######## design 1 ########
Figure 1. Metal 1 (design 1).
Supply wires on this layer in grey.
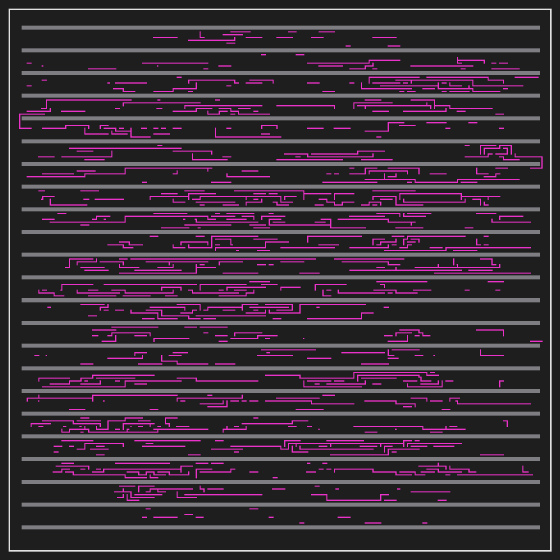

<file path="src/rtl/spi_master_ctrl_if.sv">
`default_nettype none
// ============================================================================
// Module   : spi_master_ctrl_if
// Brief    : Command/response handshake and SPI pin bundle for spi_master_ctrl.
// Revision : 1.0
// ============================================================================
interface spi_master_ctrl_if;
    logic       cmd_valid;
    logic       cmd_ready;
    logic [1:0] cmd_op;
    logic [7:0] cmd_data;
    logic       rsp_valid;
    logic [7:0] rsp_data;
    logic       rsp_err;
    logic       busy;
    logic       ss_n;
    logic       MOSI;
    logic       MISO;
    logic       valid_MISO;
    logic       sready;

    modport master (
        input  cmd_valid, cmd_op, cmd_data, MISO, valid_MISO, sready,
        output cmd_ready, rsp_valid, rsp_data, rsp_err, busy, ss_n, MOSI
    );

    modport slave (
        output cmd_valid, cmd_op, cmd_data, MISO, valid_MISO, sready,
        input  cmd_ready, rsp_valid, rsp_data, rsp_err, busy, ss_n, MOSI
    );
endinterface
`default_nettype wire

</file>
<file path="src/rtl/spi_master_ctrl.sv">
`default_nettype none
// ============================================================================
// Module   : spi_master_ctrl
// Brief    : SPI master that frames 2-bit op + 8-bit payload as 11 bits and
//            collects the 8-bit reply for read-data commands.
// Revision : 1.0
// ============================================================================
module spi_master_ctrl #(
    parameter int TIMEOUT    = 32,
    parameter int GAP_CYCLES = 2
) (
    input  wire logic         clk,
    input  wire logic         rst,
    spi_master_ctrl_if.master bus
);
    localparam int               TO_W     = $clog2(TIMEOUT + 1);
    localparam int               GAP_W    = $clog2(GAP_CYCLES + 1);
    localparam logic [TO_W-1:0]  TO_LAST  = TO_W'(TIMEOUT - 1);
    localparam logic [GAP_W-1:0] GAP_LAST = GAP_W'(GAP_CYCLES - 1);
    localparam logic [3:0]       BIT_LAST = 4'd10;
    localparam logic [3:0]       RX_LAST  = 4'd7;

    typedef enum logic [2:0] {
        S_IDLE       = 3'd0,
        S_WAIT_READY = 3'd1,
        S_SHIFT      = 3'd2,
        S_RX         = 3'd3,
        S_GAP        = 3'd4
    } state_t;

    state_t           state_q,     state_d;
    logic [10:0]      shift_q,     shift_d;
    logic             is_rd_q,     is_rd_d;
    logic [3:0]       bit_cnt_q,   bit_cnt_d;
    logic [TO_W-1:0]  to_cnt_q,    to_cnt_d;
    logic [GAP_W-1:0] gap_cnt_q,   gap_cnt_d;
    logic [6:0]       rx_q,        rx_d;
    logic             ss_n_q,      ss_n_d;
    logic             mosi_q,      mosi_d;
    logic             rsp_valid_q, rsp_valid_d;
    logic [7:0]       rsp_data_q,  rsp_data_d;
    logic             rsp_err_q,   rsp_err_d;

    always_ff @(posedge clk) begin
        if (rst) begin
            state_q     <= S_IDLE;
            shift_q     <= '0;
            is_rd_q     <= 1'b0;
            bit_cnt_q   <= '0;
            to_cnt_q    <= '0;
            gap_cnt_q   <= '0;
            rx_q        <= '0;
            ss_n_q      <= 1'b1;
            mosi_q      <= 1'b0;
            rsp_valid_q <= 1'b0;
            rsp_data_q  <= '0;
            rsp_err_q   <= 1'b0;
        end else begin
            state_q     <= state_d;
            shift_q     <= shift_d;
            is_rd_q     <= is_rd_d;
            bit_cnt_q   <= bit_cnt_d;
            to_cnt_q    <= to_cnt_d;
            gap_cnt_q   <= gap_cnt_d;
            rx_q        <= rx_d;
            ss_n_q      <= ss_n_d;
            mosi_q      <= mosi_d;
            rsp_valid_q <= rsp_valid_d;
            rsp_data_q  <= rsp_data_d;
            rsp_err_q   <= rsp_err_d;
        end
    end

    always_comb begin
        state_d     = state_q;
        shift_d     = shift_q;
        is_rd_d     = is_rd_q;
        bit_cnt_d   = bit_cnt_q;
        to_cnt_d    = to_cnt_q;
        gap_cnt_d   = gap_cnt_q;
        rx_d        = rx_q;
        ss_n_d      = ss_n_q;
        mosi_d      = mosi_q;
        rsp_valid_d = 1'b0;
        rsp_data_d  = '0;
        rsp_err_d   = 1'b0;

        case (state_q)
            S_IDLE: begin
                if (bus.cmd_valid) begin
                    // Bit 10 duplicates op[1] as the slave's wr/rd select.
                    shift_d = {bus.cmd_op[1], bus.cmd_op, bus.cmd_data};
                    is_rd_d = &bus.cmd_op;
                    state_d = S_WAIT_READY;
                end
            end
            S_WAIT_READY: begin
                if (bus.sready) begin
                    ss_n_d  = 1'b0;
                    mosi_d  = shift_q[10];
                    shift_d = {shift_q[9:0], 1'b0};
                    state_d = S_SHIFT;
                end else if (to_cnt_q == TO_LAST) begin
                    rsp_valid_d = 1'b1;
                    rsp_err_d   = 1'b1;
                    state_d     = S_GAP;
                end else begin
                    to_cnt_d = to_cnt_q + 1'b1;
                end
            end
            S_SHIFT: begin
                if (bit_cnt_q == BIT_LAST) begin
                    mosi_d = 1'b0;
                    if (is_rd_q) begin
                        state_d = S_RX;
                    end else begin
                        ss_n_d      = 1'b1;
                        rsp_valid_d = 1'b1;
                        state_d     = S_GAP;
                    end
                end else begin
                    mosi_d    = shift_q[10];
                    shift_d   = {shift_q[9:0], 1'b0};
                    bit_cnt_d = bit_cnt_q + 1'b1;
                end
            end
            S_RX: begin
                if (bus.valid_MISO) begin
                    rx_d      = {rx_q[5:0], bus.MISO};
                    to_cnt_d  = '0;
                    bit_cnt_d = bit_cnt_q + 1'b1;
                    if (bit_cnt_q == RX_LAST) begin
                        ss_n_d      = 1'b1;
                        rsp_valid_d = 1'b1;
                        rsp_data_d  = {rx_q, bus.MISO};
                        state_d     = S_GAP;
                    end
                end else if (to_cnt_q == TO_LAST) begin
                    ss_n_d      = 1'b1;
                    rsp_valid_d = 1'b1;
                    rsp_err_d   = 1'b1;
                    state_d     = S_GAP;
                end else begin
                    to_cnt_d = to_cnt_q + 1'b1;
                end
            end
            S_GAP: begin
                if (gap_cnt_q == GAP_LAST) begin
                    state_d = S_IDLE;
                end else begin
                    gap_cnt_d = gap_cnt_q + 1'b1;
                end
            end
            default: begin
                ss_n_d  = 1'b1;
                mosi_d  = 1'b0;
                state_d = S_IDLE;
            end
        endcase

        // Every state starts with fresh counters.
        if (state_d != state_q) begin
            bit_cnt_d = '0;
            to_cnt_d  = '0;
            gap_cnt_d = '0;
        end
    end

    assign bus.cmd_ready = (state_q == S_IDLE);
    assign bus.busy      = (state_q != S_IDLE);
    assign bus.ss_n      = ss_n_q;
    assign bus.MOSI      = mosi_q;
    assign bus.rsp_valid = rsp_valid_q;
    assign bus.rsp_data  = rsp_data_q;
    assign bus.rsp_err   = rsp_err_q;
endmodule
`default_nettype wire

</file>
<file path="src/flat_wrapper.sv">
// flat-port wrapper written by rule: the top's interface ports become plain ports
module spi_master_ctrl_flat 
#(
    parameter int TIMEOUT    = 32,
    parameter int GAP_CYCLES = 2
)
  (clk, rst, bus_cmd_valid, bus_cmd_op, bus_cmd_data, bus_MISO, bus_valid_MISO, bus_sready, bus_cmd_ready, bus_rsp_valid, bus_rsp_data, bus_rsp_err, bus_busy, bus_ss_n, bus_MOSI);
  spi_master_ctrl_if bus_i ();
  input  wire logic clk;
  input  wire logic rst;
  input wire logic [$bits(bus_i.cmd_valid)-1:0] bus_cmd_valid;
  input wire logic [$bits(bus_i.cmd_op)-1:0] bus_cmd_op;
  input wire logic [$bits(bus_i.cmd_data)-1:0] bus_cmd_data;
  input wire logic [$bits(bus_i.MISO)-1:0] bus_MISO;
  input wire logic [$bits(bus_i.valid_MISO)-1:0] bus_valid_MISO;
  input wire logic [$bits(bus_i.sready)-1:0] bus_sready;
  output wire logic [$bits(bus_i.cmd_ready)-1:0] bus_cmd_ready;
  output wire logic [$bits(bus_i.rsp_valid)-1:0] bus_rsp_valid;
  output wire logic [$bits(bus_i.rsp_data)-1:0] bus_rsp_data;
  output wire logic [$bits(bus_i.rsp_err)-1:0] bus_rsp_err;
  output wire logic [$bits(bus_i.busy)-1:0] bus_busy;
  output wire logic [$bits(bus_i.ss_n)-1:0] bus_ss_n;
  output wire logic [$bits(bus_i.MOSI)-1:0] bus_MOSI;
  assign bus_i.cmd_valid = bus_cmd_valid;
  assign bus_i.cmd_op = bus_cmd_op;
  assign bus_i.cmd_data = bus_cmd_data;
  assign bus_i.MISO = bus_MISO;
  assign bus_i.valid_MISO = bus_valid_MISO;
  assign bus_i.sready = bus_sready;
  assign bus_cmd_ready = bus_i.cmd_ready;
  assign bus_rsp_valid = bus_i.rsp_valid;
  assign bus_rsp_data = bus_i.rsp_data;
  assign bus_rsp_err = bus_i.rsp_err;
  assign bus_busy = bus_i.busy;
  assign bus_ss_n = bus_i.ss_n;
  assign bus_MOSI = bus_i.MOSI;
  spi_master_ctrl #(.TIMEOUT(TIMEOUT), .GAP_CYCLES(GAP_CYCLES)) u_core (.clk(clk), .rst(rst), .bus(bus_i));
endmodule
</file>
<file path="config.mk">
export PLATFORM = sky130hd
export DESIGN_NAME = spi_master_ctrl_flat
export DESIGN_NICKNAME = d
export VERILOG_FILES = /design/src/rtl/spi_master_ctrl_if.sv /design/src/rtl/spi_master_ctrl.sv /design/src/flat_wrapper.sv
export SDC_FILE = /design/constraint.sdc
export NUM_CORES = 1
export LEC_CHECK = 0
export ABC_AREA = 1
export CAP_MARGIN = 0
export CORE_UTILIZATION = 56
export CTS_CLUSTER_SIZE = 24
export DETAILED_ROUTE_END_ITERATION = 6
export PLACE_DENSITY_LB_ADDON = 0.08
export SYNTH_ARGS = -nofsm -noshare
export SYNTH_HDL_FRONTEND = slang
export SYNTH_SLANG_ARGS = --single-unit
</file>
<file path="constraint.sdc">
create_clock -name clk -period 4.5 [get_ports clk]
set_clock_uncertainty 0.05 [all_clocks]
set_input_delay 1.125 -clock clk [delete_from_list [all_inputs] [get_ports clk]]
set_output_delay 1.125 -clock clk [all_outputs]
set_load 0.05 [all_outputs]
</file>
######## design 2 ########
**src/rtl/rr_encoder32_5.sv**
```systemverilog
// Registered 32-to-5 round-robin request encoder with valid/ready output and a one-cycle grant.
// Collapses multi-hot requests into one 5-bit index, one capture per accepted transfer.
module rr_encoder32_5 #(
  parameter int DELAY = 50,
  parameter bit RR    = 1'b1
) (
  input  logic        clk,
  input  logic        reset,
  input  logic        e,
  input  logic [31:0] req,
  input  logic        out_ready,
  output logic        out_valid,
  output logic [4:0]  idx,
  output logic [31:0] grant
);

  localparam logic [0:0] IDLE = 1'b0;
  localparam logic [0:0] HOLD = 1'b1;

  logic [0:0]  state_reg, state_next;
  logic [4:0]  idx_reg, idx_next;
  logic [31:0] grant_reg, grant_next;
  logic [4:0]  ptr_reg, ptr_next;

  logic [31:0] rot;
  logic [4:0]  offset;
  logic [4:0]  winner;
  logic        load;

  // DELAY only annotates clk-to-q in behavioural models; the registers here carry none.
  generate
    if (DELAY < 0) begin : g_negative_delay
    end
  endgenerate

  // Rotate requests so bit 0 is the highest-priority candidate.
  genvar gi;
  generate
    for (gi = 0; gi < 32; gi++) begin : g_rot
      if (RR) begin : g_rr
        assign rot[gi] = req[ptr_reg + 5'(gi)];
      end else begin : g_fixed
        assign rot[gi] = req[gi];
      end
    end
  endgenerate

  always_comb begin
    offset = 5'd0;
    for (int i = 31; i >= 0; i--) begin
      if (rot[i]) offset = 5'(i);
    end
  end

  assign winner = RR ? (ptr_reg + offset) : offset;
  assign load   = e & (|req) & ((state_reg == IDLE) | out_ready);

  always_comb begin
    state_next = state_reg;
    idx_next   = idx_reg;
    grant_next = 32'd0;
    ptr_next   = ptr_reg;
    if (load) begin
      state_next = HOLD;
      idx_next   = winner;
      grant_next = 32'd1 << winner;
      ptr_next   = winner + 5'd1;
    end else if ((state_reg == HOLD) && out_ready) begin
      state_next = IDLE;
    end
  end

  always_ff @(posedge clk) begin
    if (reset) begin
      state_reg <= IDLE;
      idx_reg   <= 5'd0;
      grant_reg <= 32'd0;
      ptr_reg   <= 5'd0;
    end else begin
      state_reg <= state_next;
      idx_reg   <= idx_next;
      grant_reg <= grant_next;
      ptr_reg   <= ptr_next;
    end
  end

  assign out_valid = (state_reg == HOLD);
  assign idx       = idx_reg;
  assign grant     = grant_reg;

endmodule

```
**config.mk**
```make
export PLATFORM = sky130hd
export DESIGN_NAME = rr_encoder32_5
export DESIGN_NICKNAME = d
export VERILOG_FILES = /design/src/rtl/rr_encoder32_5.sv
export SDC_FILE = /design/constraint.sdc
export NUM_CORES = 1
export LEC_CHECK = 0
export ABC_AREA = 1
export ABC_CLOCK_PERIOD_IN_PS = 7500
export CAP_MARGIN = 20
export CORE_ASPECT_RATIO = 1.4
export CORE_MARGIN = 5
export CORE_UTILIZATION = 33
export CTS_CLUSTER_DIAMETER = 60
export DETAILED_ROUTE_END_ITERATION = 12
export DONT_BUFFER_PORTS = 1
export PLACE_DENSITY_LB_ADDON = 0.3
export SYNTH_ARGS = -nofsm -noshare
export SYNTH_HDL_FRONTEND = slang
export SYNTH_SLANG_ARGS = --single-unit
```
**constraint.sdc**
```tcl
create_clock -name clk -period 7.5 [get_ports clk]
set_clock_uncertainty 0.1 [all_clocks]
set_input_delay 0.75 -clock clk [delete_from_list [all_inputs] [get_ports clk]]
set_output_delay 0.75 -clock clk [all_outputs]
set_load 0.005 [all_outputs]
```
######## design 3 ########
`config.mk`:
```
export PLATFORM = sky130hd
export DESIGN_NAME = kd_tree_ctrl
export DESIGN_NICKNAME = d
export VERILOG_FILES = /design/src/rtl/kd_tree_ctrl.sv
export SDC_FILE = /design/constraint.sdc
export NUM_CORES = 1
export LEC_CHECK = 0
export CORE_ASPECT_RATIO = 1.4
export CORE_MARGIN = 1.5
export CORE_UTILIZATION = 40
export DETAILED_ROUTE_END_ITERATION = 10
export GPL_ROUTABILITY_DRIVEN = 0
export GPL_TIMING_DRIVEN = 1
export PLACE_DENSITY = 0.63
export RECOVER_POWER = 25
export SKIP_CTS_REPAIR_TIMING = 1
export SKIP_LAST_GASP = 1
export SYNTH_ARGS = -nofsm -noshare
export SYNTH_HDL_FRONTEND = slang
export SYNTH_SLANG_ARGS = --single-unit
```
`constraint.sdc`:
```
create_clock -name clk -period 4.3 [get_ports clk]
set_input_delay 0.43 -clock clk [delete_from_list [all_inputs] [get_ports clk]]
set_output_delay 0.43 -clock clk [all_outputs]
set_load 0.03 [all_outputs]
```
`src/rtl/kd_tree_ctrl.sv`:
```
// KD-tree job controller: loads node configuration into the tree, streams query
// patches through it and returns leaf indices in issue order via a small result FIFO.
module kd_tree_ctrl #(
   parameter int INTERNAL_WIDTH = 22,
   parameter int PATCH_WIDTH    = 55,
   parameter int ADDRESS_WIDTH  = 8,
   parameter int NUM_NODES      = 127,
   parameter int TREE_LATENCY   = 7,
   parameter int FIFO_DEPTH     = 8
) (
   input  logic                      clk,
   input  logic                      rst,
   input  logic                      start,
   input  logic [15:0]               num_queries,
   input  logic                      cfg_valid,
   output logic                      cfg_ready,
   input  logic [INTERNAL_WIDTH-1:0] cfg_data,
   input  logic                      patch_valid,
   output logic                      patch_ready,
   input  logic [PATCH_WIDTH-1:0]    patch_data,
   output logic                      tree_rst_n,
   output logic                      fsm_enable,
   output logic                      sender_enable,
   output logic [INTERNAL_WIDTH-1:0] sender_data,
   output logic [PATCH_WIDTH-1:0]    patch_in,
   input  logic [ADDRESS_WIDTH-1:0]  leaf_index,
   output logic                      res_valid,
   input  logic                      res_ready,
   output logic [ADDRESS_WIDTH-1:0]  res_leaf,
   output logic [15:0]               res_qid,
   output logic                      busy,
   output logic                      done
);

   localparam int FAW    = $clog2(FIFO_DEPTH);
   localparam int PIPE_N = TREE_LATENCY + 1;
   localparam int RW     = 16 + ADDRESS_WIDTH;

   typedef enum logic [2:0] {IDLE, LOAD, QUERY, DRAIN, DONE} state_t;

   state_t                state;
   logic [15:0]           nq_lat;
   logic [15:0]           node_cnt;
   logic [15:0]           issued;
   logic                  load_first;
   logic [PIPE_N-1:0]     vld_p;
   logic [15:0]           qid_p [PIPE_N];
   logic [RW-1:0]         fifo_mem [FIFO_DEPTH];
   logic [FAW-1:0]        wr_ptr;
   logic [FAW-1:0]        rd_ptr;
   logic [FAW:0]          fifo_cnt;
   logic [15:0]           inflight;
   logic [15:0]           credit_used;
   logic                  patch_acc;
   logic                  push;
   logic                  pop;

   always_comb begin
      inflight = '0;
      for (int i = 0; i < PIPE_N; i++) inflight = inflight + 16'(vld_p[i]);
   end

   // Credit covers both results still inside the tree and results parked in the FIFO.
   assign credit_used   = inflight + 16'(fifo_cnt);
   assign cfg_ready     = (state == LOAD) && !load_first;
   assign fsm_enable    = (state == LOAD);
   assign sender_enable = cfg_valid && cfg_ready;
   assign sender_data   = cfg_data;
   assign tree_rst_n    = !(rst || load_first);
   assign patch_ready   = (state == QUERY) && (issued < nq_lat) &&
                          (credit_used < 16'(FIFO_DEPTH));
   assign patch_acc     = patch_valid && patch_ready;
   assign push          = vld_p[PIPE_N-1];
   assign res_valid     = (fifo_cnt != '0);
   assign pop           = res_valid && res_ready;
   assign {res_qid, res_leaf} = fifo_mem[rd_ptr];

   always_ff @(posedge clk) begin
      if (rst) begin
         state      <= IDLE;
         nq_lat     <= '0;
         node_cnt   <= '0;
         issued     <= '0;
         load_first <= 1'b0;
         busy       <= 1'b0;
         done       <= 1'b0;
      end else begin
         done       <= 1'b0;
         load_first <= 1'b0;
         case (state)
            IDLE: if (start) begin
               state      <= LOAD;
               nq_lat     <= num_queries;
               node_cnt   <= '0;
               issued     <= '0;
               load_first <= 1'b1;
               busy       <= 1'b1;
            end
            LOAD: if (sender_enable) begin
               node_cnt <= node_cnt + 16'd1;
               if (node_cnt == 16'(NUM_NODES - 1)) begin
                  if (nq_lat != '0) begin
                     state <= QUERY;
                  end else begin
                     state <= DONE;
                     done  <= 1'b1;
                  end
               end
            end
            QUERY: if (patch_acc) begin
               issued <= issued + 16'd1;
               if (issued == nq_lat - 16'd1) state <= DRAIN;
            end
            DRAIN: if (inflight == '0 && fifo_cnt == '0) begin
               state <= DONE;
               done  <= 1'b1;
            end
            DONE: begin
               state <= IDLE;
               busy  <= 1'b0;
            end
            default: state <= IDLE;
         endcase
      end
   end

   // Stage p0: patch registered onto the tree root; qid rides alongside to the FIFO.
   always_ff @(posedge clk) begin
      if (rst) patch_in <= '0;
      else if (patch_acc) patch_in <= patch_data;
   end

   always_ff @(posedge clk) begin
      if (rst) vld_p <= '0;
      else if (state == IDLE && start) vld_p <= '0;
      else vld_p <= {vld_p[PIPE_N-2:0], patch_acc};
   end

   always_ff @(posedge clk) begin
      qid_p[0] <= issued;
      for (int i = 1; i < PIPE_N; i++) qid_p[i] <= qid_p[i-1];
   end

   // Last stage: leaf_index is valid for the entry now at the pipeline tail.
   always_ff @(posedge clk) begin
      if (push) fifo_mem[wr_ptr] <= {qid_p[PIPE_N-1], leaf_index};
   end

   always_ff @(posedge clk) begin
      if (rst) begin
         wr_ptr   <= '0;
         rd_ptr   <= '0;
         fifo_cnt <= '0;
      end else begin
         if (push) wr_ptr <= wr_ptr + FAW'(1);
         if (pop)  rd_ptr <= rd_ptr + FAW'(1);
         case ({push, pop})
            2'b10:   fifo_cnt <= fifo_cnt + (FAW+1)'(1);
            2'b01:   fifo_cnt <= fifo_cnt - (FAW+1)'(1);
            default: fifo_cnt <= fifo_cnt;
         endcase
      end
   end

   no_overflow: assert property (@(posedge clk) disable iff (rst)
      !(push && fifo_cnt == (FAW+1)'(FIFO_DEPTH)));

endmodule

```
######## design 4 ########
File: src/rtl/bit_adder_64.sv
// -----------------------------------------------------------------------------
// bit_adder_64
//   Integer add datapath for the execute stage (ADD/ADDI, address calculation).
//   A ripple chain of one-bit full-adder cells computes a + b + cin
//   combinationally. The result is captured into an output register so the
//   ripple chain is never part of a downstream timing path.
//
// Parameters
//   WIDTH      operand/sum width in bits (any WIDTH >= 1)
//
// Ports
//   clk        rising-edge clock
//   rst_n      asynchronous active-low reset; clears sum/cout/out_valid
//   in_valid   a/b/cin are valid this cycle and are captured on the rising edge
//   a, b       operands (unsigned; two's-complement add is bit-identical)
//   cin        carry into bit 0
//   sum        registered (a + b + cin) mod 2^WIDTH
//   cout       registered carry out of bit WIDTH-1
//   out_valid  sum/cout hold a result captured from an in_valid cycle
// -----------------------------------------------------------------------------
module bit_adder_64 #(
    parameter int WIDTH = 64
) (
    input  logic             clk,
    input  logic             rst_n,
    input  logic             in_valid,
    input  logic [WIDTH-1:0] a,
    input  logic [WIDTH-1:0] b,
    input  logic             cin,
    output logic [WIDTH-1:0] sum,
    output logic             cout,
    output logic             out_valid
);

    logic [WIDTH-1:0] sum_next_s;
    logic             cout_next_s;

    logic [WIDTH-1:0] sum_r;
    logic             cout_r;
    logic             out_valid_r;

    // Each cell keeps its own carry-in/carry-out nets rather than sharing one
    // carry vector, so the chain is seen as a straight sequence of separate
    // signals instead of one vector that feeds back into itself.
    for (genvar i = 0; i < WIDTH; i++) begin : g_cell
        logic c_in_s;
        logic c_out_s;
        logic p_s;

        if (i == 0) begin : g_first
            assign c_in_s = cin;
        end else begin : g_chain
            assign c_in_s = g_cell[i-1].c_out_s;
        end

        // Propagate term is shared between the sum bit and the carry.
        assign p_s           = a[i] ^ b[i];
        assign sum_next_s[i] = p_s ^ c_in_s;
        assign c_out_s       = (a[i] & b[i]) | (c_in_s & p_s);
    end

    assign cout_next_s = g_cell[WIDTH-1].c_out_s;

    // Output register: capture on in_valid, otherwise hold the data and drop valid.
    always_ff @(posedge clk or negedge rst_n) begin
        if (!rst_n) begin
            sum_r       <= '0;
            cout_r      <= 1'b0;
            out_valid_r <= 1'b0;
        end else if (in_valid) begin
            sum_r       <= sum_next_s;
            cout_r      <= cout_next_s;
            out_valid_r <= 1'b1;
        end else begin
            // Operands are not looked at here, so X on a/b/cin cannot leak in.
            sum_r       <= sum_r;
            cout_r      <= cout_r;
            out_valid_r <= 1'b0;
        end
    end

    assign sum       = sum_r;
    assign cout      = cout_r;
    assign out_valid = out_valid_r;

endmodule

File: config.mk
export PLATFORM = sky130hd
export DESIGN_NAME = bit_adder_64
export DESIGN_NICKNAME = d
export VERILOG_FILES = /design/src/rtl/bit_adder_64.sv
export SDC_FILE = /design/constraint.sdc
export NUM_CORES = 1
export LEC_CHECK = 0
export CORE_MARGIN = 4
export CORE_UTILIZATION = 44
export CTS_CLUSTER_DIAMETER = 150
export DETAILED_ROUTE_END_ITERATION = 6
export PLACE_DENSITY = 0.87
export SYNTH_ARGS = -nofsm -noshare
export SYNTH_HDL_FRONTEND = slang
export SYNTH_SLANG_ARGS = --single-unit
File: constraint.sdc
create_clock -name clk -period 1.15 [get_ports clk]
set_clock_uncertainty 0.05 [all_clocks]
set_input_delay 0.23 -clock clk [delete_from_list [all_inputs] [get_ports clk]]
set_output_delay 0.23 -clock clk [all_outputs]
set_load 0.01 [all_outputs]
######## design 5 ########
$ cat src/rtl/fifo_wptr_full.sv
// fifo_wptr_full: write-domain half of an asynchronous FIFO.
// Keeps the binary/Gray write pointers and brings the read-domain Gray pointer
// across two flops. It also produces registered full, occupancy and optional
// almost-full status.
// Optional feature macro: WPTR_ALMOST_FULL_EN adds the walmost_full port.
// All status is pessimistic: a read only frees space once its pointer has
// crossed the synchronizer, so an accepted write can never overflow the RAM.
module fifo_wptr_full #(
  parameter int DATA_WIDTH   = 8,
  parameter int ADDR_WIDTH   = 6,
  parameter int AFULL_THRESH = (1 << ADDR_WIDTH) - 4
) (
  input  logic                  wclk,
  input  logic                  wrst_n,
  input  logic                  winc,
  input  logic [ADDR_WIDTH:0]   rptr_gray,
  output logic [ADDR_WIDTH-1:0] waddr,
  output logic [ADDR_WIDTH:0]   wptr_gray,
  output logic                  wfull,
  output logic [ADDR_WIDTH:0]   wcount
`ifdef WPTR_ALMOST_FULL_EN
  ,
  output logic                  walmost_full
`endif
);

  // Reject configurations the pointer arithmetic cannot support.
  if (ADDR_WIDTH < 2 || DATA_WIDTH < 1 || AFULL_THRESH < 0 ||
      AFULL_THRESH > (1 << ADDR_WIDTH)) begin : g_param_check
    $error("fifo_wptr_full: illegal parameter combination");
  end

  localparam logic [ADDR_WIDTH:0] PTR_ONE = {{ADDR_WIDTH{1'b0}}, 1'b1};

  // Pointer and status registers.
  logic [ADDR_WIDTH:0] r_wbin;
  logic [ADDR_WIDTH:0] r_wgray;
  logic [ADDR_WIDTH:0] r_rq1;
  logic [ADDR_WIDTH:0] r_rq2;
  logic                r_wfull;
  logic [ADDR_WIDTH:0] r_wcount;

  // Next-state values.
  logic                w_wr_accept;
  logic [ADDR_WIDTH:0] w_wbin_next;
  logic [ADDR_WIDTH:0] w_wgray_next;
  logic [ADDR_WIDTH:0] w_rq2_bin;
  logic [ADDR_WIDTH:0] w_full_pattern;
  logic                w_wfull_next;
  logic [ADDR_WIDTH:0] w_wcount_next;

  // Two-flop synchronizer for the read-domain Gray pointer.
  always_ff @(posedge wclk or negedge wrst_n) begin
    if (!wrst_n) begin
      r_rq1 <= '0;
      r_rq2 <= '0;
    end else begin
      r_rq1 <= rptr_gray;
      r_rq2 <= r_rq1;
    end
  end

  // Gray-to-binary of the synchronized read pointer: bit i is the XOR of bits MSB..i.
  always_comb begin
    w_rq2_bin = '0;
    for (int i = 0; i <= ADDR_WIDTH; i++) begin
      w_rq2_bin[i] = ^(r_rq2 >> i);
    end
  end

  // Write acceptance and next pointer values; writes while full are dropped silently.
  always_comb begin
    w_wr_accept  = winc & ~r_wfull;
    w_wbin_next  = w_wr_accept ? (r_wbin + PTR_ONE) : r_wbin;
    w_wgray_next = w_wbin_next ^ (w_wbin_next >> 1);
  end

  // Full when the write pointer has lapped the read pointer by one full depth:
  // in Gray form that is the read pointer with its two MSBs inverted.
  always_comb begin
    w_full_pattern = {~r_rq2[ADDR_WIDTH:ADDR_WIDTH-1], r_rq2[ADDR_WIDTH-2:0]};
    w_wfull_next   = (w_wgray_next == w_full_pattern);
    w_wcount_next  = w_wbin_next - w_rq2_bin;
  end

  // Pointer registers: binary for addressing, Gray for the domain crossing.
  always_ff @(posedge wclk or negedge wrst_n) begin
    if (!wrst_n) begin
      r_wbin  <= '0;
      r_wgray <= '0;
    end else begin
      r_wbin  <= w_wbin_next;
      r_wgray <= w_wgray_next;
    end
  end

  // Registered status so that no output has a combinational path from an input.
  always_ff @(posedge wclk or negedge wrst_n) begin
    if (!wrst_n) begin
      r_wfull  <= 1'b0;
      r_wcount <= '0;
    end else begin
      r_wfull  <= w_wfull_next;
      r_wcount <= w_wcount_next;
    end
  end

`ifdef WPTR_ALMOST_FULL_EN
  localparam logic [ADDR_WIDTH:0] AF_THRESH = (ADDR_WIDTH + 1)'(AFULL_THRESH);

  logic r_walmost_full;
  logic w_walmost_full_next;

  // Almost-full compares the same next occupancy that feeds wcount.
  always_comb begin
    w_walmost_full_next = (w_wcount_next >= AF_THRESH);
  end

  // Almost-full register, updated alongside wfull.
  always_ff @(posedge wclk or negedge wrst_n) begin
    if (!wrst_n) begin
      r_walmost_full <= 1'b0;
    end else begin
      r_walmost_full <= w_walmost_full_next;
    end
  end

  assign walmost_full = r_walmost_full;
`endif

  assign waddr     = r_wbin[ADDR_WIDTH-1:0];
  assign wptr_gray = r_wgray;
  assign wfull     = r_wfull;
  assign wcount    = r_wcount;

endmodule

$ cat config.mk
export PLATFORM = sky130hd
export DESIGN_NAME = fifo_wptr_full
export DESIGN_NICKNAME = d
export VERILOG_FILES = /design/src/rtl/fifo_wptr_full.sv
export SDC_FILE = /design/constraint.sdc
export NUM_CORES = 1
export LEC_CHECK = 0
export CORE_MARGIN = 2
export CORE_UTILIZATION = 25
export DETAILED_ROUTE_END_ITERATION = 6
export HOLD_SLACK_MARGIN = 0.02
export PLACE_DENSITY = 0.41
export SLEW_MARGIN = 20
export SYNTH_ARGS = -nofsm -noshare
export SYNTH_HDL_FRONTEND = slang
export SYNTH_SLANG_ARGS = --single-unit
export TNS_END_PERCENT = 30
$ cat constraint.sdc
create_clock -name wclk -period 5.25 [get_ports wclk]
set_input_delay 0.7875 -clock wclk [delete_from_list [all_inputs] [get_ports wclk]]
set_output_delay 0.7875 -clock wclk [all_outputs]
set_load 0.03 [all_outputs]
Figure 2. Where the registers sit (design 2).
Other sequential cells in the stronger grey, the rest of the logic in the fainter grey.
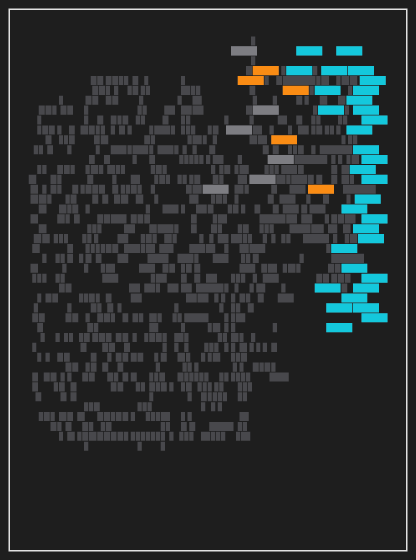
| colour | netlist name | placed flops |
|---|---|---|
| cyan | `grant` | 32 |
| orange | `idx` | 5 |

==> flow_metrics.tcl, design 2 <==
# flow metrics
set metrics [dict create \
    combPwrFrac_pct 81.3 \
    fillerInstances 1492 \
    post_cts_buffers 0 \
    ant_nets 0 \
    top_area_share_pct 19.0 \
    wire_per_inst_um 15.3 \
    die-height_um 149 \
    aoi_share_pct 12.8 \
    yosys-stat-cells 761 \
    worstReg2RegEnd "grant[7]" \
    grt_pass1_wl_mm 22.5 \
    crit_family "simple AND/OR/NAND/NOR gates" \
    tritoncts "built" \
    place_inst 920 \
    final-clk-cell-share_pct 3.13 \
    lay_top_cells "226 x nand2_1, 145 x nand3_1, 71 x inv_1" \
    globalRoute.busiestLayer "met2" \
    status "finished clean" \
    topCombFamilyByArea "simple AND/OR/NAND/NOR gates" \
    crit_fanout 17 \
    flop_cell "dfxtp_1" \
    rsz0062_at_grt "no" \
    area_leaders "dfxtp_1 19%, nand2_1 19%, nand3_1 16%, ha_1 6.4%, inv_1 5.9%" \
    netlist_instances 761 \
    detailed_place_hpwl_mm 11.8 \
    ys_warn_count 0 \
    synth_nets 821 \
    startpoint "ptr_reg[2]" \
]
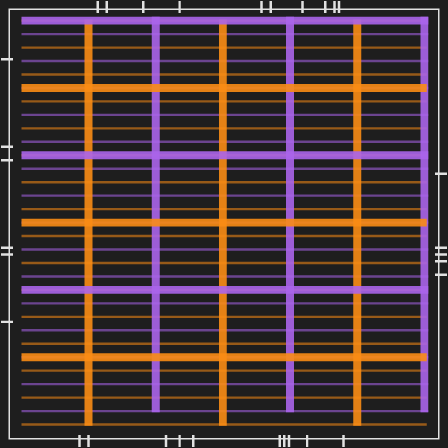
Figure 3: design 5, power grid.
Pins as bars on the die edge.
| colour | net |
|---|---|
| purple | VDD |
| orange | VSS |
met1 rails: 31
met5 straps: 6
signal pins: 31
rows: 30
met4 straps: 6

==> flow_metrics.tcl, design 5 <==
# flow metrics
set metrics [dict create \
    clk_pin_slew_ns 0.07 \
    ys_seq_share_pct 51.5 \
    crit_family "XOR/XNOR gates" \
    startpoint "r_rq2[5]" \
    comb_area_share_pct 34.7 \
    initialDrtViolationCount 26 \
    edf_count 0 \
    numSynthFlops 35 \
    cts-root-buf "clkbuf_8" \
    place_inst 245 \
    worstReg2RegEnd "wcount[6]" \
    drc_errors 0 \
    ys_types 38 \
    nWellTaps 80 \
    numPortBuffers 30 \
    post_cts_buffers 0 \
    clkbuf_count 8 \
    synth_nets 153 \
    min_to "r_rq2[2]" \
    finalInstanceArea_um2 2190 \
    drive_gt1_share_pct 12.1 \
    dominant_cells "registers" \
    maxSlewViolCount 0 \
    crit_fanout 7 \
    routed.top_layer "met4" \
    status "finished clean" \
    peakVddDrop_mv 0.245 \
    rsz0062_at_grt "no" \
    holdWs_ns 0.351 \
    p_leak_nw 0.923 \
    aoi_share_pct 7.36 \
    viasPerCell 4.19 \
]
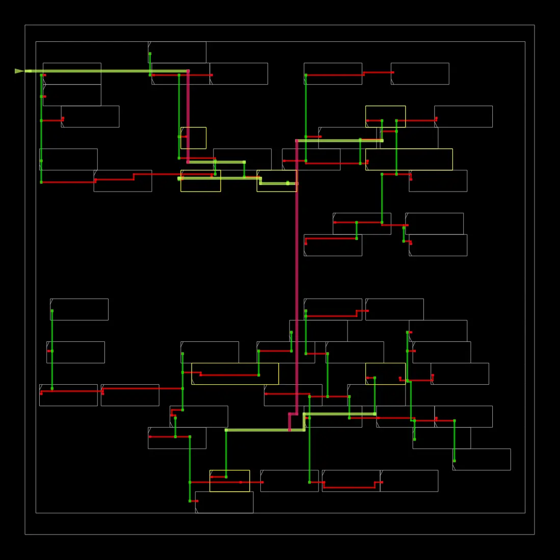
Figure 4: design 1, the clock network.
worst-skew pair later-pin latency: 0.30 ns
Flop Count: 46
CLK BUF: 5
clk sinks: 46
cts bufs inserted: 5

Figure 5. Power grid (design 1).
Pins as bars on the die edge.
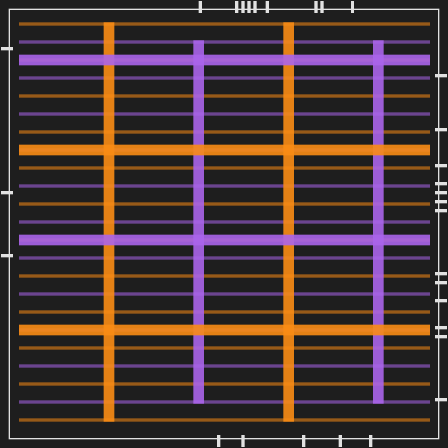
| colour | net |
|---|---|
| orange | VSS |
| purple | VDD |
rows: 22
met4 straps: 4
signal pins: 30
met1 rails: 23

About Figure 1:
main direction: horizontal
nets with wire on the layer: 304
share of all routed wire: 47%
longest straight run: 22.1 µm

==> flow_metrics.tcl, design 1 <==
# flow metrics
set metrics [dict create \
    die_w_um 64.7 \
    drv_cap 0 \
    rsz0062_at_grt "no" \
    postCtsHoldBufs 0 \
    min_to "u_core.bus.rsp_data[7]" \
    place_inst 349 \
    status "finished clean" \
    swShare_pct 26.6 \
    path_cells "nor2_2, nand2_2, inv_2, clkdlybuf4s50_1" \
    overflow 0 \
    finalInstanceArea_um2 2640 \
    die_area_um2 4180 \
    pg_clk_mw 0.362 \
    met2_usage_pct 37.1 \
    netlist_instances 279 \
    fp_util_pct 59.2 \
    detailed_place_hpwl_mm 2.96 \
    synthTopCellsByCount "46 x dfxtp_1, 43 x nand2_1, 29 x inv_1" \
    top_area_share_pct 41.9 \
    cp-endpoint "bus_cmd_ready" \
    hp-start "u_core.rx_q[6]" \
    syn_area_um2 2200 \
    drive_gt1_share_pct 17.2 \
    seq_share_pct 34.9 \
    synth_top_cell_by_count "dfxtp_1" \
    fin_total_pwr_mw 0.976 \
    tritoncts "built" \
    critical_path_class "reg2out" \
    setup_tns_ns 0 \
    globalRoute.busiestLayer "met2" \
    grt_pass1_wl_mm 6.80 \
    fin_nets 328 \
    fin_util_pct 71.1 \
    synthToLayoutAreaGrowth_pct 20.1 \
    avgSynthCellArea_um2 7.88 \
    numPortBuffers 29 \
]
Figure 6. Metal 1 (design 3).
Supply wires on this layer in grey.
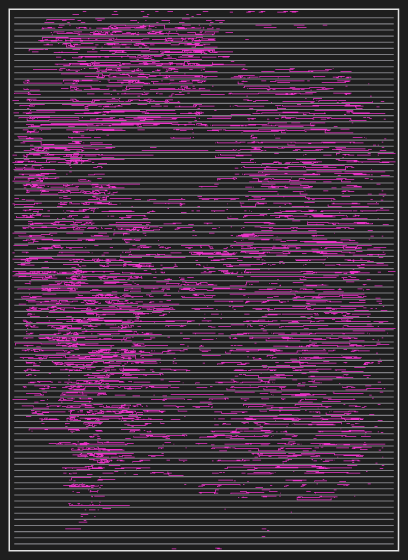
main direction: horizontal
nets with wire on the layer: 1397

==> flow_metrics.tcl, design 3 <==
# flow metrics
set metrics [dict create \
    setup_viol 73 \
    wl_met1_mm 14.3 \
    syn_area_um2 16100 \
    largest_registers "fifo_mem: 192 flops, qid_p: 128 flops, patch_in: 55 flops" \
    drt-total-wl_mm 33.9 \
    tightest_slew_ns 0.976 \
    placed_cell_area_um2 18200 \
    use_met3_pct 2.68 \
    r2r-start "vld_p[0]" \
    pg_clk_mw 3.70 \
    multi_input_comb_cells 630 \
    clk_pin_slew_ns 0.07 \
    grt_max_degree 68 \
    r2r_slack_ns -0.19 \
    core_um2 39500 \
    hold_violations 0 \
    tritoncts "built" \
    place_ws_ns -0.219 \
    fmax_mhz 206 \
    topCombFamilyByArea "simple AND/OR/NAND/NOR gates" \
    violations "setup timing" \
    comb_area_share_pct 23.7 \
    met2_usage_pct 27.3 \
    status "finished, violations left" \
    swShare_pct 22.6 \
    setup_ws_ns -0.563 \
    synth_top_cell_by_count "dfxtp_1" \
    min_to "qid_p[1][20]" \
    flops 450 \
    regMostFlops "fifo_mem" \
    first_pass_iters 5 \
    buffers_excl_clock 207 \
    peakVddDrop_mv 0.391 \
    cpPeakStageDelay_ns 0.53 \
    fin_skew_ns 0.0182 \
    io_pins 216 \
]
Figure 7. Metal 1 (design 4).
Supply wires on this layer in grey.
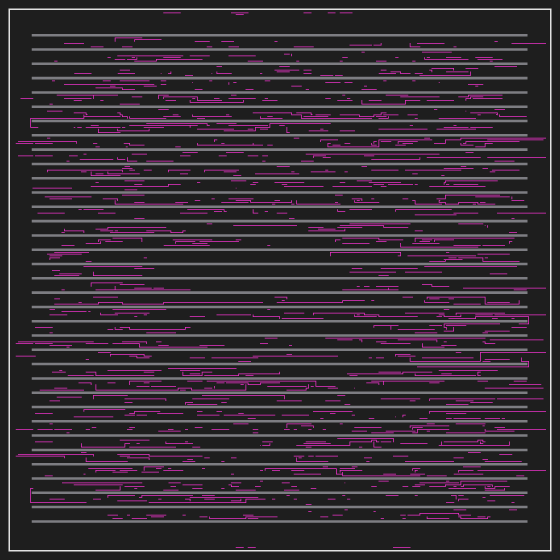
wire length on this layer: 3540 µm
nets with wire on the layer: 552
share of all routed wire: 35%

==> flow_metrics.tcl, design 4 <==
# flow metrics
set metrics [dict create \
    r2r_slack_ns 0.08 \
    cp.buffers_inverters 4 \
    p_int_mw 6.40 \
    numCtsBuffers 9 \
    hp-start "in_valid" \
    place_inst 522 \
    hold_path.class "in2reg" \
    fin_nets 654 \
    setup_viol 64 \
    h-tree-depth 3 \
    yosys-stat-cells 212 \
    initialDrtViolationCount 10 \
    final_common_cell "clkdlybuf4s50_1" \
    grt_max_degree 67 \
    violations "setup timing" \
    min_to "out_valid" \
    flops 66 \
    holdWs_ns 0.240 \
    edf_count 0 \
    status "finished, violations left" \
    ys_warn_count 0 \
    buffers_excl_clock 242 \
    combPwrFrac_pct 44.8 \
    warnings 29 \
    grt_pass1_wl_mm 15.1 \
    nWellTaps 108 \
    seqPwrFrac_pct 36.2 \
    viasPerCell 4.70 \
    cp.depth 69 \
    seq-power_mw 3.26 \
    worstPathRequired_ns 1.35 \
    worstSkewPairLatency_ns 0.32 \
    synthTopCellsByCount "66 x dfrtp_1, 64 x fa_1, 47 x mux2_4" \
    placed_cell_area_um2 6280 \
    critPathArrivalTime_ns 22.99 \
    first_pass_iters 3 \
    setup_ws_ns -21.65 \
    met3WireLength_um 913 \
    netlist_instances 212 \
]

######## design 6 ########
Figure 8. Metal 1 (design 6).
Supply wires on this layer in grey.
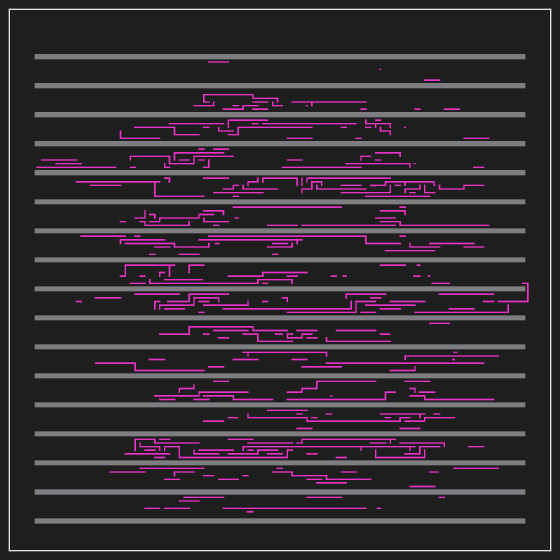

===== config.mk =====
export PLATFORM = sky130hd
export DESIGN_NAME = serial_subtractor
export DESIGN_NICKNAME = d
export VERILOG_FILES = /design/src/rtl/serial_subtractor.sv
export SDC_FILE = /design/constraint.sdc
export NUM_CORES = 1
export LEC_CHECK = 0
export ABC_CLOCK_PERIOD_IN_PS = 2200
export CORE_MARGIN = 2
export CORE_UTILIZATION = 44
export DETAILED_ROUTE_END_ITERATION = 10
export PLACE_DENSITY = 0.75
export SLEW_MARGIN = 30
export SYNTH_ARGS = -nofsm -noshare
export SYNTH_HDL_FRONTEND = slang
export SYNTH_SLANG_ARGS = --single-unit
export TNS_END_PERCENT = 30

===== constraint.sdc =====
create_clock -name clk -period 2.2 [get_ports clk]
set_input_delay 0.44 -clock clk [delete_from_list [all_inputs] [get_ports clk]]
set_output_delay 0.44 -clock clk [all_outputs]
set_load 0.03 [all_outputs]

===== src/rtl/serial_subtractor.sv =====
// Bit-serial two's-complement subtractor: x - y - b_in, LSB first, through one
// registered full-subtractor cell with a start/busy/done handshake.
module serial_subtractor #(
  parameter int unsigned WIDTH = 4
) (
  input  logic             clk,
  input  logic             rst,
  input  logic             start,
  input  logic [WIDTH-1:0] x,
  input  logic [WIDTH-1:0] y,
  input  logic             b_in,
  output logic             busy,
  output logic             done,
  output logic [WIDTH-1:0] diff,
  output logic             b_out
);

  localparam int unsigned CNT_W = (WIDTH > 1) ? $clog2(WIDTH) : 1;
  localparam logic [CNT_W-1:0] CNT_LAST = CNT_W'(WIDTH - 1);

  localparam logic [1:0] ST_IDLE  = 2'd0;
  localparam logic [1:0] ST_SHIFT = 2'd1;
  localparam logic [1:0] ST_DONE  = 2'd2;

  logic [1:0]       state_q,  state_d;
  logic [WIDTH-1:0] x_sh_q,   x_sh_d;
  logic [WIDTH-1:0] y_sh_q,   y_sh_d;
  logic [WIDTH-1:0] res_sh_q, res_sh_d;
  logic             borrow_q, borrow_d;
  logic [CNT_W-1:0] cnt_q,    cnt_d;
  logic [WIDTH-1:0] diff_q,   diff_d;
  logic             b_out_q,  b_out_d;
  logic             busy_q,   busy_d;
  logic             done_q,   done_d;

  logic             bit_d;
  logic             borrow_nx;
  logic [WIDTH-1:0] res_nx;

  // Full-subtractor cell on the current LSBs.
  always_comb begin
    bit_d     = x_sh_q[0] ^ y_sh_q[0] ^ borrow_q;
    borrow_nx = (~x_sh_q[0] & y_sh_q[0]) | (~(x_sh_q[0] ^ y_sh_q[0]) & borrow_q);
    res_nx    = {bit_d, res_sh_q[WIDTH-1:1]};
  end

  always_comb begin
    state_d  = state_q;
    x_sh_d   = x_sh_q;
    y_sh_d   = y_sh_q;
    res_sh_d = res_sh_q;
    borrow_d = borrow_q;
    cnt_d    = cnt_q;
    diff_d   = diff_q;
    b_out_d  = b_out_q;

    case (state_q)
      ST_SHIFT: begin
        x_sh_d   = x_sh_q >> 1;
        y_sh_d   = y_sh_q >> 1;
        res_sh_d = res_nx;
        borrow_d = borrow_nx;
        cnt_d    = cnt_q + CNT_W'(1);
        if (cnt_q == CNT_LAST) begin
          diff_d  = res_nx;
          b_out_d = borrow_nx;
          cnt_d   = '0;
          state_d = ST_DONE;
        end
      end
      ST_IDLE, ST_DONE: begin
        // DONE accepts a new start directly so held start gives back-to-back ops.
        if (start) begin
          x_sh_d   = x;
          y_sh_d   = y;
          borrow_d = b_in;
          res_sh_d = '0;
          cnt_d    = '0;
          state_d  = ST_SHIFT;
        end else begin
          state_d  = ST_IDLE;
        end
      end
      default: state_d = ST_IDLE;
    endcase

    busy_d = (state_d == ST_SHIFT);
    done_d = (state_d == ST_DONE);
  end

  always_ff @(posedge clk) begin
    if (rst) begin
      state_q  <= ST_IDLE;
      x_sh_q   <= '0;
      y_sh_q   <= '0;
      res_sh_q <= '0;
      borrow_q <= 1'b0;
      cnt_q    <= '0;
      diff_q   <= '0;
      b_out_q  <= 1'b0;
      busy_q   <= 1'b0;
      done_q   <= 1'b0;
    end else begin
      state_q  <= state_d;
      x_sh_q   <= x_sh_d;
      y_sh_q   <= y_sh_d;
      res_sh_q <= res_sh_d;
      borrow_q <= borrow_d;
      cnt_q    <= cnt_d;
      diff_q   <= diff_d;
      b_out_q  <= b_out_d;
      busy_q   <= busy_d;
      done_q   <= done_d;
    end
  end

  assign busy  = busy_q;
  assign done  = done_q;
  assign diff  = diff_q;
  assign b_out = b_out_q;

endmodule


######## design 7 ########
<file path="config.mk">
export PLATFORM = sky130hd
export DESIGN_NAME = mac16_dsp_flat
export DESIGN_NICKNAME = d
export VERILOG_FILES = /design/src/rtl/mac16_pkg.sv /design/src/rtl/mac16_dsp_if.sv /design/src/rtl/mac16_mult.sv /design/src/rtl/mac16_dsp.sv /design/src/flat_wrapper.sv
export SDC_FILE = /design/constraint.sdc
export NUM_CORES = 1
export LEC_CHECK = 0
export CAP_MARGIN = 25
export CORE_ASPECT_RATIO = 0.8
export CORE_UTILIZATION = 50
export CTS_CLUSTER_DIAMETER = 30
export DETAILED_ROUTE_END_ITERATION = 6
export PLACE_DENSITY = 0.71
export SYNTH_ARGS = -nofsm -noshare
export SYNTH_HDL_FRONTEND = slang
export SYNTH_HIERARCHICAL = 1
export SYNTH_SLANG_ARGS = --single-unit
</file>
<file path="constraint.sdc">
create_clock -name clk -period 9.2 [get_ports clk]
set_clock_uncertainty 0.15 [all_clocks]
set_input_delay 1.38 -clock clk [delete_from_list [all_inputs] [get_ports clk]]
set_output_delay 1.38 -clock clk [all_outputs]
set_load 0.01 [all_outputs]
</file>
<file path="src/rtl/mac16_pkg.sv">
// Shared types, encodings and operand-extension helpers for the mac16 DSP slice.
package mac16_pkg;

  typedef logic [15:0] operand_t;
  typedef logic [31:0] product_t;
  typedef logic [32:0] sum_t;

  // Encodings for the signedness and multiplier-mode parameters.
  localparam bit OPND_SIGNED   = 1'b1;
  localparam bit MODE_DUAL_8X8 = 1'b1;

  // Number of input operand lanes (A, B, C, D), in that index order.
  localparam int NUM_IN = 4;

  // Sign- or zero-extend a 16-bit operand to 32 bits.
  function automatic product_t ext32(input operand_t v, input bit sgn);
    return {{16{sgn & v[15]}}, v};
  endfunction

  // Sign- or zero-extend a byte operand to 16 bits.
  function automatic logic [15:0] ext16(input logic [7:0] v, input bit sgn);
    return {{8{sgn & v[7]}}, v};
  endfunction

endpackage

</file>
<file path="src/rtl/mac16_dsp_if.sv">
// Operand, control and result bundle of the mac16 DSP slice.
interface mac16_dsp_if;
  import mac16_pkg::*;

  logic     ce;
  operand_t a;
  operand_t b;
  operand_t c;
  operand_t d;
  logic     ahold;
  logic     bhold;
  logic     chold;
  logic     dhold;
  logic     addsub;
  logic     oload;
  logic     ohold;
  logic     ci;
  product_t o;
  logic     co;
  logic     accumco;
  logic     signextout;

  modport master (
    output ce, a, b, c, d, ahold, bhold, chold, dhold, addsub, oload, ohold, ci,
    input  o, co, accumco, signextout
  );

  modport slave (
    input  ce, a, b, c, d, ahold, bhold, chold, dhold, addsub, oload, ohold, ci,
    output o, co, accumco, signextout
  );

endinterface

</file>
<file path="src/rtl/mac16_mult.sv">
// Combinational multiplier: one 16x16 product or two independent 8x8 products.
module mac16_mult
  import mac16_pkg::*;
#(
  parameter bit A_SIGNED = 1'b0,
  parameter bit B_SIGNED = 1'b0,
  parameter bit MODE_8x8 = 1'b0
) (
  input  operand_t a,
  input  operand_t b,
  output product_t p
);

  generate
    if (MODE_8x8 == MODE_DUAL_8X8) begin : g_dual
      logic [15:0] at;
      logic [15:0] bt;
      logic [15:0] pt;
      logic [15:0] pb;
      // Upper bytes honour signedness; lower bytes are always unsigned; no carry between halves.
      always_comb begin
        at = ext16(a[15:8], A_SIGNED);
        bt = ext16(b[15:8], B_SIGNED);
        pt = at * bt;
        pb = {8'h00, a[7:0]} * {8'h00, b[7:0]};
        p  = {pt, pb};
      end
    end else begin : g_single
      // Full product of the extended operands, kept modulo 2^32.
      always_comb begin
        p = ext32(a, A_SIGNED) * ext32(b, B_SIGNED);
      end
    end
  endgenerate

endmodule

</file>
<file path="src/rtl/mac16_dsp.sv">
// 16x16 / dual 8x8 multiply-add/accumulate slice with optional input and output registers.
module mac16_dsp
  import mac16_pkg::*;
#(
  parameter bit A_SIGNED = 1'b0,
  parameter bit B_SIGNED = 1'b0,
  parameter bit MODE_8x8 = 1'b0,
  parameter bit A_REG    = 1'b0,
  parameter bit B_REG    = 1'b0,
  parameter bit C_REG    = 1'b0,
  parameter bit D_REG    = 1'b0,
  parameter bit OUT_REG  = 1'b1,
  parameter bit ACCUM    = 1'b0
) (
  input logic        clk,
  input logic        rst,
  mac16_dsp_if.slave bus
);

  localparam bit [NUM_IN-1:0] IN_REG = {D_REG, C_REG, B_REG, A_REG};

  operand_t          in_raw [NUM_IN];
  operand_t          in_v   [NUM_IN];
  logic [NUM_IN-1:0] in_hold;

  assign in_raw[0] = bus.a;
  assign in_raw[1] = bus.b;
  assign in_raw[2] = bus.c;
  assign in_raw[3] = bus.d;
  assign in_hold   = {bus.dhold, bus.chold, bus.bhold, bus.ahold};

  // Each lane has a register; unregistered lanes select the raw input and the flop is pruned.
  genvar gi;
  generate
    for (gi = 0; gi < NUM_IN; gi++) begin : g_in
      operand_t in_q;
      operand_t in_d;
      // Load the lane register only when enabled and not held.
      always_comb begin
        in_d = in_q;
        if (bus.ce && !in_hold[gi]) in_d = in_raw[gi];
      end
      // Lane register; reset wins over enable and hold.
      always_ff @(posedge clk) begin
        if (rst) in_q <= '0;
        else     in_q <= in_d;
      end
      assign in_v[gi] = IN_REG[gi] ? in_q : in_raw[gi];
    end
  endgenerate

  product_t p;
  product_t z;
  product_t dc;
  sum_t     sum;
  product_t o_q;
  product_t o_d;
  logic     co_q;
  logic     co_d;
  product_t o_w;
  logic     co_w;

  mac16_mult #(
    .A_SIGNED (A_SIGNED),
    .B_SIGNED (B_SIGNED),
    .MODE_8x8 (MODE_8x8)
  ) u_mult (
    .a (in_v[0]),
    .b (in_v[1]),
    .p (p)
  );

  assign dc = {in_v[3], in_v[2]};

  // 33-bit add/subtract over the full 32-bit chain; bit 32 is carry (add) or borrow (subtract).
  always_comb begin
    z = ACCUM ? o_q : dc;
    if (bus.addsub) sum = {1'b0, p} - {1'b0, z} - {32'b0, bus.ci};
    else            sum = {1'b0, p} + {1'b0, z} + {32'b0, bus.ci};
  end

  // Output register next state: enable, then direct load, then hold, then adder result.
  always_comb begin
    o_d  = o_q;
    co_d = co_q;
    if (bus.ce) begin
      if (bus.oload) begin
        o_d  = dc;
        co_d = 1'b0;
      end else if (!bus.ohold) begin
        o_d  = sum[31:0];
        co_d = sum[32];
      end
    end
  end

  // Output and carry registers; the accumulator feedback always comes from here.
  always_ff @(posedge clk) begin
    if (rst) begin
      o_q  <= '0;
      co_q <= 1'b0;
    end else begin
      o_q  <= o_d;
      co_q <= co_d;
    end
  end

  assign o_w            = OUT_REG ? o_q : sum[31:0];
  assign co_w           = OUT_REG ? co_q : sum[32];
  assign bus.o          = o_w;
  assign bus.co         = co_w;
  assign bus.accumco    = ACCUM ? co_w : 1'b0;
  assign bus.signextout = o_w[31];

endmodule

</file>
<file path="src/flat_wrapper.sv">
// flat-port wrapper written by rule: the top's interface ports become plain ports
module mac16_dsp_flat import mac16_pkg::*;
#(
  parameter bit A_SIGNED = 1'b0,
  parameter bit B_SIGNED = 1'b0,
  parameter bit MODE_8x8 = 1'b0,
  parameter bit A_REG    = 1'b0,
  parameter bit B_REG    = 1'b0,
  parameter bit C_REG    = 1'b0,
  parameter bit D_REG    = 1'b0,
  parameter bit OUT_REG  = 1'b1,
  parameter bit ACCUM    = 1'b0
)
  (clk, rst, bus_ce, bus_a, bus_b, bus_c, bus_d, bus_ahold, bus_bhold, bus_chold, bus_dhold, bus_addsub, bus_oload, bus_ohold, bus_ci, bus_o, bus_co, bus_accumco, bus_signextout);
  mac16_dsp_if bus_i ();
  input logic clk;
  input logic rst;
  input wire logic [$bits(bus_i.ce)-1:0] bus_ce;
  input wire logic [$bits(bus_i.a)-1:0] bus_a;
  input wire logic [$bits(bus_i.b)-1:0] bus_b;
  input wire logic [$bits(bus_i.c)-1:0] bus_c;
  input wire logic [$bits(bus_i.d)-1:0] bus_d;
  input wire logic [$bits(bus_i.ahold)-1:0] bus_ahold;
  input wire logic [$bits(bus_i.bhold)-1:0] bus_bhold;
  input wire logic [$bits(bus_i.chold)-1:0] bus_chold;
  input wire logic [$bits(bus_i.dhold)-1:0] bus_dhold;
  input wire logic [$bits(bus_i.addsub)-1:0] bus_addsub;
  input wire logic [$bits(bus_i.oload)-1:0] bus_oload;
  input wire logic [$bits(bus_i.ohold)-1:0] bus_ohold;
  input wire logic [$bits(bus_i.ci)-1:0] bus_ci;
  output wire logic [$bits(bus_i.o)-1:0] bus_o;
  output wire logic [$bits(bus_i.co)-1:0] bus_co;
  output wire logic [$bits(bus_i.accumco)-1:0] bus_accumco;
  output wire logic [$bits(bus_i.signextout)-1:0] bus_signextout;
  assign bus_i.ce = bus_ce;
  assign bus_i.a = bus_a;
  assign bus_i.b = bus_b;
  assign bus_i.c = bus_c;
  assign bus_i.d = bus_d;
  assign bus_i.ahold = bus_ahold;
  assign bus_i.bhold = bus_bhold;
  assign bus_i.chold = bus_chold;
  assign bus_i.dhold = bus_dhold;
  assign bus_i.addsub = bus_addsub;
  assign bus_i.oload = bus_oload;
  assign bus_i.ohold = bus_ohold;
  assign bus_i.ci = bus_ci;
  assign bus_o = bus_i.o;
  assign bus_co = bus_i.co;
  assign bus_accumco = bus_i.accumco;
  assign bus_signextout = bus_i.signextout;
  mac16_dsp #(.A_SIGNED(A_SIGNED), .B_SIGNED(B_SIGNED), .MODE_8x8(MODE_8x8), .A_REG(A_REG), .B_REG(B_REG), .C_REG(C_REG), .D_REG(D_REG), .OUT_REG(OUT_REG), .ACCUM(ACCUM)) u_core (.clk(clk), .rst(rst), .bus(bus_i));
endmodule
</file>
######## design 8 ########
### src/rtl/alu_req_arbiter_if.sv
// Requester, ALU-control and response signals of the two-requester ALU arbiter.
// The master side is the environment (requesters, ALU datapath, response consumer);
// the slave side is the arbiter itself.
interface alu_req_arbiter_if #(
    parameter int DATA_W = 8
);
    logic              req0_valid;
    logic              req0_ready;
    logic [2:0]        req0_mode;
    logic [1:0]        req0_op;
    logic [DATA_W-1:0] req0_a;
    logic [DATA_W-1:0] req0_b;

    logic              req1_valid;
    logic              req1_ready;
    logic [2:0]        req1_mode;
    logic [1:0]        req1_op;
    logic [DATA_W-1:0] req1_a;
    logic [DATA_W-1:0] req1_b;

    logic              alu_enable;
    logic              alu_enable_a;
    logic              alu_enable_b;
    logic [1:0]        alu_op_a;
    logic [1:0]        alu_op_b;
    logic [DATA_W-1:0] alu_a;
    logic [DATA_W-1:0] alu_b;
    logic [DATA_W-1:0] alu_c;

    logic              rsp_valid;
    logic              rsp_ready;
    logic              rsp_id;
    logic [DATA_W-1:0] rsp_data;
    logic              rsp_err;

    modport master (
        output req0_valid, req0_mode, req0_op, req0_a, req0_b,
        input  req0_ready,
        output req1_valid, req1_mode, req1_op, req1_a, req1_b,
        input  req1_ready,
        input  alu_enable, alu_enable_a, alu_enable_b, alu_op_a, alu_op_b, alu_a, alu_b,
        output alu_c,
        input  rsp_valid, rsp_id, rsp_data, rsp_err,
        output rsp_ready
    );

    modport slave (
        input  req0_valid, req0_mode, req0_op, req0_a, req0_b,
        output req0_ready,
        input  req1_valid, req1_mode, req1_op, req1_a, req1_b,
        output req1_ready,
        output alu_enable, alu_enable_a, alu_enable_b, alu_op_a, alu_op_b, alu_a, alu_b,
        input  alu_c,
        output rsp_valid, rsp_id, rsp_data, rsp_err,
        input  rsp_ready
    );
endinterface

### src/rtl/alu_req_arbiter.sv
// Round-robin arbiter sharing one ALU between two requesters. A granted command
// is captured in IDLE, drives the ALU control lines for ALU_LAT+1 cycles in EXEC,
// and its captured result is offered in RESP until the consumer takes it.
// Illegal mode encodings skip EXEC and return an error response.
module alu_req_arbiter #(
    parameter int DATA_W  = 8,
    parameter int ALU_LAT = 1
) (
    input  logic               clk,
    input  logic               rst_n,
    alu_req_arbiter_if.slave   bus
);
    typedef enum logic [1:0] {IDLE, EXEC, RESP} state_t;

    localparam int                CNT_W    = (ALU_LAT > 0) ? $clog2(ALU_LAT + 1) : 1;
    localparam logic [CNT_W-1:0]  CNT_LAST = CNT_W'(ALU_LAT);
    localparam logic [2:0]        MODE_A   = 3'b101;
    localparam logic [2:0]        MODE_B   = 3'b011;

    state_t             state_q, state_d;
    logic [CNT_W-1:0]   cnt_q, cnt_d;
    logic               last_grant_q, last_grant_d;
    logic [2:0]         mode_q, mode_d;
    logic [1:0]         op_q, op_d;
    logic [DATA_W-1:0]  a_q, a_d;
    logic [DATA_W-1:0]  b_q, b_d;
    logic               rsp_id_q, rsp_id_d;
    logic [DATA_W-1:0]  rsp_data_q, rsp_data_d;
    logic               rsp_err_q, rsp_err_d;

    logic               any_valid;
    logic               grant_id;
    logic [2:0]         sel_mode;
    logic [1:0]         sel_op;
    logic [DATA_W-1:0]  sel_a;
    logic [DATA_W-1:0]  sel_b;
    logic               sel_legal;
    logic               ready0, ready1;

    // Round-robin choice between pending requesters and selection of that requester's command
    always_comb begin
        any_valid = bus.req0_valid | bus.req1_valid;
        if (bus.req0_valid && bus.req1_valid) begin
            grant_id = ~last_grant_q;
        end else begin
            grant_id = bus.req1_valid;
        end
        if (grant_id) begin
            sel_mode = bus.req1_mode;
            sel_op   = bus.req1_op;
            sel_a    = bus.req1_a;
            sel_b    = bus.req1_b;
        end else begin
            sel_mode = bus.req0_mode;
            sel_op   = bus.req0_op;
            sel_a    = bus.req0_a;
            sel_b    = bus.req0_b;
        end
        sel_legal = (sel_mode == MODE_A) || (sel_mode == MODE_B);
    end

    // State, command capture and response registers
    always_ff @(posedge clk or negedge rst_n) begin
        if (!rst_n) begin
            state_q      <= IDLE;
            cnt_q        <= '0;
            last_grant_q <= 1'b1;
            mode_q       <= '0;
            op_q         <= '0;
            a_q          <= '0;
            b_q          <= '0;
            rsp_id_q     <= 1'b0;
            rsp_data_q   <= '0;
            rsp_err_q    <= 1'b0;
        end else begin
            state_q      <= state_d;
            cnt_q        <= cnt_d;
            last_grant_q <= last_grant_d;
            mode_q       <= mode_d;
            op_q         <= op_d;
            a_q          <= a_d;
            b_q          <= b_d;
            rsp_id_q     <= rsp_id_d;
            rsp_data_q   <= rsp_data_d;
            rsp_err_q    <= rsp_err_d;
        end
    end

    // Next-state logic: accept in IDLE, count ALU latency in EXEC, hand off in RESP
    always_comb begin
        state_d      = state_q;
        cnt_d        = cnt_q;
        last_grant_d = last_grant_q;
        mode_d       = mode_q;
        op_d         = op_q;
        a_d          = a_q;
        b_d          = b_q;
        rsp_id_d     = rsp_id_q;
        rsp_data_d   = rsp_data_q;
        rsp_err_d    = rsp_err_q;
        ready0       = 1'b0;
        ready1       = 1'b0;

        unique case (state_q)
            IDLE: begin
                if (any_valid) begin
                    ready0   = ~grant_id;
                    ready1   = grant_id;
                    mode_d   = sel_mode;
                    op_d     = sel_op;
                    a_d      = sel_a;
                    b_d      = sel_b;
                    rsp_id_d = grant_id;
                    cnt_d    = '0;
                    if (sel_legal) begin
                        state_d = EXEC;
                    end else begin
                        rsp_data_d = '0;
                        rsp_err_d  = 1'b1;
                        state_d    = RESP;
                    end
                end
            end
            EXEC: begin
                cnt_d = cnt_q + CNT_W'(1);
                if (cnt_q == CNT_LAST) begin
                    rsp_data_d = bus.alu_c;
                    rsp_err_d  = 1'b0;
                    state_d    = RESP;
                end
            end
            RESP: begin
                if (bus.rsp_ready) begin
                    last_grant_d = rsp_id_q;
                    state_d      = IDLE;
                end
            end
            default: state_d = IDLE;
        endcase
    end

    // Output drive: ALU lines are live only in EXEC, so reset clears them without a clock
    always_comb begin
        bus.req0_ready   = ready0;
        bus.req1_ready   = ready1;
        bus.alu_enable   = (state_q == EXEC);
        bus.alu_enable_a = (state_q == EXEC) && mode_q[2];
        bus.alu_enable_b = (state_q == EXEC) && mode_q[1];
        bus.alu_op_a     = '0;
        bus.alu_op_b     = '0;
        bus.alu_a        = '0;
        bus.alu_b        = '0;
        if (state_q == EXEC) begin
            bus.alu_a = a_q;
            bus.alu_b = b_q;
            if (mode_q == MODE_A) begin
                bus.alu_op_a = op_q;
            end else begin
                bus.alu_op_b = op_q;
            end
        end
        bus.rsp_valid = (state_q == RESP);
        bus.rsp_id    = rsp_id_q;
        bus.rsp_data  = rsp_data_q;
        bus.rsp_err   = rsp_err_q;
    end

endmodule

### src/flat_wrapper.sv
// flat-port wrapper written by rule: the top's interface ports become plain ports
module alu_req_arbiter_flat 
#(
    parameter int DATA_W  = 8,
    parameter int ALU_LAT = 1
)
  (clk, rst_n, bus_req0_valid, bus_req0_mode, bus_req0_op, bus_req0_a, bus_req0_b, bus_req0_ready, bus_req1_valid, bus_req1_mode, bus_req1_op, bus_req1_a, bus_req1_b, bus_req1_ready, bus_alu_enable, bus_alu_enable_a, bus_alu_enable_b, bus_alu_op_a, bus_alu_op_b, bus_alu_a, bus_alu_b, bus_alu_c, bus_rsp_valid, bus_rsp_id, bus_rsp_data, bus_rsp_err, bus_rsp_ready);
  alu_req_arbiter_if #(.DATA_W(DATA_W)) bus_i ();
  input  logic clk;
  input  logic rst_n;
  input wire logic [$bits(bus_i.req0_valid)-1:0] bus_req0_valid;
  input wire logic [$bits(bus_i.req0_mode)-1:0] bus_req0_mode;
  input wire logic [$bits(bus_i.req0_op)-1:0] bus_req0_op;
  input wire logic [$bits(bus_i.req0_a)-1:0] bus_req0_a;
  input wire logic [$bits(bus_i.req0_b)-1:0] bus_req0_b;
  output wire logic [$bits(bus_i.req0_ready)-1:0] bus_req0_ready;
  input wire logic [$bits(bus_i.req1_valid)-1:0] bus_req1_valid;
  input wire logic [$bits(bus_i.req1_mode)-1:0] bus_req1_mode;
  input wire logic [$bits(bus_i.req1_op)-1:0] bus_req1_op;
  input wire logic [$bits(bus_i.req1_a)-1:0] bus_req1_a;
  input wire logic [$bits(bus_i.req1_b)-1:0] bus_req1_b;
  output wire logic [$bits(bus_i.req1_ready)-1:0] bus_req1_ready;
  output wire logic [$bits(bus_i.alu_enable)-1:0] bus_alu_enable;
  output wire logic [$bits(bus_i.alu_enable_a)-1:0] bus_alu_enable_a;
  output wire logic [$bits(bus_i.alu_enable_b)-1:0] bus_alu_enable_b;
  output wire logic [$bits(bus_i.alu_op_a)-1:0] bus_alu_op_a;
  output wire logic [$bits(bus_i.alu_op_b)-1:0] bus_alu_op_b;
  output wire logic [$bits(bus_i.alu_a)-1:0] bus_alu_a;
  output wire logic [$bits(bus_i.alu_b)-1:0] bus_alu_b;
  input wire logic [$bits(bus_i.alu_c)-1:0] bus_alu_c;
  output wire logic [$bits(bus_i.rsp_valid)-1:0] bus_rsp_valid;
  output wire logic [$bits(bus_i.rsp_id)-1:0] bus_rsp_id;
  output wire logic [$bits(bus_i.rsp_data)-1:0] bus_rsp_data;
  output wire logic [$bits(bus_i.rsp_err)-1:0] bus_rsp_err;
  input wire logic [$bits(bus_i.rsp_ready)-1:0] bus_rsp_ready;
  assign bus_i.req0_valid = bus_req0_valid;
  assign bus_i.req0_mode = bus_req0_mode;
  assign bus_i.req0_op = bus_req0_op;
  assign bus_i.req0_a = bus_req0_a;
  assign bus_i.req0_b = bus_req0_b;
  assign bus_req0_ready = bus_i.req0_ready;
  assign bus_i.req1_valid = bus_req1_valid;
  assign bus_i.req1_mode = bus_req1_mode;
  assign bus_i.req1_op = bus_req1_op;
  assign bus_i.req1_a = bus_req1_a;
  assign bus_i.req1_b = bus_req1_b;
  assign bus_req1_ready = bus_i.req1_ready;
  assign bus_alu_enable = bus_i.alu_enable;
  assign bus_alu_enable_a = bus_i.alu_enable_a;
  assign bus_alu_enable_b = bus_i.alu_enable_b;
  assign bus_alu_op_a = bus_i.alu_op_a;
  assign bus_alu_op_b = bus_i.alu_op_b;
  assign bus_alu_a = bus_i.alu_a;
  assign bus_alu_b = bus_i.alu_b;
  assign bus_i.alu_c = bus_alu_c;
  assign bus_rsp_valid = bus_i.rsp_valid;
  assign bus_rsp_id = bus_i.rsp_id;
  assign bus_rsp_data = bus_i.rsp_data;
  assign bus_rsp_err = bus_i.rsp_err;
  assign bus_i.rsp_ready = bus_rsp_ready;
  alu_req_arbiter #(.DATA_W(DATA_W), .ALU_LAT(ALU_LAT)) u_core (.clk(clk), .rst_n(rst_n), .bus(bus_i));
endmodule
### config.mk
export PLATFORM = sky130hd
export DESIGN_NAME = alu_req_arbiter_flat
export DESIGN_NICKNAME = d
export VERILOG_FILES = /design/src/rtl/alu_req_arbiter_if.sv /design/src/rtl/alu_req_arbiter.sv /design/src/flat_wrapper.sv
export SDC_FILE = /design/constraint.sdc
export NUM_CORES = 1
export LEC_CHECK = 0
export CAP_MARGIN = 40
export CORE_ASPECT_RATIO = 1.4
export CORE_MARGIN = 1
export CORE_UTILIZATION = 42
export DETAILED_ROUTE_END_ITERATION = 10
export PLACE_DENSITY = 0.87
export REMOVE_ABC_BUFFERS = 1
export SLEW_MARGIN = 20
export SYNTH_ARGS = -nofsm -noshare
export SYNTH_HDL_FRONTEND = slang
export SYNTH_SLANG_ARGS = --single-unit
### constraint.sdc
create_clock -name clk -period 4.45 [get_ports clk]
set_clock_uncertainty 0.2 [all_clocks]
set_input_delay 0.6675 -clock clk [delete_from_list [all_inputs] [get_ports clk]]
set_output_delay 0.6675 -clock clk [all_outputs]
set_load 0.03 [all_outputs]
######## design 9 ########
--- config.mk ---
export PLATFORM = sky130hd
export DESIGN_NAME = msg_shift_dp
export DESIGN_NICKNAME = d
export VERILOG_FILES = /design/src/rtl/msg_shift_dp.sv
export SDC_FILE = /design/constraint.sdc
export NUM_CORES = 1
export LEC_CHECK = 0
export ABC_AREA = 0
export CORE_MARGIN = 3
export CORE_UTILIZATION = 41
export DETAILED_ROUTE_END_ITERATION = 12
export MAX_ROUTING_LAYER = met4
export PLACE_DENSITY = 0.72
export SLEW_MARGIN = 10
export SYNTH_ARGS = -nofsm -noshare
export SYNTH_HDL_FRONTEND = slang
export SYNTH_SLANG_ARGS = --single-unit
--- constraint.sdc ---
create_clock -name clk -period 1.36 [get_ports clk]
set_input_delay 0.136 -clock clk [delete_from_list [all_inputs] [get_ports clk]]
set_output_delay 0.136 -clock clk [all_outputs]
set_load 0.1 [all_outputs]
--- src/rtl/msg_shift_dp.sv ---
// msg_shift_dp: loads a parallel message and shifts it out MSB-first, holding each bit for BIT_CYCLES enabled cycles; ports clk/reset, Ld/En/msg_in in, bit_out/bit_valid/Co1/Co2/bit_cnt out
module msg_shift_dp #(
  parameter int MSG_W      = 8,
  parameter int BIT_CYCLES = 16
) (
  input  logic                     clk,
  input  logic                     reset,
  input  logic                     Ld,
  input  logic                     En,
  input  logic [MSG_W-1:0]         msg_in,
  output logic                     bit_out,
  output logic                     bit_valid,
  output logic                     Co1,
  output logic                     Co2,
  output logic [$clog2(MSG_W)-1:0] bit_cnt
);
  localparam int BW = $clog2(MSG_W);
  localparam int PW = (BIT_CYCLES > 1) ? $clog2(BIT_CYCLES) : 1;
  logic [MSG_W-1:0] r_shreg;
  logic [PW-1:0]    r_pcnt;
  logic [BW-1:0]    r_bcnt;
  logic             w_last_p;
  logic             w_last_b;
  assign w_last_p  = r_pcnt == PW'(BIT_CYCLES - 1);
  assign w_last_b  = r_bcnt == BW'(MSG_W - 1);
  assign bit_valid = En & ~Ld;
  assign Co1       = bit_valid & w_last_p;
  assign Co2       = Co1 & w_last_b;
  assign bit_out   = r_shreg[MSG_W-1];
  assign bit_cnt   = r_bcnt;
  always_ff @(posedge clk) begin
    if (reset) begin
      r_shreg <= '0;
      r_pcnt  <= '0;
      r_bcnt  <= '0;
    end else if (Ld) begin
      r_shreg <= msg_in;
      r_pcnt  <= '0;
      r_bcnt  <= '0;
    end else if (En) begin
      if (w_last_p) begin
        r_pcnt  <= '0;
        r_shreg <= {r_shreg[MSG_W-2:0], 1'b0};
        r_bcnt  <= w_last_b ? '0 : r_bcnt + BW'(1);
      end else begin
        r_pcnt <= r_pcnt + PW'(1);
      end
    end
  end
endmodule


==> notes/layouts.md <==
Pictures saved along the way, in no particular order.

Power grid.
Pins as bars on the die edge.
Plate I
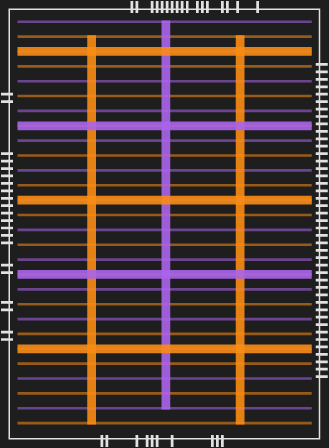
Plate II
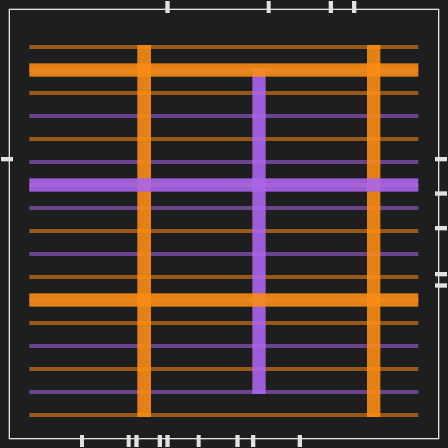
Plate III
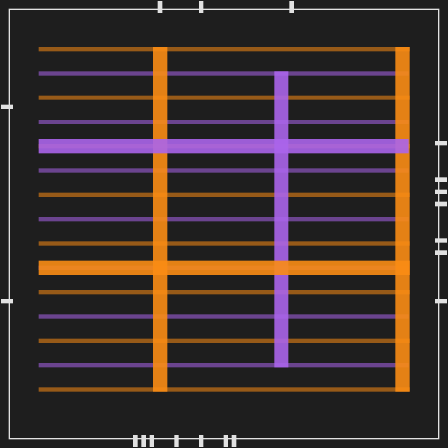
Plate IV
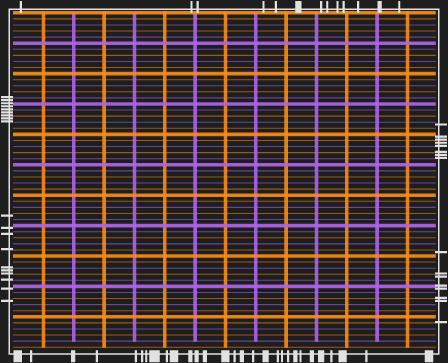
Plate IV: design 7
Plate II: design 6
Plate I: design 8
Plate III: design 9
Of these, most pins: Plate IV
Of these, largest die: Plate IV

Figure 9. Pin map (design 7).
Pins as bars across the die edge, other pins in grey.
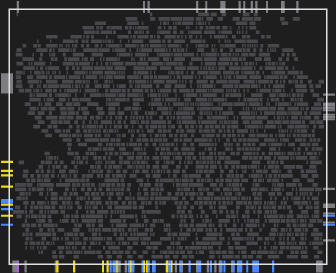
| colour | port | pins | direction | edge |
|---|---|---|---|---|
| purple | `bus_dhold` | 1 | input | bottom |
| yellow | `bus_d` | 16 | input | 10 bottom, 6 left |
| blue | `bus_o` | 32 | output | 26 bottom, 4 left, 2 right |

==> flow_metrics.tcl, design 7 <==
# flow metrics
set metrics [dict create \
    clkbuf_count 5 \
    cp.buffers_inverters 9 \
    hp-start "u_core/bus.o[3]" \
    numSynthFlops 33 \
    worstPathRequired_ns 9.22 \
    dr_total_vias 13360 \
    clock_sinks 33 \
    status "finished clean" \
    tightest_slew_ns 1.03 \
    grt_max_degree 48 \
    viasPerCell 5.40 \
    final_cell_count_no_fill 2476 \
    seq_share_pct 3.58 \
    cp.depth 33 \
    area_leaders "fa_1 28%, ha_1 17%, inv_1 8.6%, nand2_1 5.6%, and2_1 5.5%" \
    synth_adder_area_share_pct 44.8 \
    met3WireLength_mm 2.22 \
    tritoncts "built" \
    numPortBuffers 104 \
    flops 33 \
    yosysTopAreaCell "fa_1" \
    detailed_place_hpwl_mm 34.3 \
    met2_usage_pct 45.6 \
    core_um2 28300 \
    r2r-start "u_core/bus.o[24]" \
    worstReg2RegEnd "u_core/bus.o[24]" \
    post_cts_buffers 2 \
    overflow 0 \
    fin_crit_ns 9.00 \
    fmax_mhz 111 \
    place_inst 2454 \
    cts_buffer_depth 2 \
    die_area_um2 29400 \
    grtUsageMet1_pct 39.7 \
    simple_gate_share_pct 18.2 \
    critical_path_class "in2reg" \
    drc_errors 0 \
    holdWs_ns 0.308 \
]
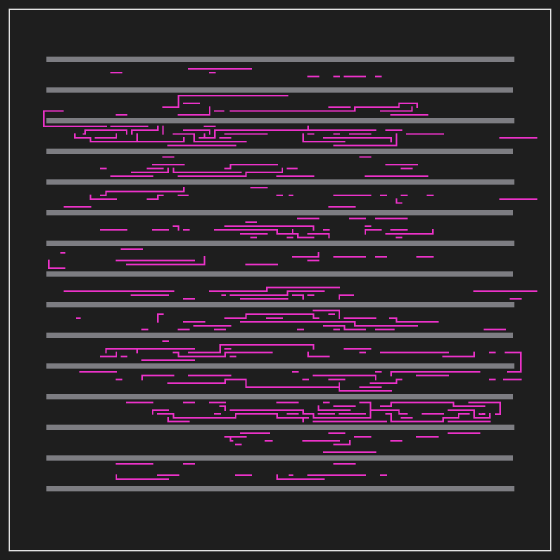
Figure 10: design 9, metal 1.
Supply wires on this layer in grey.
nets with wire on the layer: 111
main direction: horizontal
wire length on this layer: 667 µm
share of all routed wire: 40%

==> flow_metrics.tcl, design 9 <==
# flow metrics
set metrics [dict create \
    drive_gt1_share_pct 36.9 \
    buf_share_pct 32.5 \
    combGateArea_um2 408 \
    netlist_instances 80 \
    critPathArrivalTime_ns 1.45 \
    setup_ws_ns -0.229 \
    hold_violations 0 \
    setup_viol 10 \
    io_pins 19 \
    crit_fanout 2 \
    placed_cell_area_um2 1090 \
    grtUsageMet1_pct 18.9 \
    core_um2 1580 \
    yosys-stat-cells 80 \
    grt_pass1_vias 659 \
    critical_path_class "reg2out" \
    cts-root-buf "clkbuf_4" \
    cp-endpoint "Co2" \
    largest_reg_flops 8 \
    die_w_um 47.9 \
    status "finished, violations left" \
    globalRoute.busiestLayer "met2" \
    routed.top_layer "met4" \
    ant_nets 0 \
    drt-total-wl_mm 1.65 \
    post_cts_buffers 3 \
    violations "setup timing" \
    first_pass_iters 4 \
    initialDrtViolationCount 10 \
]
Figure 11. The clock network (design 6).
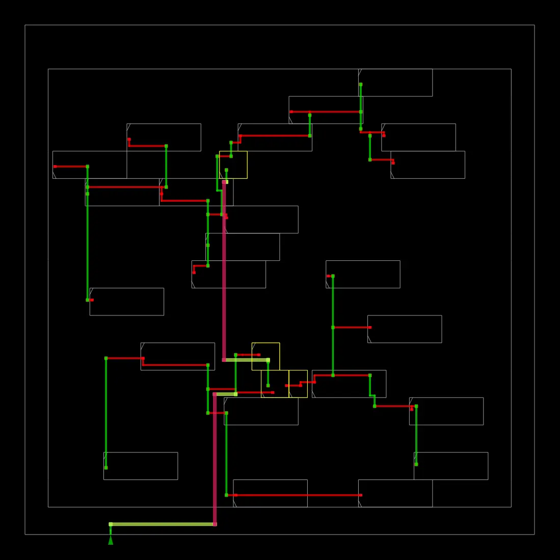
CLK BUF: 3
Final Skew: 0.00199 ns

Figure 12. Gate-type map (design 6).
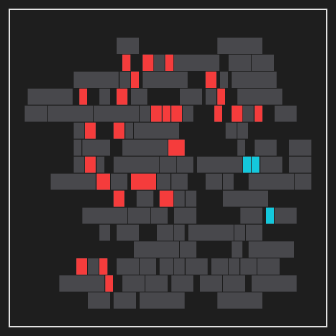
| colour | family | cells |
|---|---|---|
| cyan | inverters | 3 |
| red | NAND gates | 25 |

Notes on Figure 8 above:
main direction: horizontal
wire length on this layer: 835 µm
nets with wire on the layer: 122
share of all routed wire: 46%
longest straight run: 16.1 µm

==> flow_metrics.tcl, design 6 <==
# flow metrics
set metrics [dict create \
    status "finished clean" \
    drc_errors 0 \
    globalRoute.busiestLayer "met2" \
    post_cts_buffers 0 \
    placed_cell_area_um2 1130 \
    grt_max_degree 24 \
    drt-total-wl_mm 1.81 \
    fp_util_pct 47.8 \
    syn_area_um2 956 \
    initialDrtViolationCount 12 \
    slew_headroom_pct 58.7 \
    worstPathRequired_ns 1.76 \
    final_common_cell "dfxtp_1" \
    routed.top_layer "met4" \
    nNonClkInverters 3 \
    topCombFamilyByArea "simple AND/OR/NAND/NOR gates" \
    multi_input_comb_cells 70 \
    postCtsHoldBufs 0 \
    fin_nets 136 \
    place_ws_ns 0.328 \
    rsz0062_at_grt "no" \
    die_area_um2 2560 \
    r2r.worst_path.cells 3 \
    finalInstanceArea_um2 1160 \
    cp_slowest_cell "clkdlybuf4s50_1" \
    comb_area_share_pct 36.6 \
    seq_share_pct 39.7 \
    numCtsBuffers 3 \
    synthToLayoutAreaGrowth_pct 21.5 \
    cp.buffers_inverters 1 \
    die-height_um 50.6 \
    crit_fanout 2 \
    met3WireLength_um 61 \
    flops 23 \
    buffers_excl_clock 21 \
    viasPerCell 5.26 \
    ys_warn_count 0 \
    numPortBuffers 18 \
]
Figure 13. Metal 1 (design 8).
Supply wires on this layer in grey.
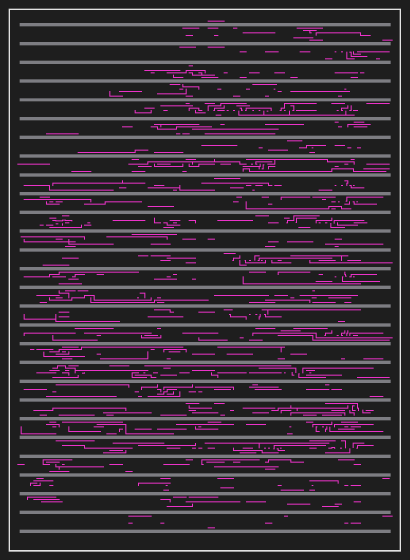
wire length on this layer: 1690 µm
nets with wire on the layer: 260

==> flow_metrics.tcl, design 8 <==
# flow metrics
set metrics [dict create \
    status "finished clean" \
    netlist_instances 171 \
    fin_crit_ns 3.41 \
    h-tree-depth 2 \
    flops 35 \
    r2r-start "u_core.state_q[1]" \
    maxSlewViolCount 0 \
    clock_sinks 35 \
    start_kind "input port" \
    globalRoute.busiestLayer "met2" \
    drt-total-wl_mm 4.55 \
    antenna_found_initial 0 \
    lay_top_cells "89 x clkdlybuf4s50_1, 34 x dfrtp_1, 22 x inv_1" \
    startpoint "bus_req1_valid" \
    synthTopCellsByCount "34 x dfrtp_1, 22 x inv_1, 19 x and2_1" \
    place_inst 294 \
    placed_cell_area_um2 2630 \
    rsz0062_at_grt "no" \
    die-height_um 78.3 \
    overflow 0 \
    critPathArrivalTime_ns 2.55 \
    cp_slowest_cell "clkdlybuf4s50_1" \
    wl_met1_mm 1.69 \
    place_ws_ns 1.03 \
    numPortBuffers 90 \
]

######## design 10 ########
Figure 14. Gate-type map (design 10).
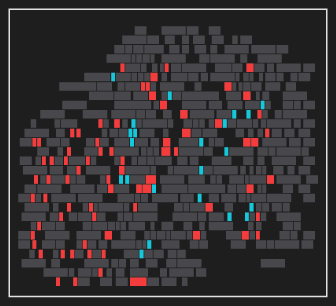

### config.mk
export PLATFORM = sky130hd
export DESIGN_NAME = hex_count_display_flat
export DESIGN_NICKNAME = d
export VERILOG_FILES = /design/src/rtl/hex_disp_pkg.sv /design/src/rtl/hex_count_display_if.sv /design/src/rtl/seg7_decode.sv /design/src/rtl/hex_count_display.sv /design/src/flat_wrapper.sv
export SDC_FILE = /design/constraint.sdc
export NUM_CORES = 1
export LEC_CHECK = 0
export CAP_MARGIN = 20
export CORE_ASPECT_RATIO = 0.9
export CORE_MARGIN = 2
export CORE_UTILIZATION = 50
export DETAILED_ROUTE_END_ITERATION = 6
export PLACE_DENSITY = 0.82
export SYNTH_ARGS = -nofsm -noshare
export SYNTH_HDL_FRONTEND = slang
export SYNTH_HIERARCHICAL = 1
export SYNTH_SLANG_ARGS = --single-unit
### constraint.sdc
create_clock -name clk -period 1.7 [get_ports clk]
set_input_delay 0.255 -clock clk [delete_from_list [all_inputs] [get_ports clk]]
set_output_delay 0.255 -clock clk [all_outputs]
set_load 0.01 [all_outputs]
### src/rtl/hex_disp_pkg.sv
// Shared definitions for the hex_count_display block: FSM state encoding and
// active-low 7-segment patterns (bit 0 = segment a, bit 6 = segment g).
package hex_disp_pkg;

  typedef enum logic [1:0] {
    ST_IDLE  = 2'd0,
    ST_SHIFT = 2'd1,
    ST_DONE  = 2'd2
  } state_t;

  localparam logic [6:0] SEG_0     = 7'b1000000;
  localparam logic [6:0] SEG_1     = 7'b1111001;
  localparam logic [6:0] SEG_2     = 7'b0100100;
  localparam logic [6:0] SEG_3     = 7'b0110000;
  localparam logic [6:0] SEG_4     = 7'b0011001;
  localparam logic [6:0] SEG_5     = 7'b0010010;
  localparam logic [6:0] SEG_6     = 7'b0000010;
  localparam logic [6:0] SEG_7     = 7'b1111000;
  localparam logic [6:0] SEG_8     = 7'b0000000;
  localparam logic [6:0] SEG_9     = 7'b0010000;
  localparam logic [6:0] SEG_BLANK = 7'h7F;

endpackage

### src/rtl/hex_count_display_if.sv
// Bus between a count producer (master) and the hex_count_display block (slave).
interface hex_count_display_if #(
  parameter int CNT_W  = 9,
  parameter int DIGITS = 3
);

  // value_vld is a one-cycle strobe with no ready: the slave always accepts it,
  // either starting a conversion or overwriting its one-deep pending slot.
  // busy is advisory only; done pulses for one cycle when HEX changes.
  logic [CNT_W-1:0]    value;
  logic                value_vld;
  logic                busy;
  logic                done;
  logic [DIGITS*7-1:0] HEX;

  modport master (output value, output value_vld, input busy, input done, input HEX);
  modport slave  (input value, input value_vld, output busy, output done, output HEX);

endinterface

### src/rtl/seg7_decode.sv
// One BCD digit to an active-low 7-segment pattern; codes 10-15 are blanked.
module seg7_decode
  import hex_disp_pkg::*;
(
  input  logic [3:0] bcd,
  output logic [6:0] seg
);

  always_comb begin
    seg = SEG_BLANK;
    case (bcd)
      4'd0:    seg = SEG_0;
      4'd1:    seg = SEG_1;
      4'd2:    seg = SEG_2;
      4'd3:    seg = SEG_3;
      4'd4:    seg = SEG_4;
      4'd5:    seg = SEG_5;
      4'd6:    seg = SEG_6;
      4'd7:    seg = SEG_7;
      4'd8:    seg = SEG_8;
      4'd9:    seg = SEG_9;
      default: seg = SEG_BLANK;
    endcase
  end

endmodule

### src/rtl/hex_count_display.sv
// Sequential double-dabble binary-to-BCD converter driving DIGITS 7-segment digits.
// Define HEX_BLANK_LZ_EN to blank leading zero digits (digit 0 always shown).
module hex_count_display
  import hex_disp_pkg::*;
#(
  parameter int CNT_W  = 9,
  parameter int DIGITS = 3
) (
  input  logic                clk,
  input  logic                rst,
  hex_count_display_if.slave  bus,
  output state_t              fsm_state
);

  localparam int BCD_W = DIGITS * 4;
  localparam int CW    = $clog2(CNT_W + 1);
  localparam logic [CW-1:0] LAST_CNT = CW'(CNT_W - 1);

  state_t              state;
  logic [CNT_W-1:0]    sh;
  logic [CNT_W-1:0]    pend_val;
  logic                pend_vld;
  logic [BCD_W-1:0]    bcd;
  logic [BCD_W-1:0]    bcd_adj;
  logic [CW-1:0]       cnt;
  logic                busy_q;
  logic                done_q;
  logic [DIGITS*7-1:0] hex_q;
  logic [DIGITS*7-1:0] seg_raw;
  logic [DIGITS*7-1:0] seg_shown;

  always_comb begin
    bcd_adj = bcd;
    for (int i = 0; i < DIGITS; i++) begin
      if (bcd[4*i +: 4] >= 4'd5) bcd_adj[4*i +: 4] = bcd[4*i +: 4] + 4'd3;
    end
  end

  for (genvar g = 0; g < DIGITS; g++) begin : g_dec
    seg7_decode u_dec (
      .bcd (bcd[4*g +: 4]),
      .seg (seg_raw[7*g +: 7])
    );
  end

`ifdef HEX_BLANK_LZ_EN
  logic lead_zero;

  always_comb begin
    seg_shown = seg_raw;
    lead_zero = 1'b1;
    for (int i = DIGITS - 1; i >= 1; i--) begin
      lead_zero = lead_zero && (bcd[4*i +: 4] == 4'd0);
      if (lead_zero) seg_shown[7*i +: 7] = SEG_BLANK;
    end
  end
`else
  always_comb begin
    seg_shown = seg_raw;
  end
`endif

  // busy is the SHIFT state delayed by one edge, so it rises one edge after
  // the strobe is taken and falls on the edge that publishes the result.
  always_ff @(posedge clk) begin
    if (rst) begin
      state    <= ST_IDLE;
      sh       <= '0;
      pend_val <= '0;
      pend_vld <= 1'b0;
      bcd      <= '0;
      cnt      <= '0;
      busy_q   <= 1'b0;
      done_q   <= 1'b0;
      hex_q    <= '1;
    end else begin
      done_q <= 1'b0;
      busy_q <= (state == ST_SHIFT);
      case (state)
        ST_IDLE: begin
          if (bus.value_vld || pend_vld) begin
            sh       <= bus.value_vld ? bus.value : pend_val;
            bcd      <= '0;
            cnt      <= '0;
            pend_vld <= 1'b0;
            state    <= ST_SHIFT;
          end
        end
        ST_SHIFT: begin
          bcd <= (bcd_adj << 1) | {{(BCD_W-1){1'b0}}, sh[CNT_W-1]};
          sh  <= sh << 1;
          cnt <= cnt + CW'(1);
          if (cnt == LAST_CNT) state <= ST_DONE;
          if (bus.value_vld) begin
            pend_val <= bus.value;
            pend_vld <= 1'b1;
          end
        end
        ST_DONE: begin
          hex_q  <= seg_shown;
          done_q <= 1'b1;
          if (pend_vld) begin
            sh    <= pend_val;
            bcd   <= '0;
            cnt   <= '0;
            state <= ST_SHIFT;
          end else begin
            state <= ST_IDLE;
          end
          // A strobe on the consuming edge refills the slot just emptied.
          pend_vld <= bus.value_vld;
          if (bus.value_vld) pend_val <= bus.value;
        end
        default: state <= ST_IDLE;
      endcase
    end
  end

  assign bus.busy  = busy_q;
  assign bus.done  = done_q;
  assign bus.HEX   = hex_q;
  assign fsm_state = state;

endmodule

### src/flat_wrapper.sv
// flat-port wrapper written by rule: the top's interface ports become plain ports
module hex_count_display_flat import hex_disp_pkg::*;
#(
  parameter int CNT_W  = 9,
  parameter int DIGITS = 3
)
  (clk, rst, fsm_state, bus_value, bus_value_vld, bus_busy, bus_done, bus_HEX);
  hex_count_display_if #(.CNT_W(CNT_W), .DIGITS(DIGITS)) bus_i ();
  input  logic clk;
  input  logic rst;
  output state_t fsm_state;
  input wire logic [$bits(bus_i.value)-1:0] bus_value;
  input wire logic [$bits(bus_i.value_vld)-1:0] bus_value_vld;
  output wire logic [$bits(bus_i.busy)-1:0] bus_busy;
  output wire logic [$bits(bus_i.done)-1:0] bus_done;
  output wire logic [$bits(bus_i.HEX)-1:0] bus_HEX;
  assign bus_i.value = bus_value;
  assign bus_i.value_vld = bus_value_vld;
  assign bus_busy = bus_i.busy;
  assign bus_done = bus_i.done;
  assign bus_HEX = bus_i.HEX;
  hex_count_display #(.CNT_W(CNT_W), .DIGITS(DIGITS)) u_core (.clk(clk), .rst(rst), .bus(bus_i), .fsm_state(fsm_state));
endmodule
######## design 11 ########
[src/rtl/coeff_bridge.sv]
// coeff_bridge: sweeps W taps out to the W0 LUT-FIR as 2-bit codes from a 2nd-order
// error-feedback 4-level quantiser. Define COEFF_BRIDGE_INTERP_EN for linear interpolation.
module coeff_bridge #(
  parameter int W_N     = 32,
  parameter int RATIO   = 32,
  parameter int COEFF_W = 16
) (
  input  logic                             clock,
  input  logic                             reset_n,
  input  logic                             start_in,
  input  logic                             auto_restart_in,
  output logic [$clog2(W_N)-1:0]           coeff_rd_idx,
  input  logic signed [COEFF_W-1:0]        coeff_rd_data,
  output logic                             upd_valid_out,
  output logic [$clog2(W_N*RATIO)-1:0]     upd_idx_out,
  output logic [1:0]                       upd_code_out,
  output logic                             busy_out,
  output logic                             done_out
);

  localparam int IW    = $clog2(W_N);
  localparam int PW    = $clog2(W_N*RATIO);
  localparam int LOG2R = $clog2(RATIO);
  localparam int QW    = COEFF_W + 3;

  localparam logic [PW-1:0]        LAST_P    = PW'(W_N*RATIO-1);
  localparam logic [PW:0]          LAST_TAP  = (PW+1)'(W_N-1);
  localparam logic signed [QW-1:0] STEP      = {5'b00000, 1'b1, {(COEFF_W-3){1'b0}}};
  localparam logic signed [QW-1:0] TWO_S     = STEP <<< 1;
  localparam logic signed [QW-1:0] THREE_S   = STEP + TWO_S;
  localparam logic signed [QW-1:0] FOUR_S    = STEP <<< 2;
  localparam logic signed [QW-1:0] NEG_STEP  = -STEP;
  localparam logic signed [QW-1:0] NEG_TWO_S = -TWO_S;
  localparam logic signed [QW-1:0] NEG_THR_S = -THREE_S;
  localparam logic signed [QW-1:0] NEG_FOUR_S = -FOUR_S;

  typedef enum logic [1:0] {IDLE, PRIME, SWEEP, DONE} state_t;

  state_t                  r_state;
  logic                    r_start;
  logic                    r_pend;
  logic [PW-1:0]           r_p;
  logic [IW-1:0]           r_rdIdx;
  logic signed [QW-1:0]    r_e1;
  logic signed [QW-1:0]    r_e2;
  logic                    r_updValid;
  logic [PW-1:0]           r_updIdx;
  logic [1:0]              r_updCode;
  logic                    r_busy;
  logic                    r_done;

  logic signed [COEFF_W-1:0] w_x;
  logic signed [QW-1:0]      w_v;
  logic signed [QW-1:0]      w_qs;
  logic signed [QW-1:0]      w_err;
  logic signed [QW-1:0]      w_eSat;
  logic [1:0]                w_code;

  // Source tap for position p; the index is clamped so the tail never wraps to tap 0.
  function automatic logic [IW-1:0] tapIndex(input logic [PW-1:0] p);
    logic [PW:0] k;
`ifdef COEFF_BRIDGE_INTERP_EN
    k = ({1'b0, p} >> LOG2R) + (PW+1)'(1);
`else
    k = ({1'b0, p} + (PW+1)'(RATIO/2)) >> LOG2R;
`endif
    if (k > LAST_TAP) return IW'(W_N-1);
    return k[IW-1:0];
  endfunction

`ifdef COEFF_BRIDGE_INTERP_EN
  logic signed [COEFF_W-1:0]       r_cur;
  logic [LOG2R-1:0]                w_j;
  logic signed [COEFF_W:0]         w_diff;
  logic signed [COEFF_W:0]         w_frac;
  logic signed [COEFF_W:0]         w_sum;
  logic signed [COEFF_W+LOG2R+1:0] w_prod;

  always_comb begin
    w_j    = r_p[LOG2R-1:0];
    w_diff = {coeff_rd_data[COEFF_W-1], coeff_rd_data} - {r_cur[COEFF_W-1], r_cur};
    w_prod = (COEFF_W+LOG2R+2)'(w_diff) * (COEFF_W+LOG2R+2)'($signed({1'b0, w_j}));
    w_frac = w_prod[COEFF_W+LOG2R:LOG2R];
    w_sum  = {r_cur[COEFF_W-1], r_cur} + w_frac;
    if (w_sum[COEFF_W] != w_sum[COEFF_W-1])
      w_x = w_sum[COEFF_W] ? {1'b1, {(COEFF_W-1){1'b0}}} : {1'b0, {(COEFF_W-1){1'b1}}};
    else
      w_x = w_sum[COEFF_W-1:0];
  end
`else
  always_comb begin
    w_x = coeff_rd_data;
  end
`endif

  // Error feedback pushes the quantisation noise towards high frequency.
  always_comb begin
    w_v = {{3{w_x[COEFF_W-1]}}, w_x} - (r_e1 <<< 1) + r_e2;
    if (w_v >= TWO_S) begin
      w_qs   = THREE_S;
      w_code = 2'b01;
    end else if (!w_v[QW-1]) begin
      w_qs   = STEP;
      w_code = 2'b11;
    end else if (w_v >= NEG_TWO_S) begin
      w_qs   = NEG_STEP;
      w_code = 2'b10;
    end else begin
      w_qs   = NEG_THR_S;
      w_code = 2'b00;
    end
    w_err = w_qs - w_v;
    if (w_err > FOUR_S)
      w_eSat = FOUR_S;
    else if (w_err < NEG_FOUR_S)
      w_eSat = NEG_FOUR_S;
    else
      w_eSat = w_err;
  end

  // r_rdIdx is loaded one cycle ahead so the tap for p is on the read port during p.
  always_ff @(posedge clock or negedge reset_n) begin
    if (!reset_n) begin
      r_state    <= IDLE;
      r_start    <= 1'b0;
      r_pend     <= 1'b0;
      r_p        <= '0;
      r_rdIdx    <= '0;
      r_e1       <= '0;
      r_e2       <= '0;
      r_updValid <= 1'b0;
      r_updIdx   <= '0;
      r_updCode  <= '0;
      r_busy     <= 1'b0;
      r_done     <= 1'b0;
`ifdef COEFF_BRIDGE_INTERP_EN
      r_cur      <= '0;
`endif
    end else begin
      r_start    <= start_in;
      r_updValid <= 1'b0;
      r_done     <= 1'b0;
      case (r_state)
        IDLE: begin
          r_rdIdx <= '0;
          if (r_start) begin
            r_state <= PRIME;
            r_busy  <= 1'b1;
          end
        end
        PRIME: begin
          r_p     <= '0;
          r_rdIdx <= tapIndex('0);
`ifdef COEFF_BRIDGE_INTERP_EN
          r_cur   <= coeff_rd_data;
`endif
          r_state <= SWEEP;
          if (r_start) r_pend <= 1'b1;
        end
        SWEEP: begin
          r_updValid <= 1'b1;
          r_updIdx   <= r_p;
          r_updCode  <= w_code;
          r_e1       <= w_eSat;
          r_e2       <= r_e1;
`ifdef COEFF_BRIDGE_INTERP_EN
          if (&w_j) r_cur <= coeff_rd_data;
`endif
          if (r_start) r_pend <= 1'b1;
          if (r_p == LAST_P) begin
            r_state <= DONE;
            r_rdIdx <= '0;
          end else begin
            r_p     <= r_p + PW'(1);
            r_rdIdx <= tapIndex(r_p + PW'(1));
          end
        end
        DONE: begin
          r_done <= 1'b1;
          if (auto_restart_in || r_pend || r_start) begin
            r_state <= PRIME;
            r_pend  <= 1'b0;
          end else begin
            r_state <= IDLE;
            r_busy  <= 1'b0;
          end
        end
        default: r_state <= IDLE;
      endcase
    end
  end

  assign coeff_rd_idx  = r_rdIdx;
  assign upd_valid_out = r_updValid;
  assign upd_idx_out   = r_updIdx;
  assign upd_code_out  = r_updCode;
  assign busy_out      = r_busy;
  assign done_out      = r_done;

endmodule
[config.mk]
export PLATFORM = sky130hd
export DESIGN_NAME = coeff_bridge
export DESIGN_NICKNAME = d
export VERILOG_FILES = /design/src/rtl/coeff_bridge.sv
export SDC_FILE = /design/constraint.sdc
export NUM_CORES = 1
export LEC_CHECK = 0
export ABC_CLOCK_PERIOD_IN_PS = 13340
export CORE_UTILIZATION = 65
export CTS_CLUSTER_SIZE = 28
export DETAILED_ROUTE_END_ITERATION = 8
export PLACE_DENSITY = 0.87
export SLEW_MARGIN = 20
export SYNTH_ARGS = -nofsm -noshare
export SYNTH_HDL_FRONTEND = slang
export SYNTH_SLANG_ARGS = --single-unit
[constraint.sdc]
create_clock -name clock -period 13.34 [get_ports clock]
set_input_delay 1.334 -clock clock [delete_from_list [all_inputs] [get_ports clock]]
set_output_delay 1.334 -clock clock [all_outputs]
set_load 0.02 [all_outputs]
######## design 12 ########
## config.mk

```make
export PLATFORM = sky130hd
export DESIGN_NAME = dfr_batch_controller
export DESIGN_NICKNAME = d
export VERILOG_FILES = /design/src/rtl/dfr_ctrl_pkg.sv /design/src/rtl/dfr_stage_watchdog.sv /design/src/rtl/dfr_batch_controller.sv
export SDC_FILE = /design/constraint.sdc
export NUM_CORES = 1
export LEC_CHECK = 0
export CAP_MARGIN = 20
export CORE_UTILIZATION = 50
export DETAILED_ROUTE_END_ITERATION = 7
export PLACE_DENSITY = 0.83
export SLEW_MARGIN = 15
export SYNTH_ARGS = -nofsm -noshare
export SYNTH_HDL_FRONTEND = slang
export SYNTH_HIERARCHICAL = 1
export SYNTH_SLANG_ARGS = --single-unit
```

## constraint.sdc

```tcl
create_clock -name clk -period 7.29 [get_ports clk]
set_input_delay 0.729 -clock clk [delete_from_list [all_inputs] [get_ports clk]]
set_output_delay 0.729 -clock clk [all_outputs]
set_load 0.005 [all_outputs]
```

## src/rtl/dfr_ctrl_pkg.sv

```systemverilog
// Shared types and default widths for the delayed-feedback-reservoir batch controller.
package dfr_ctrl_pkg;

    localparam int DFR_SAMPLE_CNT_WIDTH = 16;
    localparam int DFR_TIMEOUT_WIDTH    = 20;
    localparam int DFR_TIMEOUT_CYCLES   = 100000;

    typedef enum logic [2:0] {
        IDLE     = 3'd0,
        RES_INIT = 3'd1,
        RES_RUN  = 3'd2,
        MM_RUN   = 3'd3,
        ADVANCE  = 3'd4,
        FINISH   = 3'd5
    } dfr_batch_state_t;

    typedef enum logic [1:0] {
        DFR_ERR_NONE    = 2'd0,
        DFR_ERR_TIMEOUT = 2'd1,
        DFR_ERR_ABORT   = 2'd2
    } dfr_err_t;

endpackage

```

## src/rtl/dfr_stage_watchdog.sv

```systemverilog
// Per-stage cycle counter; expired_o flags the last allowed cycle of a stage.
module dfr_stage_watchdog
    import dfr_ctrl_pkg::*;
#(
    parameter int TIMEOUT_WIDTH  = DFR_TIMEOUT_WIDTH,
    parameter int TIMEOUT_CYCLES = DFR_TIMEOUT_CYCLES
) (
    input  logic clk,
    input  logic rst,
    input  logic clear_i,
    input  logic enable_i,
    output logic expired_o
);

    localparam logic [TIMEOUT_WIDTH-1:0] LAST_COUNT = TIMEOUT_WIDTH'(TIMEOUT_CYCLES - 1);

    logic [TIMEOUT_WIDTH-1:0] count_q;
    logic [TIMEOUT_WIDTH-1:0] count_d;

    // Saturates at LAST_COUNT so a disabled watchdog can never wrap.
    always_comb begin
        count_d = count_q;
        if (clear_i) begin
            count_d = '0;
        end else if (enable_i && (count_q != LAST_COUNT)) begin
            count_d = count_q + 1'b1;
        end
    end

    always_ff @(posedge clk) begin
        if (rst) begin
            count_q <= '0;
        end else begin
            count_q <= count_d;
        end
    end

    assign expired_o = (TIMEOUT_CYCLES != 0) && (count_q == LAST_COUNT);

endmodule

```

## src/rtl/dfr_batch_controller.sv

```systemverilog
// Batch sequencer for the reservoir datapath: per sample runs init (optional), run and
// matrix multiply, with watchdog, abort and a sticky error code.
module dfr_batch_controller
    import dfr_ctrl_pkg::*;
#(
    parameter int SAMPLE_CNT_WIDTH = DFR_SAMPLE_CNT_WIDTH,
    parameter int TIMEOUT_WIDTH    = DFR_TIMEOUT_WIDTH,
    parameter int TIMEOUT_CYCLES   = DFR_TIMEOUT_CYCLES
) (
    input  logic                        clk,
    input  logic                        rst,
    input  logic                        start,
    input  logic                        abort,
    input  logic [SAMPLE_CNT_WIDTH-1:0] num_samples,
    input  logic                        reinit_each_sample,
    input  logic                        reservoir_init_busy,
    input  logic                        reservoir_busy,
    input  logic                        reservoir_filled,
    input  logic                        matrix_multiply_busy,
    output logic                        busy,
    output logic                        reservoir_rst,
    output logic                        matrix_multiply_rst,
    output logic                        matrix_multiply_start,
    output logic                        reservoir_en,
    output logic                        reservoir_history_en,
    output logic                        sample_cntr_rst,
    output logic [SAMPLE_CNT_WIDTH-1:0] sample_idx,
    output logic                        sample_done,
    output logic                        dfr_done,
    output logic [1:0]                  err_code
);

    dfr_batch_state_t state_q, state_d;
    dfr_err_t         err_q, err_d;
    logic [SAMPLE_CNT_WIDTH-1:0] count_q, count_d, idx_q, idx_d;
    logic reinit_q, reinit_d;
    logic entry_q;
    logic res_rst_q, res_rst_d, mm_rst_q, mm_rst_d, mm_start_q, mm_start_d;
    logic scr_q, scr_d, sample_done_q, sample_done_d, dfr_done_q, dfr_done_d;
    logic in_stage, stage_busy, expired;

    assign in_stage = (state_q == RES_INIT) || (state_q == RES_RUN) || (state_q == MM_RUN);

    always_comb begin
        stage_busy = 1'b0;
        case (state_q)
            RES_INIT: stage_busy = reservoir_init_busy;
            RES_RUN:  stage_busy = reservoir_busy;
            MM_RUN:   stage_busy = matrix_multiply_busy;
            default:  stage_busy = 1'b0;
        endcase
    end

    dfr_stage_watchdog #(
        .TIMEOUT_WIDTH (TIMEOUT_WIDTH),
        .TIMEOUT_CYCLES(TIMEOUT_CYCLES)
    ) u_watchdog (
        .clk      (clk),
        .rst      (rst),
        .clear_i  (state_d != state_q),
        .enable_i (in_stage),
        .expired_o(expired)
    );

    // Abort outranks timeout, which outranks normal stage completion.
    always_comb begin
        state_d    = state_q;
        err_d      = err_q;
        count_d    = count_q;
        idx_d      = idx_q;
        reinit_d   = reinit_q;
        res_rst_d  = 1'b0;
        mm_rst_d   = 1'b0;
        mm_start_d = 1'b0;
        scr_d      = 1'b0;
        if (abort && (state_q != IDLE) && (state_q != FINISH)) begin
            err_d     = DFR_ERR_ABORT;
            res_rst_d = 1'b1;
            mm_rst_d  = 1'b1;
            state_d   = FINISH;
        end else if (in_stage && expired && stage_busy) begin
            err_d     = DFR_ERR_TIMEOUT;
            res_rst_d = 1'b1;
            mm_rst_d  = 1'b1;
            state_d   = FINISH;
        end else begin
            case (state_q)
                IDLE: begin
                    if (start) begin
                        err_d = DFR_ERR_NONE;
                        idx_d = '0;
                        if (num_samples != '0) begin
                            count_d   = num_samples;
                            reinit_d  = reinit_each_sample;
                            res_rst_d = 1'b1;
                            mm_rst_d  = 1'b1;
                            scr_d     = 1'b1;
                            state_d   = RES_INIT;
                        end else begin
                            state_d = FINISH;
                        end
                    end
                end
                RES_INIT: begin
                    if (!entry_q && !stage_busy) begin
                        scr_d   = 1'b1;
                        state_d = RES_RUN;
                    end
                end
                RES_RUN: begin
                    if (!entry_q && !stage_busy) begin
                        mm_start_d = 1'b1;
                        state_d    = MM_RUN;
                    end
                end
                MM_RUN: begin
                    if (!entry_q && !stage_busy) begin
                        state_d = ADVANCE;
                    end
                end
                ADVANCE: begin
                    if (idx_q == (count_q - SAMPLE_CNT_WIDTH'(1))) begin
                        state_d = FINISH;
                    end else begin
                        idx_d   = idx_q + 1'b1;
                        scr_d   = 1'b1;
                        state_d = reinit_q ? RES_INIT : RES_RUN;
                    end
                end
                FINISH:  state_d = IDLE;
                default: state_d = IDLE;
            endcase
        end
        // ADVANCE and FINISH are single-cycle, so entering them is exactly their entry cycle.
        sample_done_d = (state_d == ADVANCE);
        dfr_done_d    = (state_d == FINISH);
    end

    always_ff @(posedge clk) begin
        if (rst) begin
            state_q       <= IDLE;
            err_q         <= DFR_ERR_NONE;
            count_q       <= '0;
            idx_q         <= '0;
            reinit_q      <= 1'b0;
            entry_q       <= 1'b0;
            res_rst_q     <= 1'b0;
            mm_rst_q      <= 1'b0;
            mm_start_q    <= 1'b0;
            scr_q         <= 1'b0;
            sample_done_q <= 1'b0;
            dfr_done_q    <= 1'b0;
        end else begin
            state_q       <= state_d;
            err_q         <= err_d;
            count_q       <= count_d;
            idx_q         <= idx_d;
            reinit_q      <= reinit_d;
            entry_q       <= (state_d != state_q);
            res_rst_q     <= res_rst_d;
            mm_rst_q      <= mm_rst_d;
            mm_start_q    <= mm_start_d;
            scr_q         <= scr_d;
            sample_done_q <= sample_done_d;
            dfr_done_q    <= dfr_done_d;
        end
    end

    assign busy                  = (state_q != IDLE);
    assign reservoir_en          = (state_q == RES_INIT) || (state_q == RES_RUN);
    assign reservoir_history_en  = (state_q == RES_RUN) && reservoir_filled;
    assign reservoir_rst         = res_rst_q;
    assign matrix_multiply_rst   = mm_rst_q;
    assign matrix_multiply_start = mm_start_q;
    assign sample_cntr_rst       = scr_q;
    assign sample_idx            = idx_q;
    assign sample_done           = sample_done_q;
    assign dfr_done              = dfr_done_q;
    assign err_code              = err_q;

endmodule
```


==> screenshots <==
The clock network.
picture 1
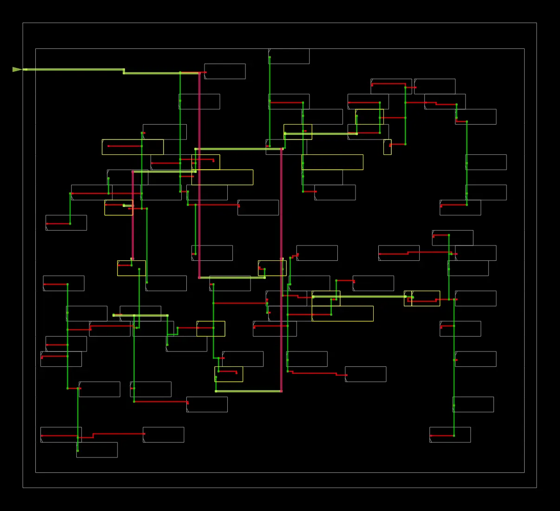
picture 2
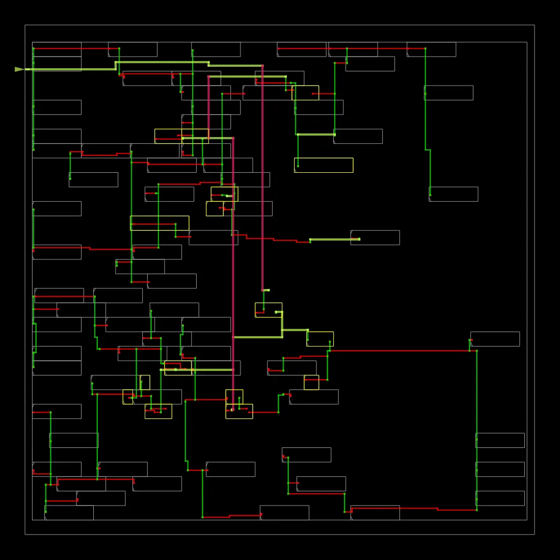
picture 3
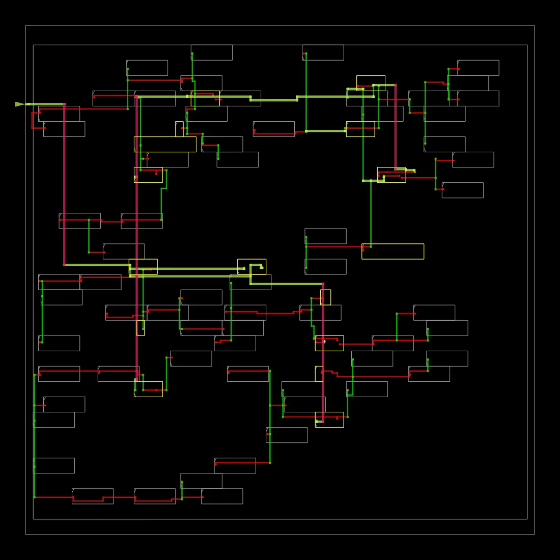
picture 1: design 10
picture 2: design 11
picture 3: design 12

Figure 15. Metal 1 (design 12).
Supply wires on this layer in grey.
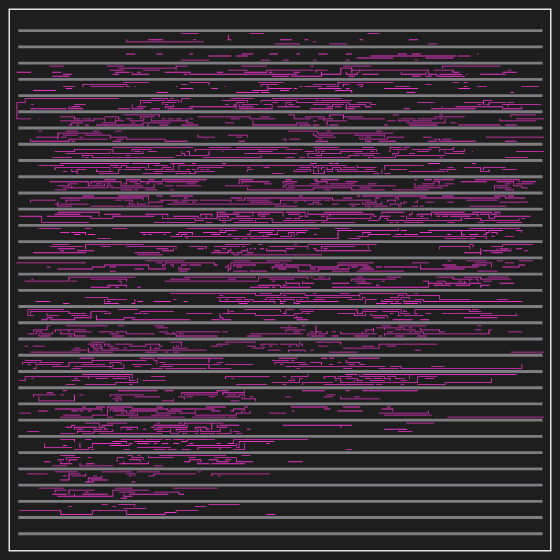
longest straight run: 25.8 µm
wire length on this layer: 4410 µm
share of all routed wire: 44%
main direction: horizontal
nets with wire on the layer: 500

==> flow_metrics.tcl, design 12 <==
# flow metrics
set metrics [dict create \
    buf_share_pct 11.3 \
    tightest_slew_ns 0.993 \
    slew_headroom_pct 33.2 \
    finalInstanceArea_um2 4640 \
    viasPerCell 6.17 \
    overflow 0 \
    status "finished clean" \
    setup_ws_ns 3.93 \
    antenna_found_initial 0 \
    worstSkewPairLatency_ns 0.35 \
    rsz0062_at_grt "no" \
    row_count 31 \
    synthTopCellsByCount "64 x dfxtp_1, 36 x a21oi_1, 35 x nor2_1" \
    numSynthFlops 64 \
    clock_sinks 64 \
    r2r.worst_path.cells 7 \
    start_kind "flop" \
    avgSynthCellArea_um2 8.23 \
    aoi_share_pct 17.1 \
    drt-total-wl_mm 9.96 \
    worstPathRequired_ns 7.57 \
    core_um2 7410 \
    hold_path.class "reg2reg" \
    buffers_excl_clock 53 \
    maxSlewViolCount 0 \
    use_met3_pct 5.13 \
    flop_cell "dfxtp_1" \
    cts-root-buf "clkbuf_8" \
    met2_usage_pct 42.6 \
    place_inst 602 \
    final_common_cell "dfxtp_1" \
    synth_adder_area_share_pct 0.958 \
    die_area_um2 8190 \
    yosys-stat-cells 476 \
    die_w_um 90.5 \
    numPortBuffers 51 \
    drive_gt1_share_pct 8.29 \
    path_cells "xor2_1, o21ai_0, o21ai_0, nor2_1, nand2_1, or4_2, a21oi_1" \
]
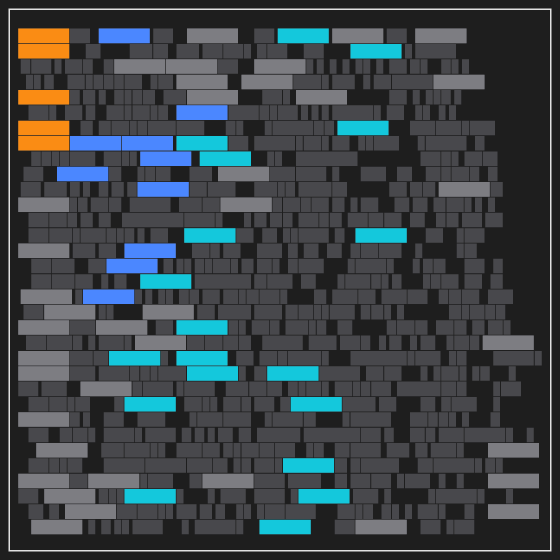
Figure 16: design 11, where the registers sit.
Other sequential cells in the stronger grey, the rest of the logic in the fainter grey.
| colour | netlist name | placed flops |
|---|---|---|
| orange | `coeff_rd_idx` | 5 |
| blue | `r_p` | 10 |
| cyan | `r_e1` | 19 |

==> flow_metrics.tcl, design 11 <==
# flow metrics
set metrics [dict create \
    fin_crit_ns 7.39 \
    die_w_um 95.7 \
    cpPeakStageDelay_ns 0.69 \
    cp-endpoint "r_e1[10]" \
    netlist_instances 619 \
    cts_buffer_depth 2 \
    grt_pass1_wl_mm 22.3 \
    place_ws_ns 5.62 \
    status "finished clean" \
    critPathArrivalTime_ns 7.61 \
    grtUsageMet1_pct 41.4 \
    edf_count 0 \
    wire_per_inst_um 18.2 \
    synth_adder_area_share_pct 12.5 \
    top_area_share_pct 31.6 \
    ys_seq_share_pct 31.6 \
    ant_nets 0 \
    synthToLayoutAreaGrowth_pct 11.9 \
    drt-total-wl_mm 13.9 \
    met2_usage_pct 54.8 \
    numPortBuffers 39 \
    lay_top_cells "77 x inv_1, 72 x dfrtp_1, 64 x nand2_1" \
    flop_cell "dfrtp_1" \
    yosys-stat-cells 619 \
    min_to "coeff_rd_idx[4]" \
    die-height_um 95.7 \
    globalRoute.busiestLayer "met2" \
    die_area_um2 9160 \
    numSynthFlops 72 \
    aoi_share_pct 22.7 \
    final_common_cell "inv_1" \
    ys_types 94 \
    met2WireLength_mm 6.83 \
    drv_cap 0 \
    comb_area_share_pct 55.1 \
]
Figure 17. Power grid (design 10).
Pins as bars on the die edge.
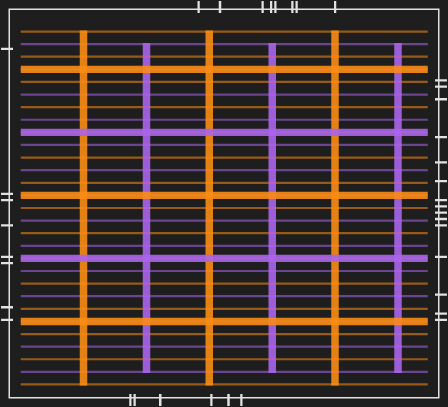
| colour | net |
|---|---|
| purple | VDD |
| orange | VSS |
met4 straps: 6
rows: 28
met5 straps: 5
signal pins: 37
met1 rails: 29

## Picture notes: Figure 14
| colour | family | cells |
|---|---|---|
| cyan | inverters | 22 |
| red | NAND gates | 73 |

==> flow_metrics.tcl, design 10 <==
# flow metrics
set metrics [dict create \
    hold_path_depth 2 \
    clkbuf_count 12 \
    crit_family "AND-OR/OR-AND gates" \
    min_to "u_core/bus.busy" \
    place_inst 529 \
    netlist_instances 416 \
    buffers_excl_clock 54 \
    synth_adder_area_share_pct 9.62 \
    flop_cell "dfxtp_1" \
    synth_top_cell_by_count "dfxtp_1" \
    drt-total-wl_mm 7.28 \
    combGateArea_um2 2080 \
    row_count 28 \
    placed_cell_area_um2 3950 \
    lay_top_cells "57 x dfxtp_1, 47 x nand2_1, 43 x a21oi_1" \
    rsz0062_at_grt "no" \
    worstReg2RegEnd "u_core/bcd[0]" \
    grt_usage_pct 19.4 \
    final-clk-cell-share_pct 6.23 \
    status "finished clean" \
    fillerInstances 542 \
    yosysTopAreaCell "dfxtp_1" \
    clk_pin_slew_ns 0.07 \
]


==> notes/layouts.md <==
Pictures saved along the way, in no particular order.

Gate-type map.
shot_01.png
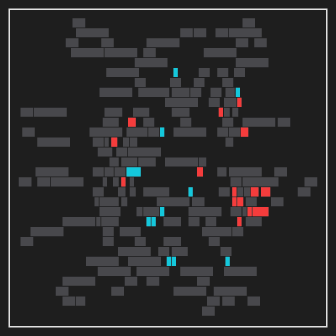
shot_02.png
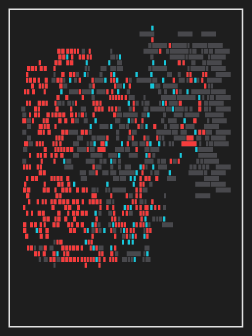
shot_03.png
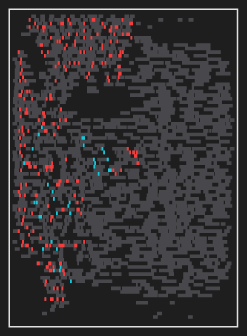
shot_04.png
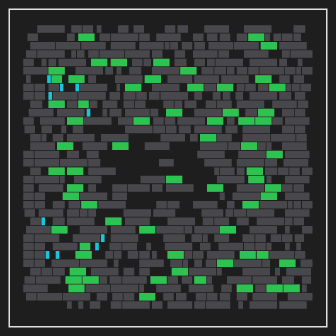
shot_05.png
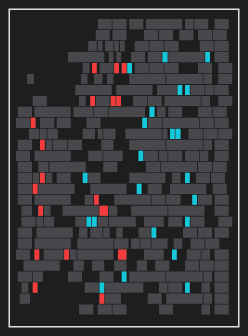
shot_06.png
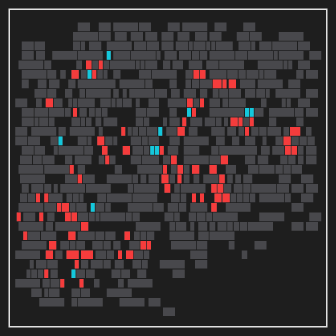
| from | picture |
|---|---|
| design 3 | shot_03.png |
| design 4 | shot_04.png |
| design 8 | shot_05.png |
| design 5 | shot_01.png |
| design 2 | shot_02.png |
| design 12 | shot_06.png |


==> gallery <==
The clock network.
panel A
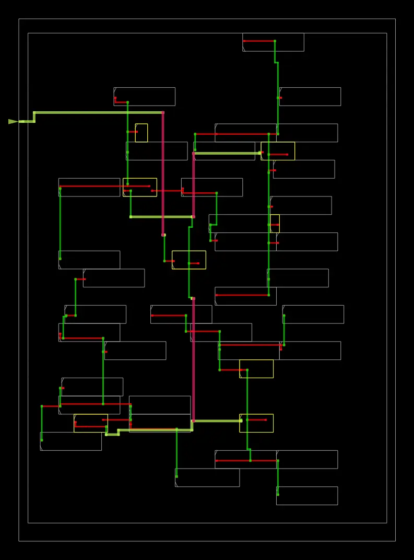
panel B
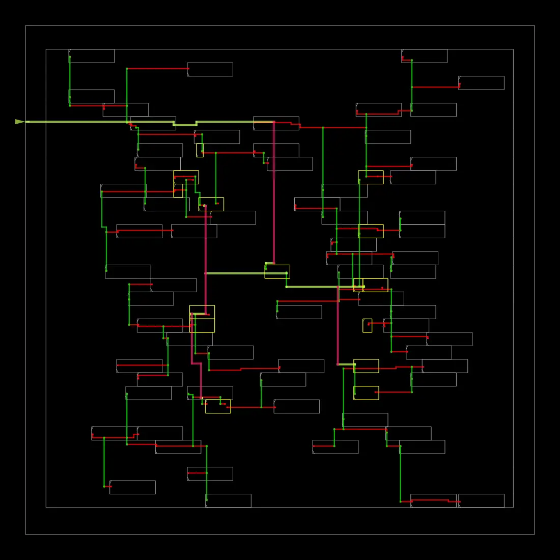
panel C
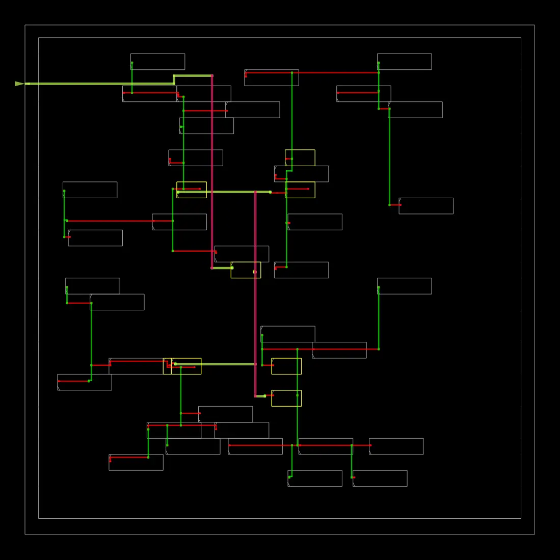
panel D
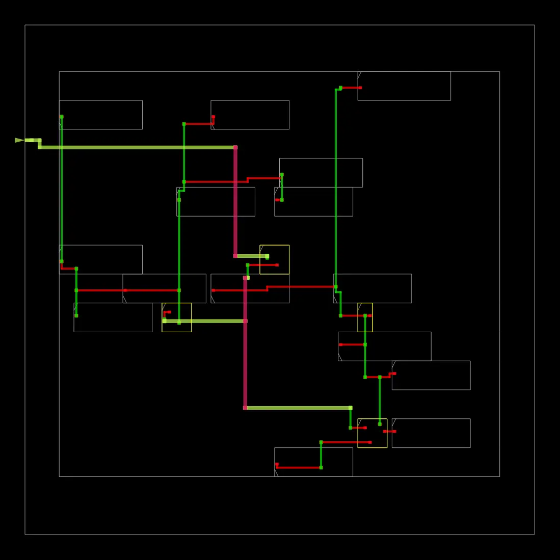
panel E
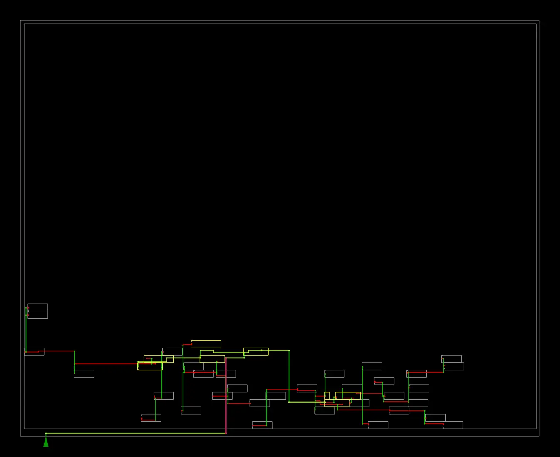
panel F
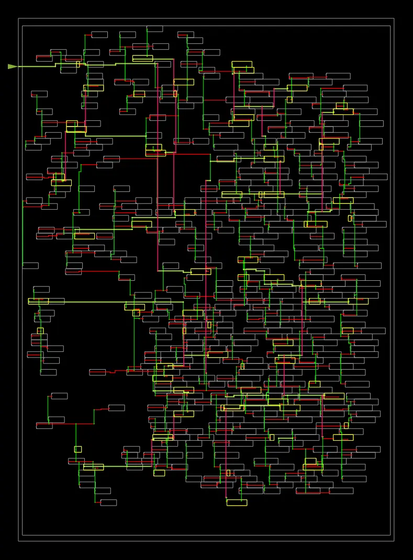
Panel B comes from design 4.
Panel C comes from design 5.
Panel F comes from design 3.
Panel E comes from design 7.
Panel A comes from design 8.
Panel D comes from design 9.
The one with the fewest sequential cells is panel D.
The one with the most sequential cells is panel F.

